==================== residu_filt_flat
Figure 1. Routed metal, one color a layer (residu_filt_flat).
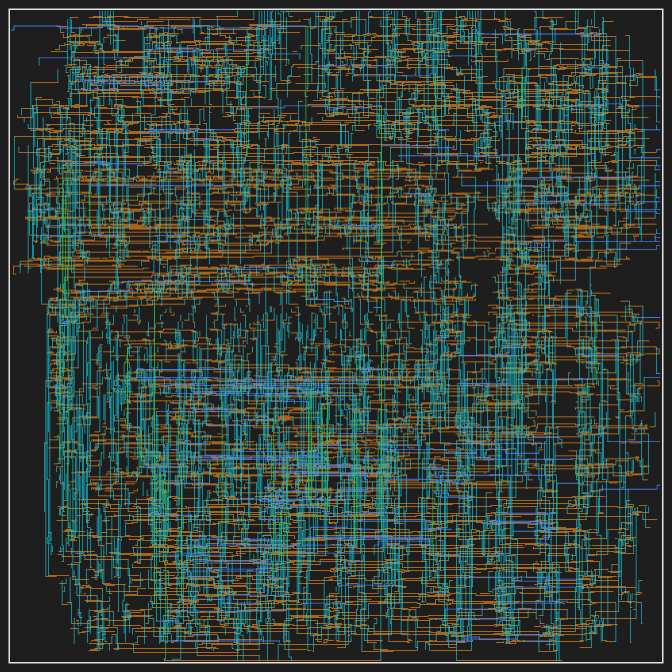

<file path="config.mk">
export PLATFORM = sky130hd
export DESIGN_NAME = residu_filt_flat
export DESIGN_NICKNAME = d
export VERILOG_FILES = /design/src/rtl/g729_pkg.sv /design/src/rtl/residu_filt_if.sv /design/src/rtl/residu_mac.sv /design/src/rtl/residu_filt.sv /design/src/flat_wrapper.sv
export SDC_FILE = /design/constraint.sdc
export NUM_CORES = 1
export LEC_CHECK = 0
export ABC_AREA = 1
export CORE_UTILIZATION = 54
export DETAILED_ROUTE_END_ITERATION = 12
export DONT_BUFFER_PORTS = 1
export HOLD_SLACK_MARGIN = 0.02
export PLACE_DENSITY_LB_ADDON = 0.1
export SYNTH_ARGS = -nofsm -noshare
export SYNTH_HDL_FRONTEND = slang
export SYNTH_SLANG_ARGS = --single-unit
</file>
<file path="constraint.sdc">
create_clock -name clk -period 15.6 [get_ports clk]
set_clock_uncertainty 0.1 [all_clocks]
set_input_delay 1.56 -clock clk [delete_from_list [all_inputs] [get_ports clk]]
set_output_delay 1.56 -clock clk [all_outputs]
set_load 0.01 [all_outputs]
</file>
<file path="src/rtl/g729_pkg.sv">
// Shared constants and types for the G.729 filter datapath blocks.
package g729_pkg;

  localparam int unsigned M       = 10;
  localparam int unsigned L_SUBFR = 40;

  localparam int unsigned AW    = 11;
  localparam int unsigned DW    = 16;
  localparam int unsigned ACC_W = 32;
  localparam int unsigned TAP_W = 4;
  localparam int unsigned SMP_W = 6;

  localparam logic [ACC_W-1:0] MAX_32  = 32'h7FFF_FFFF;
  localparam logic [ACC_W-1:0] MIN_32  = 32'h8000_0000;
  localparam logic [ACC_W-1:0] ROUND_K = 32'h0000_8000;

  typedef enum logic [2:0] {
    S_IDLE,
    S_LOAD_A,
    S_MAC,
    S_WRITE,
    S_DONE
  } residu_state_t;

endpackage

</file>
<file path="src/rtl/residu_filt_if.sv">
// Start/address and scratch-memory bus of the residual filter.
// Optional `overflow` signal is present when RESIDU_OVERFLOW_EN is defined.
interface residu_filt_if;
  import g729_pkg::*;

  logic          start;
  logic [AW-1:0] xAddr;
  logic [AW-1:0] aAddr;
  logic [AW-1:0] yAddr;
  logic [AW-1:0] memReadAddr;
  logic [31:0]   memIn;
  logic          memWriteEn;
  logic [AW-1:0] memWriteAddr;
  logic [31:0]   memOut;
  logic          done;
`ifdef RESIDU_OVERFLOW_EN
  logic          overflow;
`endif

  modport master (
    output start, xAddr, aAddr, yAddr, memIn,
    input  memReadAddr, memWriteEn, memWriteAddr, memOut, done
`ifdef RESIDU_OVERFLOW_EN
    , input overflow
`endif
  );

  modport slave (
    input  start, xAddr, aAddr, yAddr, memIn,
    output memReadAddr, memWriteEn, memWriteAddr, memOut, done
`ifdef RESIDU_OVERFLOW_EN
    , output overflow
`endif
  );

endinterface

</file>
<file path="src/rtl/residu_mac.sv">
// Combinational saturating L_mult/L_mac step plus L_shl(3) and rounding of the result.
module residu_mac
  import g729_pkg::*;
(
  input  logic [ACC_W-1:0] i_acc,
  input  logic [DW-1:0]    i_a,
  input  logic [DW-1:0]    i_x,
  input  logic             i_first,
  input  logic             i_last,
  output logic [ACC_W-1:0] o_acc_c,
  output logic [DW-1:0]    o_y_c,
  output logic             o_sat_c
);

  logic signed [30:0] w_prod;
  logic [ACC_W-1:0]   w_mult;
  logic               w_mult_sat;
  logic [ACC_W-1:0]   w_base;
  logic [ACC_W:0]     w_sum;
  logic [ACC_W-1:0]   w_mac;
  logic               w_mac_sat;
  logic               w_shl_sat;
  logic [ACC_W-1:0]   w_shl;
  logic [ACC_W:0]     w_rsum;
  logic               w_rnd_sat;
  logic               w_unused;

  // Multiply-accumulate, shift and round with ITU saturation at every stage
  always_comb begin
    // Only -32768 * -32768 exceeds 31 bits; that case is overridden below
    w_prod     = 31'($signed(i_a)) * 31'($signed(i_x));
    w_mult_sat = (i_a == 16'h8000) && (i_x == 16'h8000);
    w_mult     = w_mult_sat ? MAX_32 : {w_prod, 1'b0};

    w_base    = i_first ? '0 : i_acc;
    w_sum     = {w_base[ACC_W-1], w_base} + {w_mult[ACC_W-1], w_mult};
    w_mac_sat = w_sum[ACC_W] != w_sum[ACC_W-1];
    w_mac     = w_mac_sat ? (w_sum[ACC_W] ? MIN_32 : MAX_32) : w_sum[ACC_W-1:0];

    // Shift by 3 is exact only when the top four bits agree
    w_shl_sat = (w_mac[31:28] != 4'b0000) && (w_mac[31:28] != 4'b1111);
    w_shl     = w_shl_sat ? (w_mac[31] ? MIN_32 : MAX_32) : {w_mac[28:0], 3'b000};

    // Adding a positive constant can only overflow upward
    w_rsum    = {w_shl[ACC_W-1], w_shl} + {1'b0, ROUND_K};
    w_rnd_sat = w_rsum[ACC_W] != w_rsum[ACC_W-1];

    o_acc_c = w_mac;
    o_y_c   = w_rnd_sat ? 16'h7FFF : w_rsum[31:16];
    o_sat_c = w_mult_sat | w_mac_sat | (i_last & (w_shl_sat | w_rnd_sat));
  end

  assign w_unused = ^w_rsum[15:0];

endmodule

</file>
<file path="src/rtl/residu_filt.sv">
// Order-10 LPC residual (analysis) filter over a shared scratch memory.
// Define RESIDU_OVERFLOW_EN to add the sticky `overflow` output.
module residu_filt
  import g729_pkg::*;
(
  input  logic         clk,
  input  logic         reset,
  residu_filt_if.slave bus
);

  residu_state_t    r_state, w_state_nxt;
  logic [TAP_W-1:0] r_j, w_j_nxt, w_tap;
  logic [SMP_W-1:0] r_n, w_n_nxt;
  logic [AW-1:0]    r_xaddr, w_xaddr_nxt;
  logic [AW-1:0]    r_aaddr, w_aaddr_nxt;
  logic [AW-1:0]    r_yaddr, w_yaddr_nxt;
  logic [AW-1:0]    r_rd_addr, w_rd_addr_nxt;
  logic [AW-1:0]    r_wr_addr, w_wr_addr_nxt;
  logic [ACC_W-1:0] r_wr_data, w_wr_data_nxt;
  logic [ACC_W-1:0] r_acc, w_acc_nxt;
  logic             r_we, w_we_nxt;
  logic             r_done, w_done_nxt;
  logic [DW-1:0]    r_coef [0:M];
  logic             w_coef_we;
  logic             w_mac_en;
  logic             w_ovf_clr;
  logic [ACC_W-1:0] w_mac_acc;
  logic [DW-1:0]    w_mac_y;
  logic             w_mac_sat;
  logic             w_unused;

  // Data returned this cycle belongs to the tap issued one cycle earlier
  assign w_tap = r_j - TAP_W'(1);

  residu_mac u_mac (
    .i_acc   (r_acc),
    .i_a     (r_coef[w_tap]),
    .i_x     (bus.memIn[DW-1:0]),
    .i_first (r_j == TAP_W'(1)),
    .i_last  (r_j == TAP_W'(M + 1)),
    .o_acc_c (w_mac_acc),
    .o_y_c   (w_mac_y),
    .o_sat_c (w_mac_sat)
  );

  // Next-state and registered-output logic
  always_comb begin
    w_state_nxt   = r_state;
    w_j_nxt       = r_j;
    w_n_nxt       = r_n;
    w_xaddr_nxt   = r_xaddr;
    w_aaddr_nxt   = r_aaddr;
    w_yaddr_nxt   = r_yaddr;
    w_rd_addr_nxt = r_rd_addr;
    w_wr_addr_nxt = r_wr_addr;
    w_wr_data_nxt = r_wr_data;
    w_acc_nxt     = r_acc;
    w_we_nxt      = 1'b0;
    w_done_nxt    = 1'b0;
    w_coef_we     = 1'b0;
    w_mac_en      = 1'b0;
    w_ovf_clr     = 1'b0;

    unique case (r_state)
      S_IDLE: begin
        if (bus.start) begin
          w_state_nxt   = S_LOAD_A;
          w_j_nxt       = '0;
          w_n_nxt       = '0;
          w_xaddr_nxt   = bus.xAddr;
          w_aaddr_nxt   = bus.aAddr;
          w_yaddr_nxt   = bus.yAddr;
          w_rd_addr_nxt = bus.aAddr;
          w_ovf_clr     = 1'b1;
        end
      end
      S_LOAD_A: begin
        w_coef_we = (r_j != '0);
        if (r_j == TAP_W'(M + 1)) begin
          w_state_nxt   = S_MAC;
          w_j_nxt       = '0;
          w_rd_addr_nxt = r_xaddr + AW'(r_n);
        end else begin
          w_j_nxt = r_j + TAP_W'(1);
          if (r_j < TAP_W'(M)) w_rd_addr_nxt = r_aaddr + AW'(r_j) + AW'(1);
        end
      end
      S_MAC: begin
        if (r_j != '0) begin
          w_mac_en  = 1'b1;
          w_acc_nxt = w_mac_acc;
        end
        if (r_j == TAP_W'(M + 1)) begin
          w_state_nxt   = S_WRITE;
          w_we_nxt      = 1'b1;
          w_wr_addr_nxt = r_yaddr + AW'(r_n);
          w_wr_data_nxt = {{(ACC_W - DW){w_mac_y[DW-1]}}, w_mac_y};
        end else begin
          w_j_nxt = r_j + TAP_W'(1);
          if (r_j < TAP_W'(M)) w_rd_addr_nxt = r_xaddr + AW'(r_n) - AW'(r_j) - AW'(1);
        end
      end
      S_WRITE: begin
        if (r_n == SMP_W'(L_SUBFR - 1)) begin
          w_state_nxt = S_DONE;
          w_done_nxt  = 1'b1;
        end else begin
          w_state_nxt   = S_MAC;
          w_n_nxt       = r_n + SMP_W'(1);
          w_j_nxt       = '0;
          w_rd_addr_nxt = r_xaddr + AW'(r_n) + AW'(1);
        end
      end
      S_DONE:  w_state_nxt = S_IDLE;
      default: w_state_nxt = S_IDLE;
    endcase
  end

  // State, counters, accumulator and output registers
  always_ff @(posedge clk or posedge reset) begin
    if (reset) begin
      r_state   <= S_IDLE;
      r_j       <= '0;
      r_n       <= '0;
      r_xaddr   <= '0;
      r_aaddr   <= '0;
      r_yaddr   <= '0;
      r_rd_addr <= '0;
      r_wr_addr <= '0;
      r_wr_data <= '0;
      r_acc     <= '0;
      r_we      <= 1'b0;
      r_done    <= 1'b0;
    end else begin
      r_state   <= w_state_nxt;
      r_j       <= w_j_nxt;
      r_n       <= w_n_nxt;
      r_xaddr   <= w_xaddr_nxt;
      r_aaddr   <= w_aaddr_nxt;
      r_yaddr   <= w_yaddr_nxt;
      r_rd_addr <= w_rd_addr_nxt;
      r_wr_addr <= w_wr_addr_nxt;
      r_wr_data <= w_wr_data_nxt;
      r_acc     <= w_acc_nxt;
      r_we      <= w_we_nxt;
      r_done    <= w_done_nxt;
    end
  end

  // Coefficient register file, loaded once per invocation
  always_ff @(posedge clk) begin
    if (w_coef_we) r_coef[w_tap] <= bus.memIn[DW-1:0];
  end

  assign bus.memReadAddr  = r_rd_addr;
  assign bus.memWriteEn   = r_we;
  assign bus.memWriteAddr = r_wr_addr;
  assign bus.memOut       = r_wr_data;
  assign bus.done         = r_done;

`ifdef RESIDU_OVERFLOW_EN
  logic r_ovf;

  // Sticky saturation flag, cleared by reset or an accepted start
  always_ff @(posedge clk or posedge reset) begin
    if (reset)                       r_ovf <= 1'b0;
    else if (w_ovf_clr)              r_ovf <= 1'b0;
    else if (w_mac_en && w_mac_sat)  r_ovf <= 1'b1;
  end

  assign bus.overflow = r_ovf;
  assign w_unused     = ^bus.memIn[31:DW];
`else
  assign w_unused = ^{bus.memIn[31:DW], w_mac_sat, w_mac_en, w_ovf_clr};
`endif

endmodule

</file>
<file path="src/flat_wrapper.sv">
// flat-port wrapper written by rule: the top's interface ports become plain ports
module residu_filt_flat import g729_pkg::*;
  (clk, reset, bus_start, bus_xAddr, bus_aAddr, bus_yAddr, bus_memIn, bus_memReadAddr, bus_memWriteEn, bus_memWriteAddr, bus_memOut, bus_done);
  residu_filt_if bus_i ();
  input  logic clk;
  input  logic reset;
  input wire logic [$bits(bus_i.start)-1:0] bus_start;
  input wire logic [$bits(bus_i.xAddr)-1:0] bus_xAddr;
  input wire logic [$bits(bus_i.aAddr)-1:0] bus_aAddr;
  input wire logic [$bits(bus_i.yAddr)-1:0] bus_yAddr;
  input wire logic [$bits(bus_i.memIn)-1:0] bus_memIn;
  output wire logic [$bits(bus_i.memReadAddr)-1:0] bus_memReadAddr;
  output wire logic [$bits(bus_i.memWriteEn)-1:0] bus_memWriteEn;
  output wire logic [$bits(bus_i.memWriteAddr)-1:0] bus_memWriteAddr;
  output wire logic [$bits(bus_i.memOut)-1:0] bus_memOut;
  output wire logic [$bits(bus_i.done)-1:0] bus_done;
  assign bus_i.start = bus_start;
  assign bus_i.xAddr = bus_xAddr;
  assign bus_i.aAddr = bus_aAddr;
  assign bus_i.yAddr = bus_yAddr;
  assign bus_i.memIn = bus_memIn;
  assign bus_memReadAddr = bus_i.memReadAddr;
  assign bus_memWriteEn = bus_i.memWriteEn;
  assign bus_memWriteAddr = bus_i.memWriteAddr;
  assign bus_memOut = bus_i.memOut;
  assign bus_done = bus_i.done;
  residu_filt u_core (.clk(clk), .reset(reset), .bus(bus_i));
endmodule
</file>
==================== id_ex_stage_reg
$ cat src/rtl/id_ex_stage_reg_pkg.sv
// Shared opcode constants, ID/EX bundle types and halt-drain FSM encoding for the ID/EX stage.
package id_ex_stage_reg_pkg;

    localparam logic [6:0] OpcLoad   = 7'b0000011;
    localparam logic [6:0] OpcOpImm  = 7'b0010011;
    localparam logic [6:0] OpcSystem = 7'b1110011;

    localparam logic [31:0] EcallInst = {25'd0, OpcSystem};

    localparam int unsigned DefaultDrainCycles = 4;

    typedef enum logic [1:0] {
        StRun    = 2'd0,
        StDrain  = 2'd1,
        StHalted = 2'd2
    } halt_state_e;

    typedef struct packed {
        logic mem_read;
        logic mem_to_reg;
        logic mem_write;
        logic alu_src;
        logic write_enable;
        logic pc_to_reg;
        logic alu_op;
        logic is_ecall;
    } ex_ctrl_t;

    typedef struct packed {
        logic [31:0] pc;
        logic [31:0] inst;
        logic [31:0] rs1_data;
        logic [31:0] rs2_data;
        logic [31:0] imm;
        logic [4:0]  rd;
        logic [4:0]  rs1;
        logic [4:0]  rs2;
    } ex_data_t;

    function automatic logic [4:0] inst_rd(input logic [31:0] inst);
        return inst[11:7];
    endfunction

    function automatic logic [4:0] inst_rs1(input logic [31:0] inst);
        return inst[19:15];
    endfunction

    function automatic logic [4:0] inst_rs2(input logic [31:0] inst);
        return inst[24:20];
    endfunction

endpackage

$ cat src/rtl/id_ex_stage_reg_halt_drain_fsm.sv
// Halt sequencer: after a halt ecall enters EX, bubbles the pipe for DrainCycles then halts.
module halt_drain_fsm
    import id_ex_stage_reg_pkg::*;
#(
    parameter int unsigned DrainCycles = DefaultDrainCycles
) (
    input  logic clk_i,
    input  logic rst_ni,
    input  logic halt_capture_i,
    output logic run_o,
    output logic is_halted_o
);

    localparam int unsigned CntW = $clog2(DrainCycles) + 1;
    localparam logic [CntW-1:0] CntLast = CntW'(DrainCycles - 1);

    halt_state_e     state_q, state_d;
    logic [CntW-1:0] cnt_q, cnt_d;

    always_comb begin
        state_d = state_q;
        cnt_d   = cnt_q;
        unique case (state_q)
            StRun: begin
                if (halt_capture_i) begin
                    state_d = StDrain;
                    cnt_d   = '0;
                end
            end
            StDrain: begin
                // Counter stops at its terminal value, so it can never wrap.
                if (cnt_q == CntLast) begin
                    state_d = StHalted;
                end else begin
                    cnt_d = cnt_q + 1'b1;
                end
            end
            StHalted: begin
                state_d = StHalted;
            end
            default: begin
                state_d = StRun;
                cnt_d   = '0;
            end
        endcase
    end

    always_ff @(posedge clk_i) begin
        if (!rst_ni) begin
            state_q <= StRun;
            cnt_q   <= '0;
        end else begin
            state_q <= state_d;
            cnt_q   <= cnt_d;
        end
    end

    assign run_o       = (state_q == StRun);
    assign is_halted_o = (state_q == StHalted);

endmodule

$ cat src/rtl/id_ex_stage_reg.sv
// ID/EX pipeline register with flush/stall bubbles and a halt-ecall drain sequencer.
module id_ex_stage_reg
    import id_ex_stage_reg_pkg::*;
#(
    parameter int unsigned DRAIN_CYCLES = DefaultDrainCycles
) (
    input  logic        clk,
    input  logic        reset,
    input  logic        mem_read,
    input  logic        mem_to_reg,
    input  logic        mem_write,
    input  logic        alu_src,
    input  logic        write_enable,
    input  logic        pc_to_reg,
    input  logic        alu_op,
    input  logic        is_ecall,
    input  logic        is_stall,
    input  logic        flush,
    input  logic [31:0] id_pc,
    input  logic [31:0] id_inst,
    input  logic [31:0] id_rs1_data,
    input  logic [31:0] id_rs2_data,
    input  logic [31:0] id_imm,
    input  logic        id_x17_is_ten,
    output logic        ex_mem_read,
    output logic        ex_mem_to_reg,
    output logic        ex_mem_write,
    output logic        ex_alu_src,
    output logic        ex_write_enable,
    output logic        ex_pc_to_reg,
    output logic        ex_alu_op,
    output logic        ex_is_ecall,
    output logic [31:0] ex_pc,
    output logic [31:0] ex_inst,
    output logic [31:0] ex_rs1_data,
    output logic [31:0] ex_rs2_data,
    output logic [31:0] ex_imm,
    output logic [4:0]  ex_rd,
    output logic [4:0]  ex_rs1,
    output logic [4:0]  ex_rs2,
    output logic        ex_valid,
    output logic        is_halted
);

    ex_ctrl_t ctrl_q, ctrl_d;
    ex_data_t data_q, data_d;
    logic     valid_q, valid_d;

    logic fsm_run;
    logic capture;
    logic halt_capture;

    // Outside RUN every cycle is a bubble; flush and stall both kill the ID instruction.
    assign capture      = fsm_run && !flush && !is_stall;
    assign halt_capture = capture && is_ecall && id_x17_is_ten;

    halt_drain_fsm #(
        .DrainCycles(DRAIN_CYCLES)
    ) u_halt_drain_fsm (
        .clk_i         (clk),
        .rst_ni        (reset),
        .halt_capture_i(halt_capture),
        .run_o         (fsm_run),
        .is_halted_o   (is_halted)
    );

    always_comb begin
        ctrl_d  = '0;
        data_d  = '0;
        valid_d = 1'b0;
        if (capture) begin
            ctrl_d.mem_read     = mem_read;
            ctrl_d.mem_to_reg   = mem_to_reg;
            ctrl_d.mem_write    = mem_write;
            ctrl_d.alu_src      = alu_src;
            ctrl_d.write_enable = write_enable;
            ctrl_d.pc_to_reg    = pc_to_reg;
            ctrl_d.alu_op       = alu_op;
            ctrl_d.is_ecall     = is_ecall;
            data_d.pc           = id_pc;
            data_d.inst         = id_inst;
            data_d.rs1_data     = id_rs1_data;
            data_d.rs2_data     = id_rs2_data;
            data_d.imm          = id_imm;
            data_d.rd           = inst_rd(id_inst);
            data_d.rs1          = inst_rs1(id_inst);
            data_d.rs2          = inst_rs2(id_inst);
            valid_d             = 1'b1;
        end
    end

    always_ff @(posedge clk) begin
        if (!reset) begin
            ctrl_q  <= '0;
            data_q  <= '0;
            valid_q <= 1'b0;
        end else begin
            ctrl_q  <= ctrl_d;
            data_q  <= data_d;
            valid_q <= valid_d;
        end
    end

    assign ex_mem_read     = ctrl_q.mem_read;
    assign ex_mem_to_reg   = ctrl_q.mem_to_reg;
    assign ex_mem_write    = ctrl_q.mem_write;
    assign ex_alu_src      = ctrl_q.alu_src;
    assign ex_write_enable = ctrl_q.write_enable;
    assign ex_pc_to_reg    = ctrl_q.pc_to_reg;
    assign ex_alu_op       = ctrl_q.alu_op;
    assign ex_is_ecall     = ctrl_q.is_ecall;
    assign ex_pc           = data_q.pc;
    assign ex_inst         = data_q.inst;
    assign ex_rs1_data     = data_q.rs1_data;
    assign ex_rs2_data     = data_q.rs2_data;
    assign ex_imm          = data_q.imm;
    assign ex_rd           = data_q.rd;
    assign ex_rs1          = data_q.rs1;
    assign ex_rs2          = data_q.rs2;
    assign ex_valid        = valid_q;

endmodule

$ cat config.mk
export PLATFORM = sky130hd
export DESIGN_NAME = id_ex_stage_reg
export DESIGN_NICKNAME = d
export VERILOG_FILES = /design/src/rtl/id_ex_stage_reg_pkg.sv /design/src/rtl/id_ex_stage_reg_halt_drain_fsm.sv /design/src/rtl/id_ex_stage_reg.sv
export SDC_FILE = /design/constraint.sdc
export NUM_CORES = 1
export LEC_CHECK = 0
export CAP_MARGIN = 5
export CORE_AREA = 5 5 136 138
export DETAILED_ROUTE_END_ITERATION = 8
export DIE_AREA = 0 0 141 143
export PLACE_DENSITY = 0.7
export SLEW_MARGIN = 20
export SYNTH_ARGS = -nofsm -noshare
export SYNTH_HDL_FRONTEND = slang
export SYNTH_HIERARCHICAL = 1
export SYNTH_SLANG_ARGS = --single-unit
$ cat constraint.sdc
create_clock -name clk -period 2.1 [get_ports clk]
set_clock_uncertainty 0.2 [all_clocks]
set_input_delay 0.21 -clock clk [delete_from_list [all_inputs] [get_ports clk]]
set_output_delay 0.21 -clock clk [all_outputs]
set_load 0.05 [all_outputs]
Figure 2. Placed cells, one color a class (residu_filt_flat).
Fill, decap, tap and diode cells in gray.
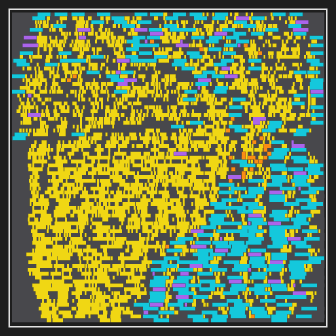
Key: other buffers and delay cells = orange [cells 29, share of their area 0.81%]; flops = cyan [cells 294, share of their area 31%]; combinational and other logic = yellow [cells 2763, share of their area 65%]; clock drivers and dummy loads = purple [cells 58, share of their area 4.2%]
Final Cell Area: 27800 um^2
site row count: 80

About Figure 1:
Key: metal 4 = green [wire length 1450 um]; metal 1 = orange [wire length 28.7 mm]; metal 3 = blue [wire length 3850 um]; metal 2 = cyan [wire length 30.3 mm]
vias: 20437
WL final: 64.3 mm
GRT Util Overall: 0.273
post-DR wirelength/cell: 17.1 um

==> GITHUB_STEP_SUMMARY, residu_filt_flat <==
## Implementation flow summary

| Metric | Value |
|---|---|
| Area leader, netlist | `edfxtp_1` |
| Synth top cell by count | `nand2_1` |
| Fmax | `70.5 MHz` |
| Die Width | `222 um` |
| Number of cells in Yosys stat | `3167` |
| Vias/cell | `5.44` |
| Post-synthesis mux area share | `0` |
| Comb area share | `0.546` |
| DRC viols | `0` |
| Top cell category | `multi-input combinational cells` |
| Synth warnings | `0` |
| Post-Syn Instances | `3167` |
| Comb gates | `2166` |
| Ao+oa area frac | `0.0937` |
| First-pass GRT wire length | `107 mm` |
| Metal3 WL | `3.85 mm` |
| Synth cell types | `57` |
| Hold EP | `u_core.r_yaddr[0]` |
| M1 GR Usage | `0.378` |
| Outcome | `complete, no violations` |
| H-Tree Depth | `2` |
| Async SR Flop Fraction | `0.401` |
| Gr ovfl total | `0` |
| Critical register-to-register path startpoint | `u_core.r_j[0]` |
| Met2 wire len | `30.3 mm` |
| Xor+xnor area frac | `0.0147` |
[residu_filt_flat: flip-flops by register name, indices dropped and copies added (netlist names)]
name                     cells
u_core.r_coef              176
u_core.r_acc                32
u_core.bus.memOut           16
u_core.bus.memReadAddr      11
u_core.bus.memWriteAddr     11
u_core.r_aaddr              11
u_core.r_xaddr              11
u_core.r_yaddr              11
u_core.r_n                   6
u_core.r_j                   4
u_core.r_state               3
u_core.bus.done              1
u_core.bus.memWriteEn        1
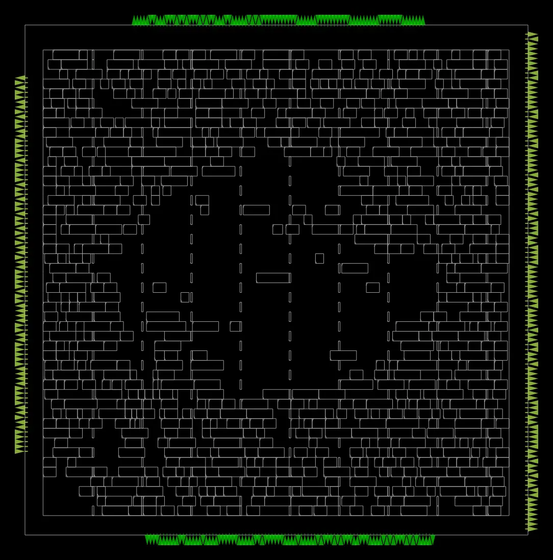
Figure 3: id_ex_stage_reg, cell outlines without signal wires.
Seq area share: 0.376
Flops: 174
tap cells: 225

==> GITHUB_STEP_SUMMARY, id_ex_stage_reg <==
## Implementation flow summary

| Metric | Value |
|---|---|
| Synth Area in Adders | `0.0124` |
| Routability cong. | `0.798` |
| Placed instance area | `8670 um^2` |
| Crit path max-delay family | `buffers and inverters` |
| GRT Util Overall | `0.153` |
| Clock-cell share | `0.0650` |
| Worst slew margin | `0.631` |
| Outcome | `complete, no violations` |
| Total of max-cap violations | `0` |
| Final Slew Violations | `0` |
| Setup violations, final | `0` |
| Top FF cell, synth | `dfxtp_1` |
| Worst path slowest cell | `clkdlybuf4s50_1` |
| Synth top cells by count | `dfxtp_1, and2_1, buf_4` |
| Layout area overhead | `84.0%` |
| Register share after synthesis | `0.691` |
| Pin count of the biggest net entering global routing | `102` |
| Non-clock buffers, area share | `0.390` |
id_ex_stage_reg: placed cells by master (no fill, tap or decap), drive strengths merged, types with 2 or more instances in the layout:
master and n:
a21oi 2, and2 168, buf 6, bufinv 3, clkbuf 19, clkdlybuf4s50 354
clkinv 2, clkinvlp 3, dfxtp 174, ha 5, inv 7, mux2i 3
nand2 4, nand2b 2, nand3 2, nand3b 2, nor2 2

==================== ram_arbiter
Figure 4. Placed cells, one color a class (ram_arbiter).
Fill, decap, tap and diode cells in gray.
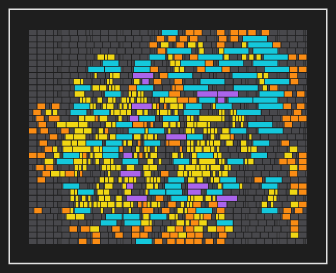

--- config.mk ---
export PLATFORM = sky130hd
export DESIGN_NAME = ram_arbiter
export DESIGN_NICKNAME = d
export VERILOG_FILES = /design/src/rtl/ram_arbiter_pkg.sv /design/src/rtl/rr_pick2.sv /design/src/rtl/ram_arbiter.sv
export SDC_FILE = /design/constraint.sdc
export NUM_CORES = 1
export LEC_CHECK = 0
export ABC_AREA = 0
export CAP_MARGIN = 0
export CORE_AREA = 8 8 132 104
export DETAILED_ROUTE_END_ITERATION = 8
export DIE_AREA = 0 0 140 112
export GPL_TIMING_DRIVEN = 0
export PLACE_DENSITY = 0.73
export SLEW_MARGIN = 20
export SYNTH_ARGS = -nofsm -noshare
export SYNTH_HDL_FRONTEND = slang
export SYNTH_HIERARCHICAL = 1
export SYNTH_SLANG_ARGS = --single-unit
export TNS_END_PERCENT = 1
--- constraint.sdc ---
create_clock -name c_clk -period 4.3 [get_ports c_clk]
set_input_delay 0.86 -clock c_clk [delete_from_list [all_inputs] [get_ports c_clk]]
set_output_delay 0.86 -clock c_clk [all_outputs]
set_load 0.02 [all_outputs]
--- src/rtl/ram_arbiter_pkg.sv ---
// Shared types and default geometry for the two-master RAM arbiter.
package ram_arbiter_pkg;

    // Default RAM port geometry
    localparam int unsigned RA_AW      = 13;
    localparam int unsigned RA_DW      = 8;
    localparam int unsigned RA_LW      = 4;

    // Cycles avalid may sit unacknowledged before the burst is abandoned
    localparam int unsigned RA_TIMEOUT = 255;

    // Burst sequencer states
    typedef enum logic [1:0] {
        StIdle,
        StIssue,
        StGap,
        StFinish
    } arb_state_e;

    // Byte address of a beat inside a burst; wraps at the top of the RAM.
    function automatic logic [RA_AW-1:0] beat_addr(input logic [RA_AW-1:0] base,
                                                   input logic [RA_LW-1:0] beat);
        return base + RA_AW'(beat);
    endfunction

endpackage

--- src/rtl/rr_pick2.sv ---
// Two-way round-robin picker; purely combinational so wider arbiters can reuse it.
module rr_pick2 (
    input  logic [1:0] req,
    input  logic       last,
    output logic       grant,
    output logic       valid
);

    // On a tie the requester that did not win last time goes first.
    always_comb begin
        valid = |req;
        grant = 1'b0;
        case (req)
            2'b01:   grant = 1'b0;
            2'b10:   grant = 1'b1;
            2'b11:   grant = ~last;
            default: grant = 1'b0;
        endcase
    end

endmodule

--- src/rtl/ram_arbiter.sv ---
// Two-master arbiter and burst sequencer for the byte-wide RAM handshake port.
// Each granted burst is issued as single-byte transactions separated by one idle
// cycle; an unacknowledged transaction aborts the burst after TIMEOUT cycles.
module ram_arbiter
    import ram_arbiter_pkg::*;
#(
    parameter int unsigned AW      = RA_AW,
    parameter int unsigned DW      = RA_DW,
    parameter int unsigned LW      = RA_LW,
    parameter int unsigned TIMEOUT = RA_TIMEOUT
) (
    input  logic          c_clk,
    input  logic          areset,

    input  logic          m0_req,
    input  logic          m0_rnw,
    input  logic [AW-1:0] m0_addr,
    input  logic [LW-1:0] m0_len,
    input  logic [DW-1:0] m0_wdata,
    output logic [LW-1:0] m0_beat,
    output logic [DW-1:0] m0_rdata,
    output logic          m0_rvalid,
    output logic          m0_done,
    output logic          m0_err,

    input  logic          m1_req,
    input  logic          m1_rnw,
    input  logic [AW-1:0] m1_addr,
    input  logic [LW-1:0] m1_len,
    input  logic [DW-1:0] m1_wdata,
    output logic [LW-1:0] m1_beat,
    output logic [DW-1:0] m1_rdata,
    output logic          m1_rvalid,
    output logic          m1_done,
    output logic          m1_err,

    output logic [AW-1:0] raddr,
    output logic          rnw,
    output logic [DW-1:0] rwdata,
    output logic          avalid,
    input  logic [DW-1:0] rrdata,
    input  logic          rack
);

    localparam int unsigned TW = $clog2(TIMEOUT + 1);
    localparam logic [TW-1:0] ToLast = TW'(TIMEOUT - 1);

    arb_state_e    state_q;
    logic          gnt_q;
    logic          last_grant_q;
    logic          rnw_q;
    logic [AW-1:0] addr_q;
    logic [LW-1:0] len_q;
    logic [LW-1:0] beat_q;
    logic [TW-1:0] to_cnt_q;

    // Per-master registered outputs, indexed by master number
    logic [LW-1:0] m_beat_q   [2];
    logic [DW-1:0] m_rdata_q  [2];
    logic          m_rvalid_q [2];
    logic          m_done_q   [2];
    logic          m_err_q    [2];

    logic [1:0]    req;
    logic          pick_grant;
    logic          pick_valid;

    logic          sel;
    logic          sel_rnw;
    logic [AW-1:0] sel_addr;
    logic [LW-1:0] sel_len;
    logic [DW-1:0] sel_wdata;
    logic [LW-1:0] beat_nxt;

    assign req = {m1_req, m0_req};

    rr_pick2 u_pick (
        .req   (req),
        .last  (last_grant_q),
        .grant (pick_grant),
        .valid (pick_valid)
    );

    // Steer the master being granted (IDLE) or the one holding the grant (otherwise).
    always_comb begin
        sel       = (state_q == StIdle) ? pick_grant : gnt_q;
        sel_rnw   = sel ? m1_rnw   : m0_rnw;
        sel_addr  = sel ? m1_addr  : m0_addr;
        sel_len   = sel ? m1_len   : m0_len;
        sel_wdata = sel ? m1_wdata : m0_wdata;
        beat_nxt  = beat_q + 1'b1;
    end

    // Burst sequencer: arbitration, beat issue, gap, completion and timeout abort.
    always_ff @(posedge c_clk) begin
        if (areset) begin
            state_q      <= StIdle;
            gnt_q        <= 1'b0;
            last_grant_q <= 1'b1;
            rnw_q        <= 1'b0;
            addr_q       <= '0;
            len_q        <= '0;
            beat_q       <= '0;
            to_cnt_q     <= '0;
            avalid       <= 1'b0;
            raddr        <= '0;
            rnw          <= 1'b0;
            rwdata       <= '0;
            for (int i = 0; i < 2; i++) begin
                m_beat_q[i]   <= '0;
                m_rdata_q[i]  <= '0;
                m_rvalid_q[i] <= 1'b0;
                m_done_q[i]   <= 1'b0;
                m_err_q[i]    <= 1'b0;
            end
        end else begin
            for (int i = 0; i < 2; i++) begin
                m_rvalid_q[i] <= 1'b0;
                m_done_q[i]   <= 1'b0;
                m_err_q[i]    <= 1'b0;
            end

            unique case (state_q)
                StIdle: begin
                    if (pick_valid) begin
                        gnt_q    <= pick_grant;
                        rnw_q    <= sel_rnw;
                        addr_q   <= sel_addr;
                        len_q    <= sel_len;
                        beat_q   <= '0;
                        to_cnt_q <= '0;
                        avalid   <= 1'b1;
                        raddr    <= sel_addr;
                        rnw      <= sel_rnw;
                        // Master shows beat 0 while ungranted, so this is beat 0's byte
                        rwdata   <= sel_wdata;
                        state_q  <= StIssue;
                    end
                end

                StIssue: begin
                    if (rack) begin
                        avalid   <= 1'b0;
                        to_cnt_q <= '0;
                        if (rnw_q) begin
                            m_rdata_q[gnt_q]  <= rrdata;
                            m_rvalid_q[gnt_q] <= 1'b1;
                        end else if (beat_q != len_q) begin
                            // Writes advance the visible beat during GAP so the master
                            // presents the next byte in time for the next ISSUE edge.
                            m_beat_q[gnt_q] <= beat_nxt;
                        end
                        state_q <= StGap;
                    end else if (to_cnt_q == ToLast) begin
                        avalid          <= 1'b0;
                        to_cnt_q        <= '0;
                        m_err_q[gnt_q]  <= 1'b1;
                        m_beat_q[gnt_q] <= '0;
                        last_grant_q    <= gnt_q;
                        state_q         <= StIdle;
                    end else begin
                        to_cnt_q <= to_cnt_q + 1'b1;
                    end
                end

                StGap: begin
                    if (beat_q == len_q) begin
                        m_done_q[gnt_q] <= 1'b1;
                        state_q         <= StFinish;
                    end else begin
                        beat_q          <= beat_nxt;
                        m_beat_q[gnt_q] <= beat_nxt;
                        avalid          <= 1'b1;
                        raddr           <= addr_q + AW'(beat_nxt);
                        rwdata          <= sel_wdata;
                        state_q         <= StIssue;
                    end
                end

                StFinish: begin
                    m_beat_q[gnt_q] <= '0;
                    last_grant_q    <= gnt_q;
                    state_q         <= StIdle;
                end

                default: state_q <= StIdle;
            endcase
        end
    end

    assign m0_beat   = m_beat_q[0];
    assign m0_rdata  = m_rdata_q[0];
    assign m0_rvalid = m_rvalid_q[0];
    assign m0_done   = m_done_q[0];
    assign m0_err    = m_err_q[0];

    assign m1_beat   = m_beat_q[1];
    assign m1_rdata  = m_rdata_q[1];
    assign m1_rvalid = m_rvalid_q[1];
    assign m1_done   = m_done_q[1];
    assign m1_err    = m_err_q[1];

endmodule
==================== xylo_sequenciador
<file path="config.mk">
export PLATFORM = sky130hd
export DESIGN_NAME = xylo_sequenciador
export DESIGN_NICKNAME = d
export VERILOG_FILES = /design/src/rtl/xylo_sequenciador.sv
export SDC_FILE = /design/constraint.sdc
export NUM_CORES = 1
export LEC_CHECK = 0
export CORE_MARGIN = 3
export CORE_UTILIZATION = 55
export CTS_CLUSTER_SIZE = 25
export DETAILED_ROUTE_END_ITERATION = 10
export PLACE_DENSITY = 0.75
export SETUP_SLACK_MARGIN = 0.02
export SKIP_CTS_REPAIR_TIMING = 1
export SLEW_MARGIN = 5
export SYNTH_ARGS = -nofsm -noshare
export SYNTH_HDL_FRONTEND = slang
export SYNTH_SLANG_ARGS = --single-unit
</file>
<file path="constraint.sdc">
create_clock -name clock -period 5.1 [get_ports clock]
set_input_delay 0.765 -clock clock [delete_from_list [all_inputs] [get_ports clock]]
set_output_delay 0.765 -clock clock [all_outputs]
set_load 0.05 [all_outputs]
</file>
<file path="src/rtl/xylo_sequenciador.sv">
// Melody sequencer: plays a 16-entry note table onto the xylophone datapath.
// Latency: iniciar seen at one clock edge -> tocando observed high at the second edge after it.
// Flow control: none; parar aborts at once, and iniciar/escrever are ignored unless idle.
//
// Ports:
//   clock, reset          single rising-edge clock, synchronous active-high reset
//   iniciar, parar        start / abort playback (parar wins when both are high)
//   escrever, endereco,   melody table write port, accepted only while idle;
//   dado                  dado = {ultimo, tom, notas[2:0], duracao[3:0]}
//   Tom, Notas            note select towards the xylophone datapath
//   tocando               Tom/Notas are a sounding note
//   ocupado               sequencer is not idle
//   fim                   one-cycle pulse on normal completion of the melody
//   indice                table address of the entry being loaded/played
module xylo_sequenciador #(
   parameter int TICKS_POR_UNIDADE = 4,
   parameter int COMPRIMENTO       = 16
) (
   input  logic       clock,
   input  logic       reset,
   input  logic       iniciar,
   input  logic       parar,
   input  logic       escrever,
   input  logic [3:0] endereco,
   input  logic [8:0] dado,
   output logic       Tom,
   output logic [2:0] Notas,
   output logic       tocando,
   output logic       ocupado,
   output logic       fim,
   output logic [3:0] indice
);

   // Wide enough for 15 units of TICKS_POR_UNIDADE cycles each.
   localparam int            CW         = 4 + $clog2(TICKS_POR_UNIDADE) + 1;
   localparam logic [CW-1:0] TICKS_W    = CW'(TICKS_POR_UNIDADE);
   localparam logic [3:0]    ULTIMO_IDX = 4'(COMPRIMENTO - 1);

   typedef enum logic [2:0] {
      OCIOSO  = 3'd0,
      CARREGA = 3'd1,
      TOCA    = 3'd2,
      PAUSA   = 3'd3,
      FIM     = 3'd4
   } estado_t;

   estado_t       estado_q, estado_d;
   logic [8:0]    mem_q [COMPRIMENTO];
   logic [8:0]    mem_d [COMPRIMENTO];
   logic [CW-1:0] contador_q, contador_d;
   logic          ultimo_q, ultimo_d;
   logic          tom_q, tom_d;
   logic [2:0]    notas_q, notas_d;
   logic          tocando_q, tocando_d;
   logic          ocupado_q, ocupado_d;
   logic          fim_q, fim_d;
   logic [3:0]    indice_q, indice_d;
   logic [8:0]    entrada;

   always_comb begin
      estado_d   = estado_q;
      mem_d      = mem_q;
      contador_d = contador_q;
      ultimo_d   = ultimo_q;
      tom_d      = tom_q;
      notas_d    = notas_q;
      tocando_d  = tocando_q;
      fim_d      = 1'b0;
      indice_d   = indice_q;
      entrada    = mem_q[indice_q];

      // The table is only writable while idle, so a write that coincides with
      // iniciar lands before CARREGA reads it on the following cycle.
      if (estado_q == OCIOSO && escrever) begin
         mem_d[endereco] = dado;
      end

      if (parar) begin
         // Abort: everything else holds, the note goes silent, no fim pulse.
         estado_d  = OCIOSO;
         tocando_d = 1'b0;
      end else begin
         case (estado_q)
            OCIOSO: begin
               if (iniciar) begin
                  indice_d = 4'd0;
                  estado_d = CARREGA;
               end
            end
            CARREGA: begin
               tom_d    = entrada[7];
               notas_d  = entrada[6:4];
               ultimo_d = entrada[8];
               // A zero duration is a rest lasting one unit.
               if (entrada[3:0] == 4'd0) begin
                  contador_d = TICKS_W;
                  tocando_d  = 1'b0;
               end else begin
                  contador_d = CW'(entrada[3:0]) * TICKS_W;
                  tocando_d  = 1'b1;
               end
               estado_d = TOCA;
            end
            TOCA: begin
               // Counter holds the cycles left including the current one.
               if (contador_q <= CW'(1)) begin
                  tocando_d = 1'b0;
                  estado_d  = PAUSA;
               end else begin
                  contador_d = contador_q - CW'(1);
               end
            end
            PAUSA: begin
               if (ultimo_q || indice_q == ULTIMO_IDX) begin
                  fim_d    = 1'b1;
                  estado_d = FIM;
               end else begin
                  indice_d = indice_q + 4'd1;
                  estado_d = CARREGA;
               end
            end
            FIM: begin
               estado_d = OCIOSO;
            end
            default: begin
               estado_d  = OCIOSO;
               tocando_d = 1'b0;
            end
         endcase
      end

      ocupado_d = (estado_d != OCIOSO);
   end

   always_ff @(posedge clock) begin
      if (reset) begin
         estado_q   <= OCIOSO;
         for (int i = 0; i < COMPRIMENTO; i++) begin
            mem_q[i] <= 9'd0;
         end
         contador_q <= '0;
         ultimo_q   <= 1'b0;
         tom_q      <= 1'b0;
         notas_q    <= 3'd0;
         tocando_q  <= 1'b0;
         ocupado_q  <= 1'b0;
         fim_q      <= 1'b0;
         indice_q   <= 4'd0;
      end else begin
         estado_q   <= estado_d;
         mem_q      <= mem_d;
         contador_q <= contador_d;
         ultimo_q   <= ultimo_d;
         tom_q      <= tom_d;
         notas_q    <= notas_d;
         tocando_q  <= tocando_d;
         ocupado_q  <= ocupado_d;
         fim_q      <= fim_d;
         indice_q   <= indice_d;
      end
   end

   assign Tom     = tom_q;
   assign Notas   = notas_q;
   assign tocando = tocando_q;
   assign ocupado = ocupado_q;
   assign fim     = fim_q;
   assign indice  = indice_q;

endmodule

</file>
==================== boa_div_iter
==> src/rtl/boa_div_iter.sv <==
// boa_div_iter: iterative radix-2 restoring divider with RISC-V M semantics.
// A 32-bit signed or unsigned divide takes 34 cycles. Valid/ready handshakes
// on input and output, abort flushes the operation in progress.
module boa_div_iter (
   input  logic        clk,
   input  logic        rst_n,
   input  logic        abort,
   input  logic        in_valid,
   output logic        in_ready,
   input  logic        u,
   input  logic [31:0] lhs,
   input  logic [31:0] rhs,
   output logic        out_valid,
   input  logic        out_ready,
   output logic [31:0] div_res,
   output logic [31:0] mod_res
);

   typedef enum logic [1:0] {IDLE, CALC, FIX, DONE} state_t;

   state_t      state, state_nxt;
   logic        sign_lhs, sign_rhs;
   logic [31:0] mag_rhs;
   logic [31:0] rem, quo;
   logic [4:0]  count;

   // Operand decode for the accept cycle.
   logic        s_lhs, s_rhs;
   logic [31:0] m_lhs, m_rhs;
   logic        accept;

   assign s_lhs  = !u && lhs[31];
   assign s_rhs  = !u && rhs[31];
   assign m_lhs  = s_lhs ? -lhs : lhs;
   assign m_rhs  = s_rhs ? -rhs : rhs;
   assign accept = in_valid && (state == IDLE) && !abort;

   // One restoring step: shift {rem, quo} left and try subtracting |rhs|.
   // rem < |rhs| always holds, so the subtraction result fits in 32 bits.
   logic [32:0] rem_sh;
   logic        ge;
   logic [31:0] rem_sub;

   assign rem_sh  = {rem, quo[31]};
   assign ge      = rem_sh >= {1'b0, mag_rhs};
   assign rem_sub = rem_sh[31:0] - mag_rhs;

   // State register.
   always_ff @(posedge clk) begin
      if (!rst_n) state <= IDLE;
      else        state <= state_nxt;
   end

   // Next-state logic; abort overrides everything but reset.
   always_comb begin
      state_nxt = state;
      case (state)
         IDLE: if (accept) state_nxt = (rhs == 32'd0) ? DONE : CALC;
         CALC: if (count == 5'd31) state_nxt = FIX;
         FIX:  state_nxt = DONE;
         DONE: if (out_ready) state_nxt = IDLE;
         default: state_nxt = IDLE;
      endcase
      if (abort) state_nxt = IDLE;
   end

   // Handshake outputs decoded from state.
   always_comb begin
      in_ready  = (state == IDLE);
      out_valid = (state == DONE);
   end

   // Datapath: operand latch, shift/subtract iterations, sign fix-up.
   always_ff @(posedge clk) begin
      if (!rst_n) begin
         sign_lhs <= 1'b0;
         sign_rhs <= 1'b0;
         mag_rhs  <= '0;
         rem      <= '0;
         quo      <= '0;
         count    <= '0;
         div_res  <= '0;
         mod_res  <= '0;
      end else if (!abort) begin
         case (state)
            IDLE: if (in_valid) begin
               sign_lhs <= s_lhs;
               sign_rhs <= s_rhs;
               mag_rhs  <= m_rhs;
               rem      <= '0;
               quo      <= m_lhs;
               count    <= '0;
               if (rhs == 32'd0) begin
                  // Divide by zero: all-ones quotient, raw dividend remainder.
                  div_res <= 32'hffff_ffff;
                  mod_res <= lhs;
               end
            end
            CALC: begin
               rem   <= ge ? rem_sub : rem_sh[31:0];
               quo   <= {quo[30:0], ge};
               count <= count + 5'd1;
            end
            FIX: begin
               div_res <= (sign_lhs ^ sign_rhs) ? -quo : quo;
               mod_res <= sign_lhs ? -rem : rem;
            end
            default: ;
         endcase
      end
   end

endmodule

==> config.mk <==
export PLATFORM = sky130hd
export DESIGN_NAME = boa_div_iter
export DESIGN_NICKNAME = d
export VERILOG_FILES = /design/src/rtl/boa_div_iter.sv
export SDC_FILE = /design/constraint.sdc
export NUM_CORES = 1
export LEC_CHECK = 0
export CORE_AREA = 2 2 156 158
export CTS_CLUSTER_DIAMETER = 40
export DETAILED_ROUTE_END_ITERATION = 6
export DIE_AREA = 0 0 158 160
export GPL_TIMING_DRIVEN = 0
export HOLD_SLACK_MARGIN = 0.12
export PLACE_DENSITY = 0.72
export SLEW_MARGIN = 20
export SYNTH_ARGS = -nofsm -noshare
export SYNTH_HDL_FRONTEND = slang
export SYNTH_SLANG_ARGS = --single-unit
==> constraint.sdc <==
create_clock -name clk -period 4.74 [get_ports clk]
set_clock_uncertainty 0.05 [all_clocks]
set_input_delay 0.711 -clock clk [delete_from_list [all_inputs] [get_ports clk]]
set_output_delay 0.711 -clock clk [all_outputs]
set_load 0.02 [all_outputs]
==================== fe_ctl_mq_flat
<file path="src/rtl/fe_ctl_mq_if.sv">
`default_nettype none
// ============================================================================
// Module   : fe_ctl_mq_if
// Purpose  : Fetch-buffer request/response, redirect and decode bundle for
//            the fetch controller.
// Revision : 1.0
// ============================================================================
interface fe_ctl_mq_if #(
  parameter int PADDR_W  = 32,
  parameter int INSTR_W  = 32,
  parameter int FQ_DEPTH = 8
);
  localparam int ID_W = $clog2(FQ_DEPTH);

  logic               fe_fb_req_valid;
  logic [PADDR_W-1:0] fe_fb_req_addr;
  logic [ID_W-1:0]    fe_fb_req_id;
  logic               fb_fe_req_ready;
  logic               fb_fe_rsp_valid;
  logic [ID_W-1:0]    fb_fe_rsp_id;
  logic [INSTR_W-1:0] fb_fe_rsp_instr;
  logic               br_mispred_valid;
  logic [PADDR_W-1:0] br_mispred_target;
  logic               nuke_valid;
  logic [PADDR_W-1:0] nuke_target;
  logic               valid_fe1;
  logic [PADDR_W-1:0] instr_fe1_pc;
  logic [INSTR_W-1:0] instr_fe1_instr;
  logic               stall;

  modport master (
    output fe_fb_req_valid, fe_fb_req_addr, fe_fb_req_id,
           valid_fe1, instr_fe1_pc, instr_fe1_instr,
    input  fb_fe_req_ready, fb_fe_rsp_valid, fb_fe_rsp_id, fb_fe_rsp_instr,
           br_mispred_valid, br_mispred_target, nuke_valid, nuke_target, stall
  );

  modport slave (
    input  fe_fb_req_valid, fe_fb_req_addr, fe_fb_req_id,
           valid_fe1, instr_fe1_pc, instr_fe1_instr,
    output fb_fe_req_ready, fb_fe_rsp_valid, fb_fe_rsp_id, fb_fe_rsp_instr,
           br_mispred_valid, br_mispred_target, nuke_valid, nuke_target, stall
  );
endinterface
`default_nettype wire

</file>
<file path="src/rtl/fe_ctl_mq.sv">
`default_nettype none
// ============================================================================
// Module   : fe_ctl_mq
// Purpose  : Multi-outstanding fetch controller with tagged out-of-order
//            responses, in-order delivery to decode and redirect draining.
// Revision : 1.0
// ============================================================================
module fe_ctl_mq #(
  parameter int PADDR_W  = 32,
  parameter int INSTR_W  = 32,
  parameter int FQ_DEPTH = 8,
  parameter int N_OUTST  = 4
) (
  input wire clk,
  input wire reset,
  fe_ctl_mq_if.master bus
);
  localparam int ID_W  = $clog2(FQ_DEPTH);
  localparam int CNT_W = $clog2(N_OUTST + 1);
  localparam logic [CNT_W-1:0] MAX_OUT = CNT_W'(N_OUTST);
  localparam logic [CNT_W-1:0] ONE     = CNT_W'(1);

  typedef enum logic [1:0] {
    FE_IDLE  = 2'd0,
    FE_RUN   = 2'd1,
    FE_DRAIN = 2'd2
  } state_t;

  state_t              state_q, state_d;
  logic [PADDR_W-1:0]  pc_q, pc_d;
  logic [ID_W-1:0]     head_q, head_d, tail_q, tail_d;
  logic [FQ_DEPTH-1:0] alloc_q, alloc_d, rdy_q, rdy_d;
  logic [PADDR_W-1:0]  slot_pc_q [FQ_DEPTH];
  logic [PADDR_W-1:0]  slot_pc_d [FQ_DEPTH];
  logic [INSTR_W-1:0]  slot_instr_q [FQ_DEPTH];
  logic [INSTR_W-1:0]  slot_instr_d [FQ_DEPTH];
  logic [CNT_W-1:0]    inflight_q, inflight_d, drain_cnt_q, drain_cnt_d;

  logic               redirect, req_valid, req_fire, out_valid, pop, rsp_keep;
  logic [PADDR_W-1:0] redir_pc;
  logic [CNT_W-1:0]   arrive;

  always_comb begin
    redirect  = bus.nuke_valid | bus.br_mispred_valid;
    redir_pc  = bus.nuke_valid ? bus.nuke_target : bus.br_mispred_target;
    arrive    = bus.fb_fe_rsp_valid ? ONE : '0;
    req_valid = (state_q == FE_RUN) && !redirect && (inflight_q < MAX_OUT) && !alloc_q[tail_q];
    req_fire  = req_valid && bus.fb_fe_req_ready;
    out_valid = (state_q == FE_RUN) && !redirect && alloc_q[head_q] && rdy_q[head_q];
    pop       = out_valid && !bus.stall;
    rsp_keep  = bus.fb_fe_rsp_valid && (state_q == FE_RUN) && !redirect;

    pc_d         = pc_q;
    head_d       = head_q;
    tail_d       = tail_q;
    alloc_d      = alloc_q;
    rdy_d        = rdy_q;
    slot_pc_d    = slot_pc_q;
    slot_instr_d = slot_instr_q;
    inflight_d   = inflight_q;
    drain_cnt_d  = drain_cnt_q;

    if (redirect) begin
      pc_d        = redir_pc;
      head_d      = '0;
      tail_d      = '0;
      alloc_d     = '0;
      rdy_d       = '0;
      inflight_d  = '0;
      // Everything still in flight becomes stale; a redirect while draining adds to the backlog.
      drain_cnt_d = drain_cnt_q + inflight_q - arrive;
    end else begin
      if (state_q == FE_DRAIN && bus.fb_fe_rsp_valid) begin
        drain_cnt_d = drain_cnt_q - ONE;
      end
      if (rsp_keep) begin
        rdy_d[bus.fb_fe_rsp_id]        = 1'b1;
        slot_instr_d[bus.fb_fe_rsp_id] = bus.fb_fe_rsp_instr;
      end
      if (req_fire) begin
        alloc_d[tail_q]   = 1'b1;
        rdy_d[tail_q]     = 1'b0;
        slot_pc_d[tail_q] = pc_q;
        tail_d            = tail_q + 1'b1;
        pc_d              = pc_q + PADDR_W'(4);
      end
      if (pop) begin
        alloc_d[head_q] = 1'b0;
        rdy_d[head_q]   = 1'b0;
        head_d          = head_q + 1'b1;
      end
      inflight_d = inflight_q + (req_fire ? ONE : '0) - (rsp_keep ? ONE : '0);
    end
  end

  always_comb begin
    state_d = state_q;
    case (state_q)
      FE_IDLE:  state_d = FE_RUN;
      FE_RUN:   if (redirect && (inflight_q != arrive)) state_d = FE_DRAIN;
      FE_DRAIN: if (!redirect && (drain_cnt_d == '0)) state_d = FE_RUN;
      default:  state_d = FE_IDLE;
    endcase
  end

  always_ff @(posedge clk) begin
    if (!reset) begin
      state_q      <= FE_IDLE;
      pc_q         <= '0;
      head_q       <= '0;
      tail_q       <= '0;
      alloc_q      <= '0;
      rdy_q        <= '0;
      slot_pc_q    <= '{default: '0};
      slot_instr_q <= '{default: '0};
      inflight_q   <= '0;
      drain_cnt_q  <= '0;
    end else begin
      state_q      <= state_d;
      pc_q         <= pc_d;
      head_q       <= head_d;
      tail_q       <= tail_d;
      alloc_q      <= alloc_d;
      rdy_q        <= rdy_d;
      slot_pc_q    <= slot_pc_d;
      slot_instr_q <= slot_instr_d;
      inflight_q   <= inflight_d;
      drain_cnt_q  <= drain_cnt_d;
    end
  end

  // Outputs are forced quiet while reset is asserted, even before the first edge.
  assign bus.fe_fb_req_valid = reset & req_valid;
  assign bus.fe_fb_req_addr  = reset ? pc_q : '0;
  assign bus.fe_fb_req_id    = reset ? tail_q : '0;
  assign bus.valid_fe1       = reset & out_valid;
  assign bus.instr_fe1_pc    = (reset && out_valid) ? slot_pc_q[head_q] : '0;
  assign bus.instr_fe1_instr = (reset && out_valid) ? slot_instr_q[head_q] : '0;

  a_rsp_unalloc: assert property (@(posedge clk) disable iff (!reset)
    !(bus.fb_fe_rsp_valid && state_q == FE_RUN && !alloc_q[bus.fb_fe_rsp_id]));
  a_drain_underflow: assert property (@(posedge clk) disable iff (!reset)
    !(bus.fb_fe_rsp_valid && state_q == FE_DRAIN && !redirect && drain_cnt_q == '0));
  a_inflight_max: assert property (@(posedge clk) disable iff (!reset)
    inflight_q <= MAX_OUT);
endmodule
`default_nettype wire

</file>
<file path="src/flat_wrapper.sv">
// flat-port wrapper written by rule: the top's interface ports become plain ports
module fe_ctl_mq_flat 
#(
  parameter int PADDR_W  = 32,
  parameter int INSTR_W  = 32,
  parameter int FQ_DEPTH = 8,
  parameter int N_OUTST  = 4
)
  (clk, reset, bus_fe_fb_req_valid, bus_fe_fb_req_addr, bus_fe_fb_req_id, bus_valid_fe1, bus_instr_fe1_pc, bus_instr_fe1_instr, bus_fb_fe_req_ready, bus_fb_fe_rsp_valid, bus_fb_fe_rsp_id, bus_fb_fe_rsp_instr, bus_br_mispred_valid, bus_br_mispred_target, bus_nuke_valid, bus_nuke_target, bus_stall);
  fe_ctl_mq_if #(.PADDR_W(PADDR_W), .INSTR_W(INSTR_W), .FQ_DEPTH(FQ_DEPTH)) bus_i ();
  input wire clk;
  input wire reset;
  output wire logic [$bits(bus_i.fe_fb_req_valid)-1:0] bus_fe_fb_req_valid;
  output wire logic [$bits(bus_i.fe_fb_req_addr)-1:0] bus_fe_fb_req_addr;
  output wire logic [$bits(bus_i.fe_fb_req_id)-1:0] bus_fe_fb_req_id;
  output wire logic [$bits(bus_i.valid_fe1)-1:0] bus_valid_fe1;
  output wire logic [$bits(bus_i.instr_fe1_pc)-1:0] bus_instr_fe1_pc;
  output wire logic [$bits(bus_i.instr_fe1_instr)-1:0] bus_instr_fe1_instr;
  input wire logic [$bits(bus_i.fb_fe_req_ready)-1:0] bus_fb_fe_req_ready;
  input wire logic [$bits(bus_i.fb_fe_rsp_valid)-1:0] bus_fb_fe_rsp_valid;
  input wire logic [$bits(bus_i.fb_fe_rsp_id)-1:0] bus_fb_fe_rsp_id;
  input wire logic [$bits(bus_i.fb_fe_rsp_instr)-1:0] bus_fb_fe_rsp_instr;
  input wire logic [$bits(bus_i.br_mispred_valid)-1:0] bus_br_mispred_valid;
  input wire logic [$bits(bus_i.br_mispred_target)-1:0] bus_br_mispred_target;
  input wire logic [$bits(bus_i.nuke_valid)-1:0] bus_nuke_valid;
  input wire logic [$bits(bus_i.nuke_target)-1:0] bus_nuke_target;
  input wire logic [$bits(bus_i.stall)-1:0] bus_stall;
  assign bus_fe_fb_req_valid = bus_i.fe_fb_req_valid;
  assign bus_fe_fb_req_addr = bus_i.fe_fb_req_addr;
  assign bus_fe_fb_req_id = bus_i.fe_fb_req_id;
  assign bus_valid_fe1 = bus_i.valid_fe1;
  assign bus_instr_fe1_pc = bus_i.instr_fe1_pc;
  assign bus_instr_fe1_instr = bus_i.instr_fe1_instr;
  assign bus_i.fb_fe_req_ready = bus_fb_fe_req_ready;
  assign bus_i.fb_fe_rsp_valid = bus_fb_fe_rsp_valid;
  assign bus_i.fb_fe_rsp_id = bus_fb_fe_rsp_id;
  assign bus_i.fb_fe_rsp_instr = bus_fb_fe_rsp_instr;
  assign bus_i.br_mispred_valid = bus_br_mispred_valid;
  assign bus_i.br_mispred_target = bus_br_mispred_target;
  assign bus_i.nuke_valid = bus_nuke_valid;
  assign bus_i.nuke_target = bus_nuke_target;
  assign bus_i.stall = bus_stall;
  fe_ctl_mq #(.PADDR_W(PADDR_W), .INSTR_W(INSTR_W), .FQ_DEPTH(FQ_DEPTH), .N_OUTST(N_OUTST)) u_core (.clk(clk), .reset(reset), .bus(bus_i));
endmodule
</file>
<file path="config.mk">
export PLATFORM = sky130hd
export DESIGN_NAME = fe_ctl_mq_flat
export DESIGN_NICKNAME = d
export VERILOG_FILES = /design/src/rtl/fe_ctl_mq_if.sv /design/src/rtl/fe_ctl_mq.sv /design/src/flat_wrapper.sv
export SDC_FILE = /design/constraint.sdc
export NUM_CORES = 2
export LEC_CHECK = 0
export CORE_MARGIN = 2
export CORE_UTILIZATION = 32
export DETAILED_ROUTE_END_ITERATION = 10
export GPL_ROUTABILITY_DRIVEN = 0
export PLACE_DENSITY = 0.6
export SLEW_MARGIN = 25
export SYNTH_ARGS = -nofsm -noshare
export SYNTH_HDL_FRONTEND = slang
export SYNTH_SLANG_ARGS = --single-unit
</file>
<file path="constraint.sdc">
create_clock -name clk -period 2.9 [get_ports clk]
set_clock_uncertainty 0.05 [all_clocks]
set_input_delay 0.435 -clock clk [delete_from_list [all_inputs] [get_ports clk]]
set_output_delay 0.435 -clock clk [all_outputs]
set_load 0.005 [all_outputs]
</file>
Figure 5. Port wiring (fe_ctl_mq_flat).
Bar = 100 um.
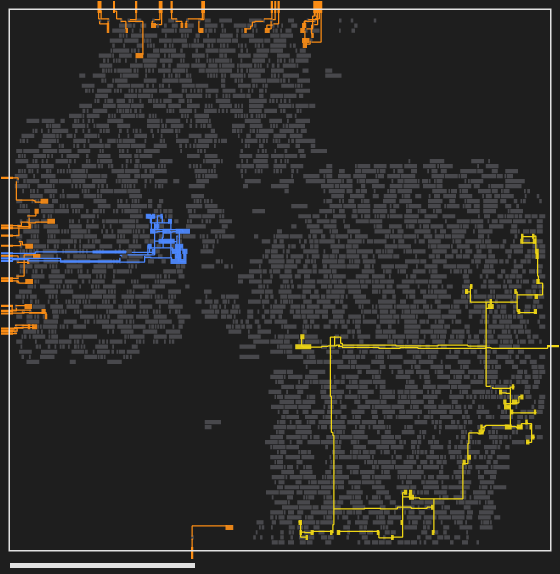
Key: bus_nuke_valid = yellow [bits 1, direction input, end cells 49, wire 896 um]; bus_fb_fe_rsp_id = blue [bits 3, direction input, end cells 18, wire 475 um]; bus_instr_fe1_instr = orange [bits 32, direction output, end cells 32, wire 556 um]
IO Pins: 207
port buffer count: 206

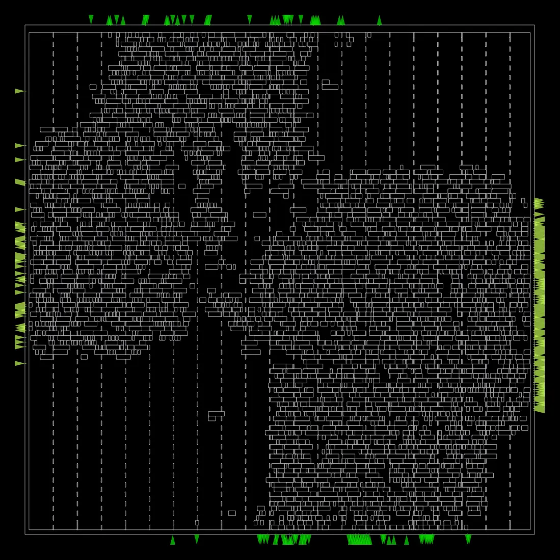
Figure 6: fe_ctl_mq_flat, cell outlines without signal wires.
core box area: 82200 um^2
fill count: 8107

==> GITHUB_STEP_SUMMARY, fe_ctl_mq_flat <==
## Implementation flow summary

| Metric | Value |
|---|---|
| Outcome | `complete, but fails checks` |
| Failing checks | `negative setup slack` |
| M1 GR Usage | `0.254` |
| Violation count after the first detailed-route iteration | `1630` |
| Hold EP | `u_core.state_q[0]` |
| Top Registers | `u_core.slot_instr_q x256, u_core.slot_pc_q x256, u_core.pc_q x32` |
| Share of cells above drive strength 1 | `0.195` |
| Synth logic family | `multiplexers` |
| Grt peak-use layer | `met2` |
| WL final | `82.1 mm` |
| Smallest setup slack after layout | `-0.116 ns` |
| Vias/cell | `5.06` |
| Hold Buf Count CTS | `0` |
| Post-synthesis mux area share | `0.238` |
| Layout Utilization | `0.402` |
| Cycle use final | `1.04` |
| Worst Hold Depth | `2` |
| Stage-log warning count | `34` |
| Final Hold Fails | `0` |
| Power Combinational | `0.976 mW` |
| Clock share of power | `0.501` |
| Flops & latches, synth | `574` |
| Setup violations, final | `58` |
| Yosys chip area | `26700 um^2` |
| Post-Syn Instances | `2855` |
| First-pass GRT wire length | `124 mm` |
| Pwr dens | `545 nW/um^2` |
| Top FF cell, synth | `dfxtp_1` |
| Register-to-Register Path Depth | `9` |
| Worst Tran Pin Value | `1.25 ns` |
fe_ctl_mq_flat: worst max-delay path by stage:
stage | startpoint | to | slack (ns) | cells after the start
floorplan | u_core.tail_q[1] | u_core.inflight_q[1] | 0.38 | 10
CTS | u_core.head_q[0] | bus_instr_fe1_pc[11] | -0.35 | 7
finish | u_core.head_q[1] | bus_instr_fe1_instr[9] | -0.12 | 7
global placement | bus_fb_fe_rsp_valid | u_core.drain_cnt_q[2] | 0.1 | 12
global route | u_core.head_q[1] | bus_instr_fe1_instr[12] | -0.20 | 7
detailed placement | bus_fb_fe_req_ready | u_core.slot_pc_q[184] | 0.12 | 8
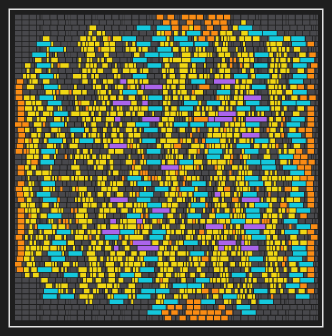
Figure 7: boa_div_iter, placed cells, one color a class.
Fill, decap, tap and diode cells in gray.
Key: combinational and other logic = yellow [cells 1203, share of their area 57%]; other buffers and delay cells = orange [cells 239, share of their area 13%]; clock drivers and dummy loads = purple [cells 32, share of their area 4.7%]; flops = cyan [cells 169, share of their area 25%]
Layout Utilization: 0.588
Seq area share: 0.242

==> GITHUB_STEP_SUMMARY, boa_div_iter <==
## Implementation flow summary

| Metric | Value |
|---|---|
| Post-layout min period | `4.13 ns` |
| Layout area overhead | `20.5%` |
| Placed instance area | `13400 um^2` |
| Hold EP | `mod_res[4]` |
| Comb area share | `0.540` |
| Flop area | `3380 um^2` |
| Cycle use final | `0.871` |
| Synth top cells by count | `nand2_1, dfxtp_1, o21ai_0` |
| Total CTS buffers | `17` |
| Biggest consumer | `clock` |
| CP bufs+invs | `4` |
| VDD IR max | `0.000190 V` |
| Top area contributor share | `0.291` |
| RSZ-0062 raised after global routing | `no` |
| Ao+oa area frac | `0.277` |
| Hold Buf Count CTS | `0` |
| Worst EP required | `5.03 ns` |
| Hold Path Origin | `mod_res[4]` |
| Metal3 WL | `2.37 mm` |
| Post-Syn Instances | `1477` |
| Static Leak | `5.92 nW` |
| Met3 GRT Util | `0.0472` |
| CTS tree | `done` |
| Reg-to-reg endpoint | `rem[1]` |
| Die H | `160 um` |
| Clk. pwr | `1.54 mW` |
| Post-DR wirelength/cell | `18.7 um` |
| Vias in the first global route | `10935` |
| Inverters | `60` |
| GR Layer Usage met2 | `0.508` |
| Comb gates | `1143` |
| Yosys chip area | `11600 um^2` |
| Outcome | `complete, no violations` |
| Clk buf depth | `2` |
| Post-detail-place hpwl | `29.2 mm` |
## boa_div_iter: worst max path at each step
| stage | slack (ns) | cells past startpoint | start | to |
|---|---|---|---|---|
| after CTS | 0.66 | 11 | rhs[6] | div_res[4] |
| after detailed placement | 0.20 | 11 | rhs[6] | div_res[4] |
| after global placement | 0.25 | 11 | rhs[6] | div_res[22] |
| final | 0.61 | 11 | rhs[6] | div_res[4] |
| after global routing | 0.46 | 11 | rhs[6] | div_res[15] |
| after floorplan | 1.19 | 9 | rhs[18] | mod_res[29] |
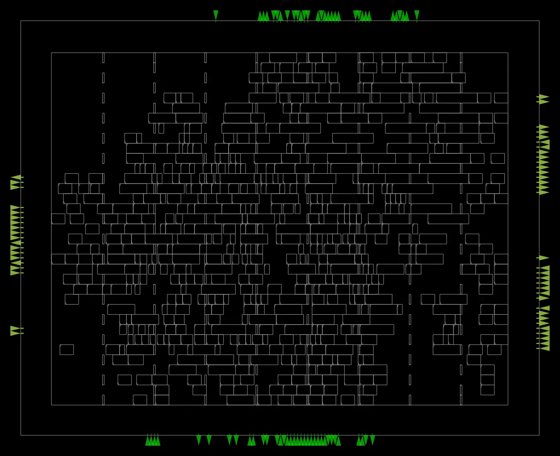
Figure 8: ram_arbiter, cell outlines without signal wires.
core box area: 11700 um^2
Flops: 86
Non-Filler Instances: 709
Seq area share: 0.335

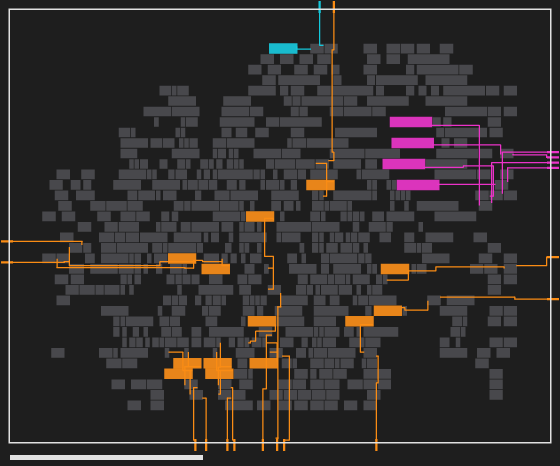
Figure 9: ram_arbiter, port wiring.
Bar = 50 um.
Key: raddr = orange [bits 13, direction output, end cells 13, wire 550 um]; m1_rvalid = cyan [bits 1, direction output, end cells 1, wire 14.2 um]; m1_beat = magenta [bits 4, direction output, end cells 4, wire 167 um]
IO Pins: 118
port buffer count: 117

## Picture notes: Figure 4
Key: combinational and other logic = yellow [cells 316, share of their area 36%]; other buffers and delay cells = orange [cells 143, share of their area 24%]; clock drivers and dummy loads = purple [cells 16, share of their area 5.3%]; flops = cyan [cells 86, share of their area 35%]
Layout Utilization: 0.499
site row count: 35
Final Cell Area: 5860 um^2

==> GITHUB_STEP_SUMMARY, ram_arbiter <==
## Implementation flow summary

| Metric | Value |
|---|---|
| GR Layer Usage met2 | `0.253` |
| Clock buffer count | `9` |
| Cycle use final | `0.624` |
| Post-detail-place hpwl | `9.62 mm` |
| RSZ-0062 raised after global routing | `no` |
| Synth area leaders | `dfxtp_1, edfxtp_1, nor2_1, mux2i_1, a211oi_1` |
| Outcome | `complete, no violations` |
| Startpoint Class | `flop` |
| CP Capture Point | `raddr[7]` |
| Reg-to-reg endpoint | `raddr[7]` |
| Top FF cell, synth | `dfxtp_1` |
| Crit path depth | `10` |
| Non-clock buffers, area share | `0.232` |
| Synth cell types | `54` |
| Post-Syn Instances | `428` |
| Synth top cells by count | `nor2_1, dfxtp_1, a211oi_1` |
| Initial antenna violation count | `0` |
| Vias/cell | `5.10` |
| Yosys simple share | `0.202` |
| Worst path slowest cell | `o21bai_1` |
| Post-synthesis mux area share | `0.0906` |
| Post_cts resized | `0` |
| Die Width | `140 um` |
| Layout area overhead | `39.5%` |
| Synth top cell by count | `nor2_1` |
| Smallest setup slack after layout | `1.62 ns` |
| Hold/Removal Path Class | `reg2reg` |
| Vias in the first global route | `3712` |
| Total CTS buffers | `9` |
| Synth logic family | `simple AND/OR/NAND/NOR gates` |
| Pwr dens | `374 nW/um^2` |
| Syn Area/Cell | `9.81 um^2` |
| Xor+xnor area frac | `0.0292` |
| Top cells excl fill/tap | `clkdlybuf4s50_1, nor2_1, dfxtp_1` |
| Post-layout min period | `2.68 ns` |
| Tap cells | `148` |
| Worst EP arrival | `2.94 ns` |
| Setup violations, final | `0` |
| Total iterations of the first detailed-routing run | `4` |
| H-Tree Depth | `3` |
==> ram_arbiter: metrics by stage <==
step	cell area, um^2	hold slack, ns
detailed placement	5550	0.452
floorplan	4200	0.468
finish	5860	0.458
global placement	5550	0.444
global route	5860	0.477
CTS	5860	0.460
==> ram_arbiter: power breakdown <==
group	internal, mW	switching [mW]
registers	0.896	0.0433
clock network	0.413	0.359
logic	0.229	0.252
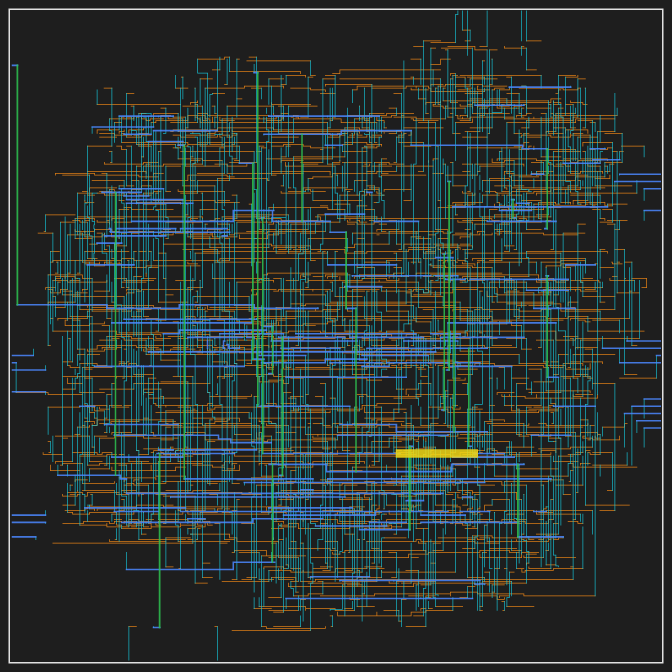
Figure 10: xylo_sequenciador, routed metal, one color a layer.
Key: metal 3 = blue [wire length 1910 um]; metal 2 = cyan [wire length 8850 um]; metal 1 = orange [wire length 7770 um]; metal 4 = green [wire length 629 um]; metal 5 = yellow [wire length 13.8 um]
post-DR wirelength/cell: 20.0 um
WL final: 19.2 mm
vias: 6032

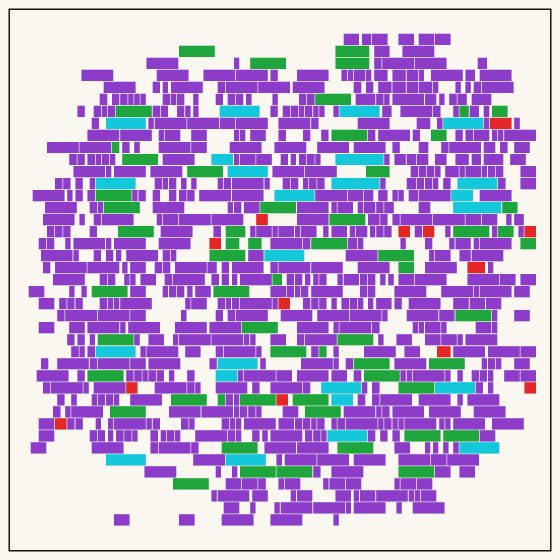
Figure 11: xylo_sequenciador, drive-strength map.
Key: _0 and _1 cells = purple [cells 693, most used dfxtp_1]; _6 and larger = cyan [cells 24, most used clkbuf_16]; _2 cells = green [cells 58, most used mux4_2]; _3 and _4 cells = red [cells 13, most used buf_4]
Buffers excl. clock: 36
Final Cell Area: 8260 um^2
Layout area overhead: 11.2%

==> GITHUB_STEP_SUMMARY, xylo_sequenciador <==
## Implementation flow summary

| Metric | Value |
|---|---|
| ANT nets after route | `0` |
| Internal power | `2.18 mW` |
| GRT Util Overall | `0.265` |
| Synth top cell by count | `dfxtp_1` |
| Post-synthesis mux area share | `0.214` |
| Xor+xnor area frac | `0.00354` |
| Port buffer count | `28` |
| Ao+oa area frac | `0.0872` |
| Reg-to-reg endpoint | `contador_q[2]` |
| Final Slew Violations | `0` |
| Hold/Removal Path Class | `reg2reg` |
| Synth warnings | `0` |
| Setup_tns | `0 ns` |
| Flop area | `3330 um^2` |
| Clk. pwr | `1.32 mW` |
| Outcome | `complete, no violations` |
| Root buffer cell | `clkbuf_16` |
| Total of max-cap violations | `0` |
| GR Layer Usage met2 | `0.412` |
| Clock sink total | `166` |
| Worst Setup SP | `indice[1]` |
| Pwr dens | `338 nW/um^2` |
| Met3 GRT Util | `0.0959` |
| Crit path max-delay family | `flip-flops` |
| Vias in the first global route | `5770` |
| Nets@finish | `797` |
| Stage-log warning count | `29` |
| Final Hold Fails | `0` |
| Post-synth EDFFs | `0` |
| Register-to-Register Path Depth | `5` |
| Die H | `122 um` |
| Clk latency of the worst-skew pair | `0.43 ns` |
xylo_sequenciador: placed cells by master (no fill, tap or decap), drive strengths merged, types with 4 or more instances in the layout:
cell	count
inv	6
nor2	79
buf	9
mux2i	67
a21oi	91
nand2	110
mux4	41
a22oi	5
nand3	95
nor3b	4
nor2b	5
dfxtp	166
clkinv	4
nor3	11
o21ai	5
clkdlybuf4s50	27
clkbuf	23
xylo_sequenciador: state kept, by name, summed over array words and instances, names as in the netlist:
name and flops:
mem_q 144, contador_q 7, indice 4, Notas 3, estado_q 3, Tom 1
fim 1, ocupado 1, tocando 1, ultimo_q 1


==> notes/layouts.md <==
Pictures saved along the way, in no particular order.

Routed metal, one color a layer.
picture 1
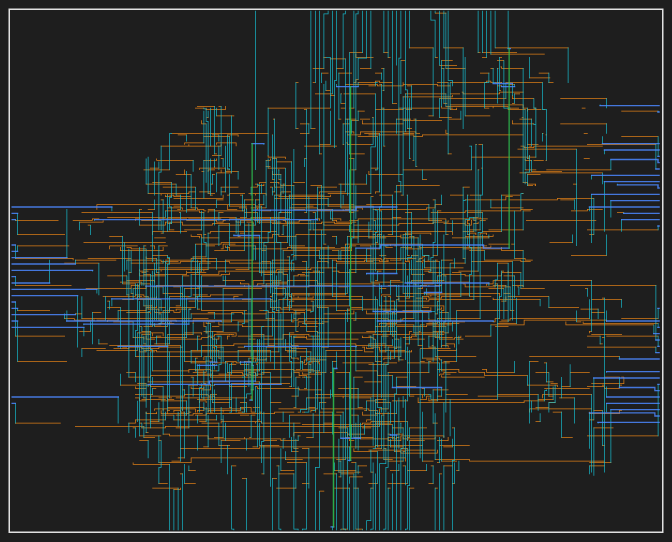
picture 2
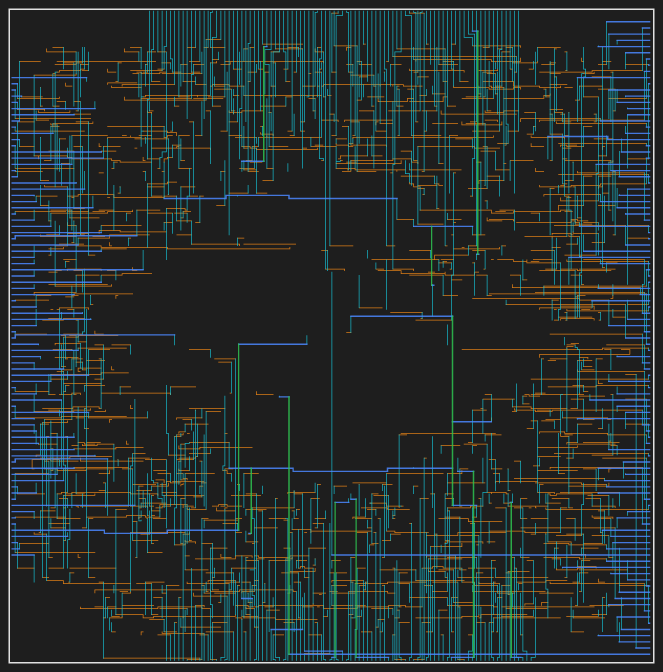
picture 3
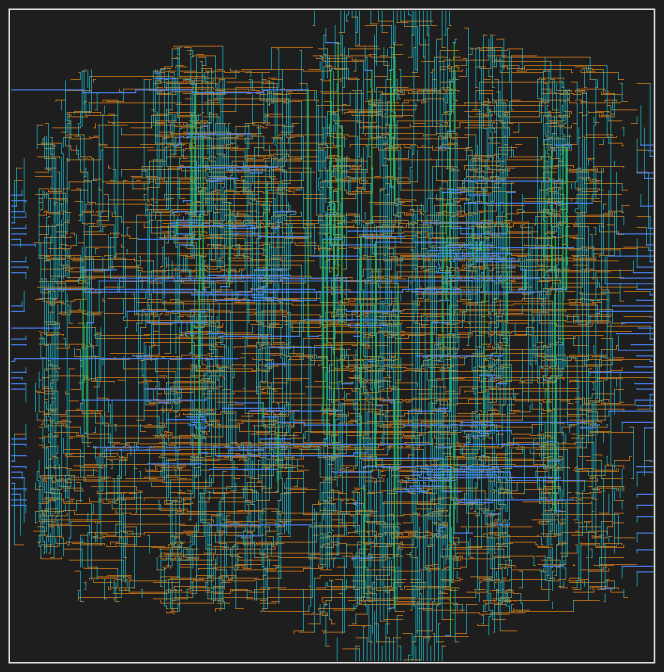
picture 4
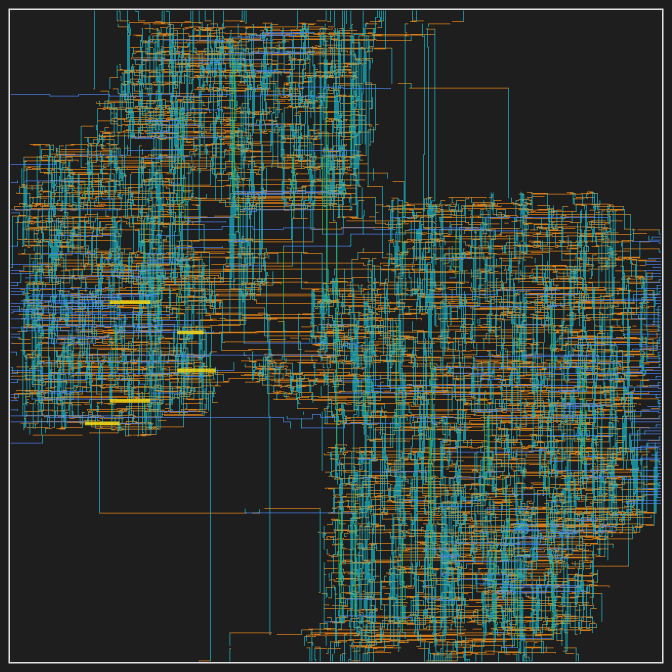
ram_arbiter is picture 1.
fe_ctl_mq_flat is picture 4.
id_ex_stage_reg is picture 2.
boa_div_iter is picture 3.
Of these, most wire: picture 4
Of these, least wire: picture 1


==> layout pictures side by side <==
Port wiring.
panel A
Bar = 20 um.
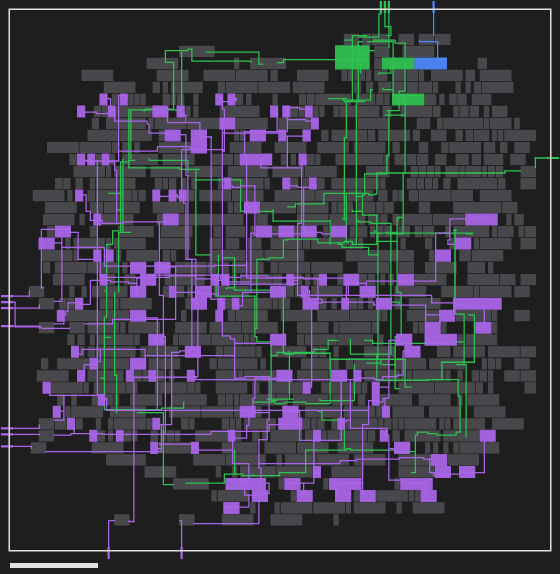
panel B
Bar = 50 um.
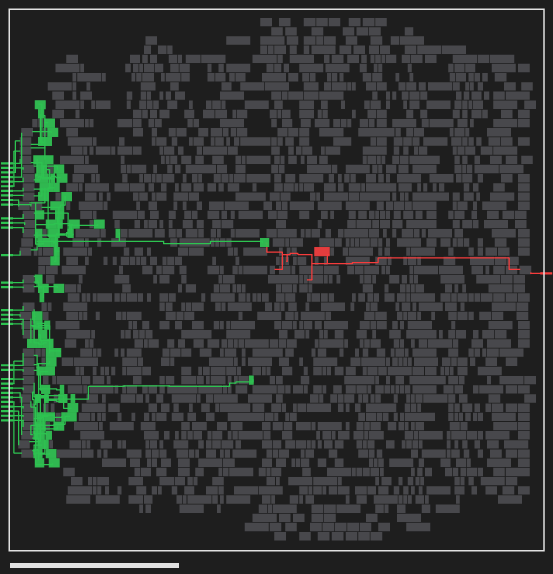
panel C
Bar = 50 um.
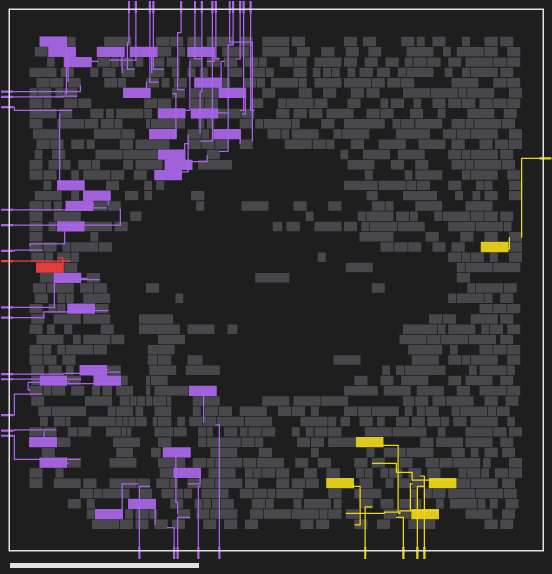
panel D
Bar = 50 um.
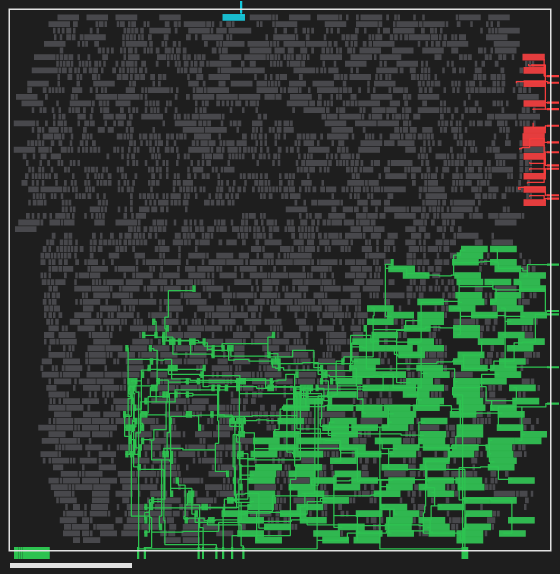
xylo_sequenciador is panel A.
residu_filt_flat is panel D.
id_ex_stage_reg is panel C.
boa_div_iter is panel B.
Of these, smallest die: panel A
Of these, most cells: panel D

Power figures rest on the tool's default switching activity, not on a simulated workload.
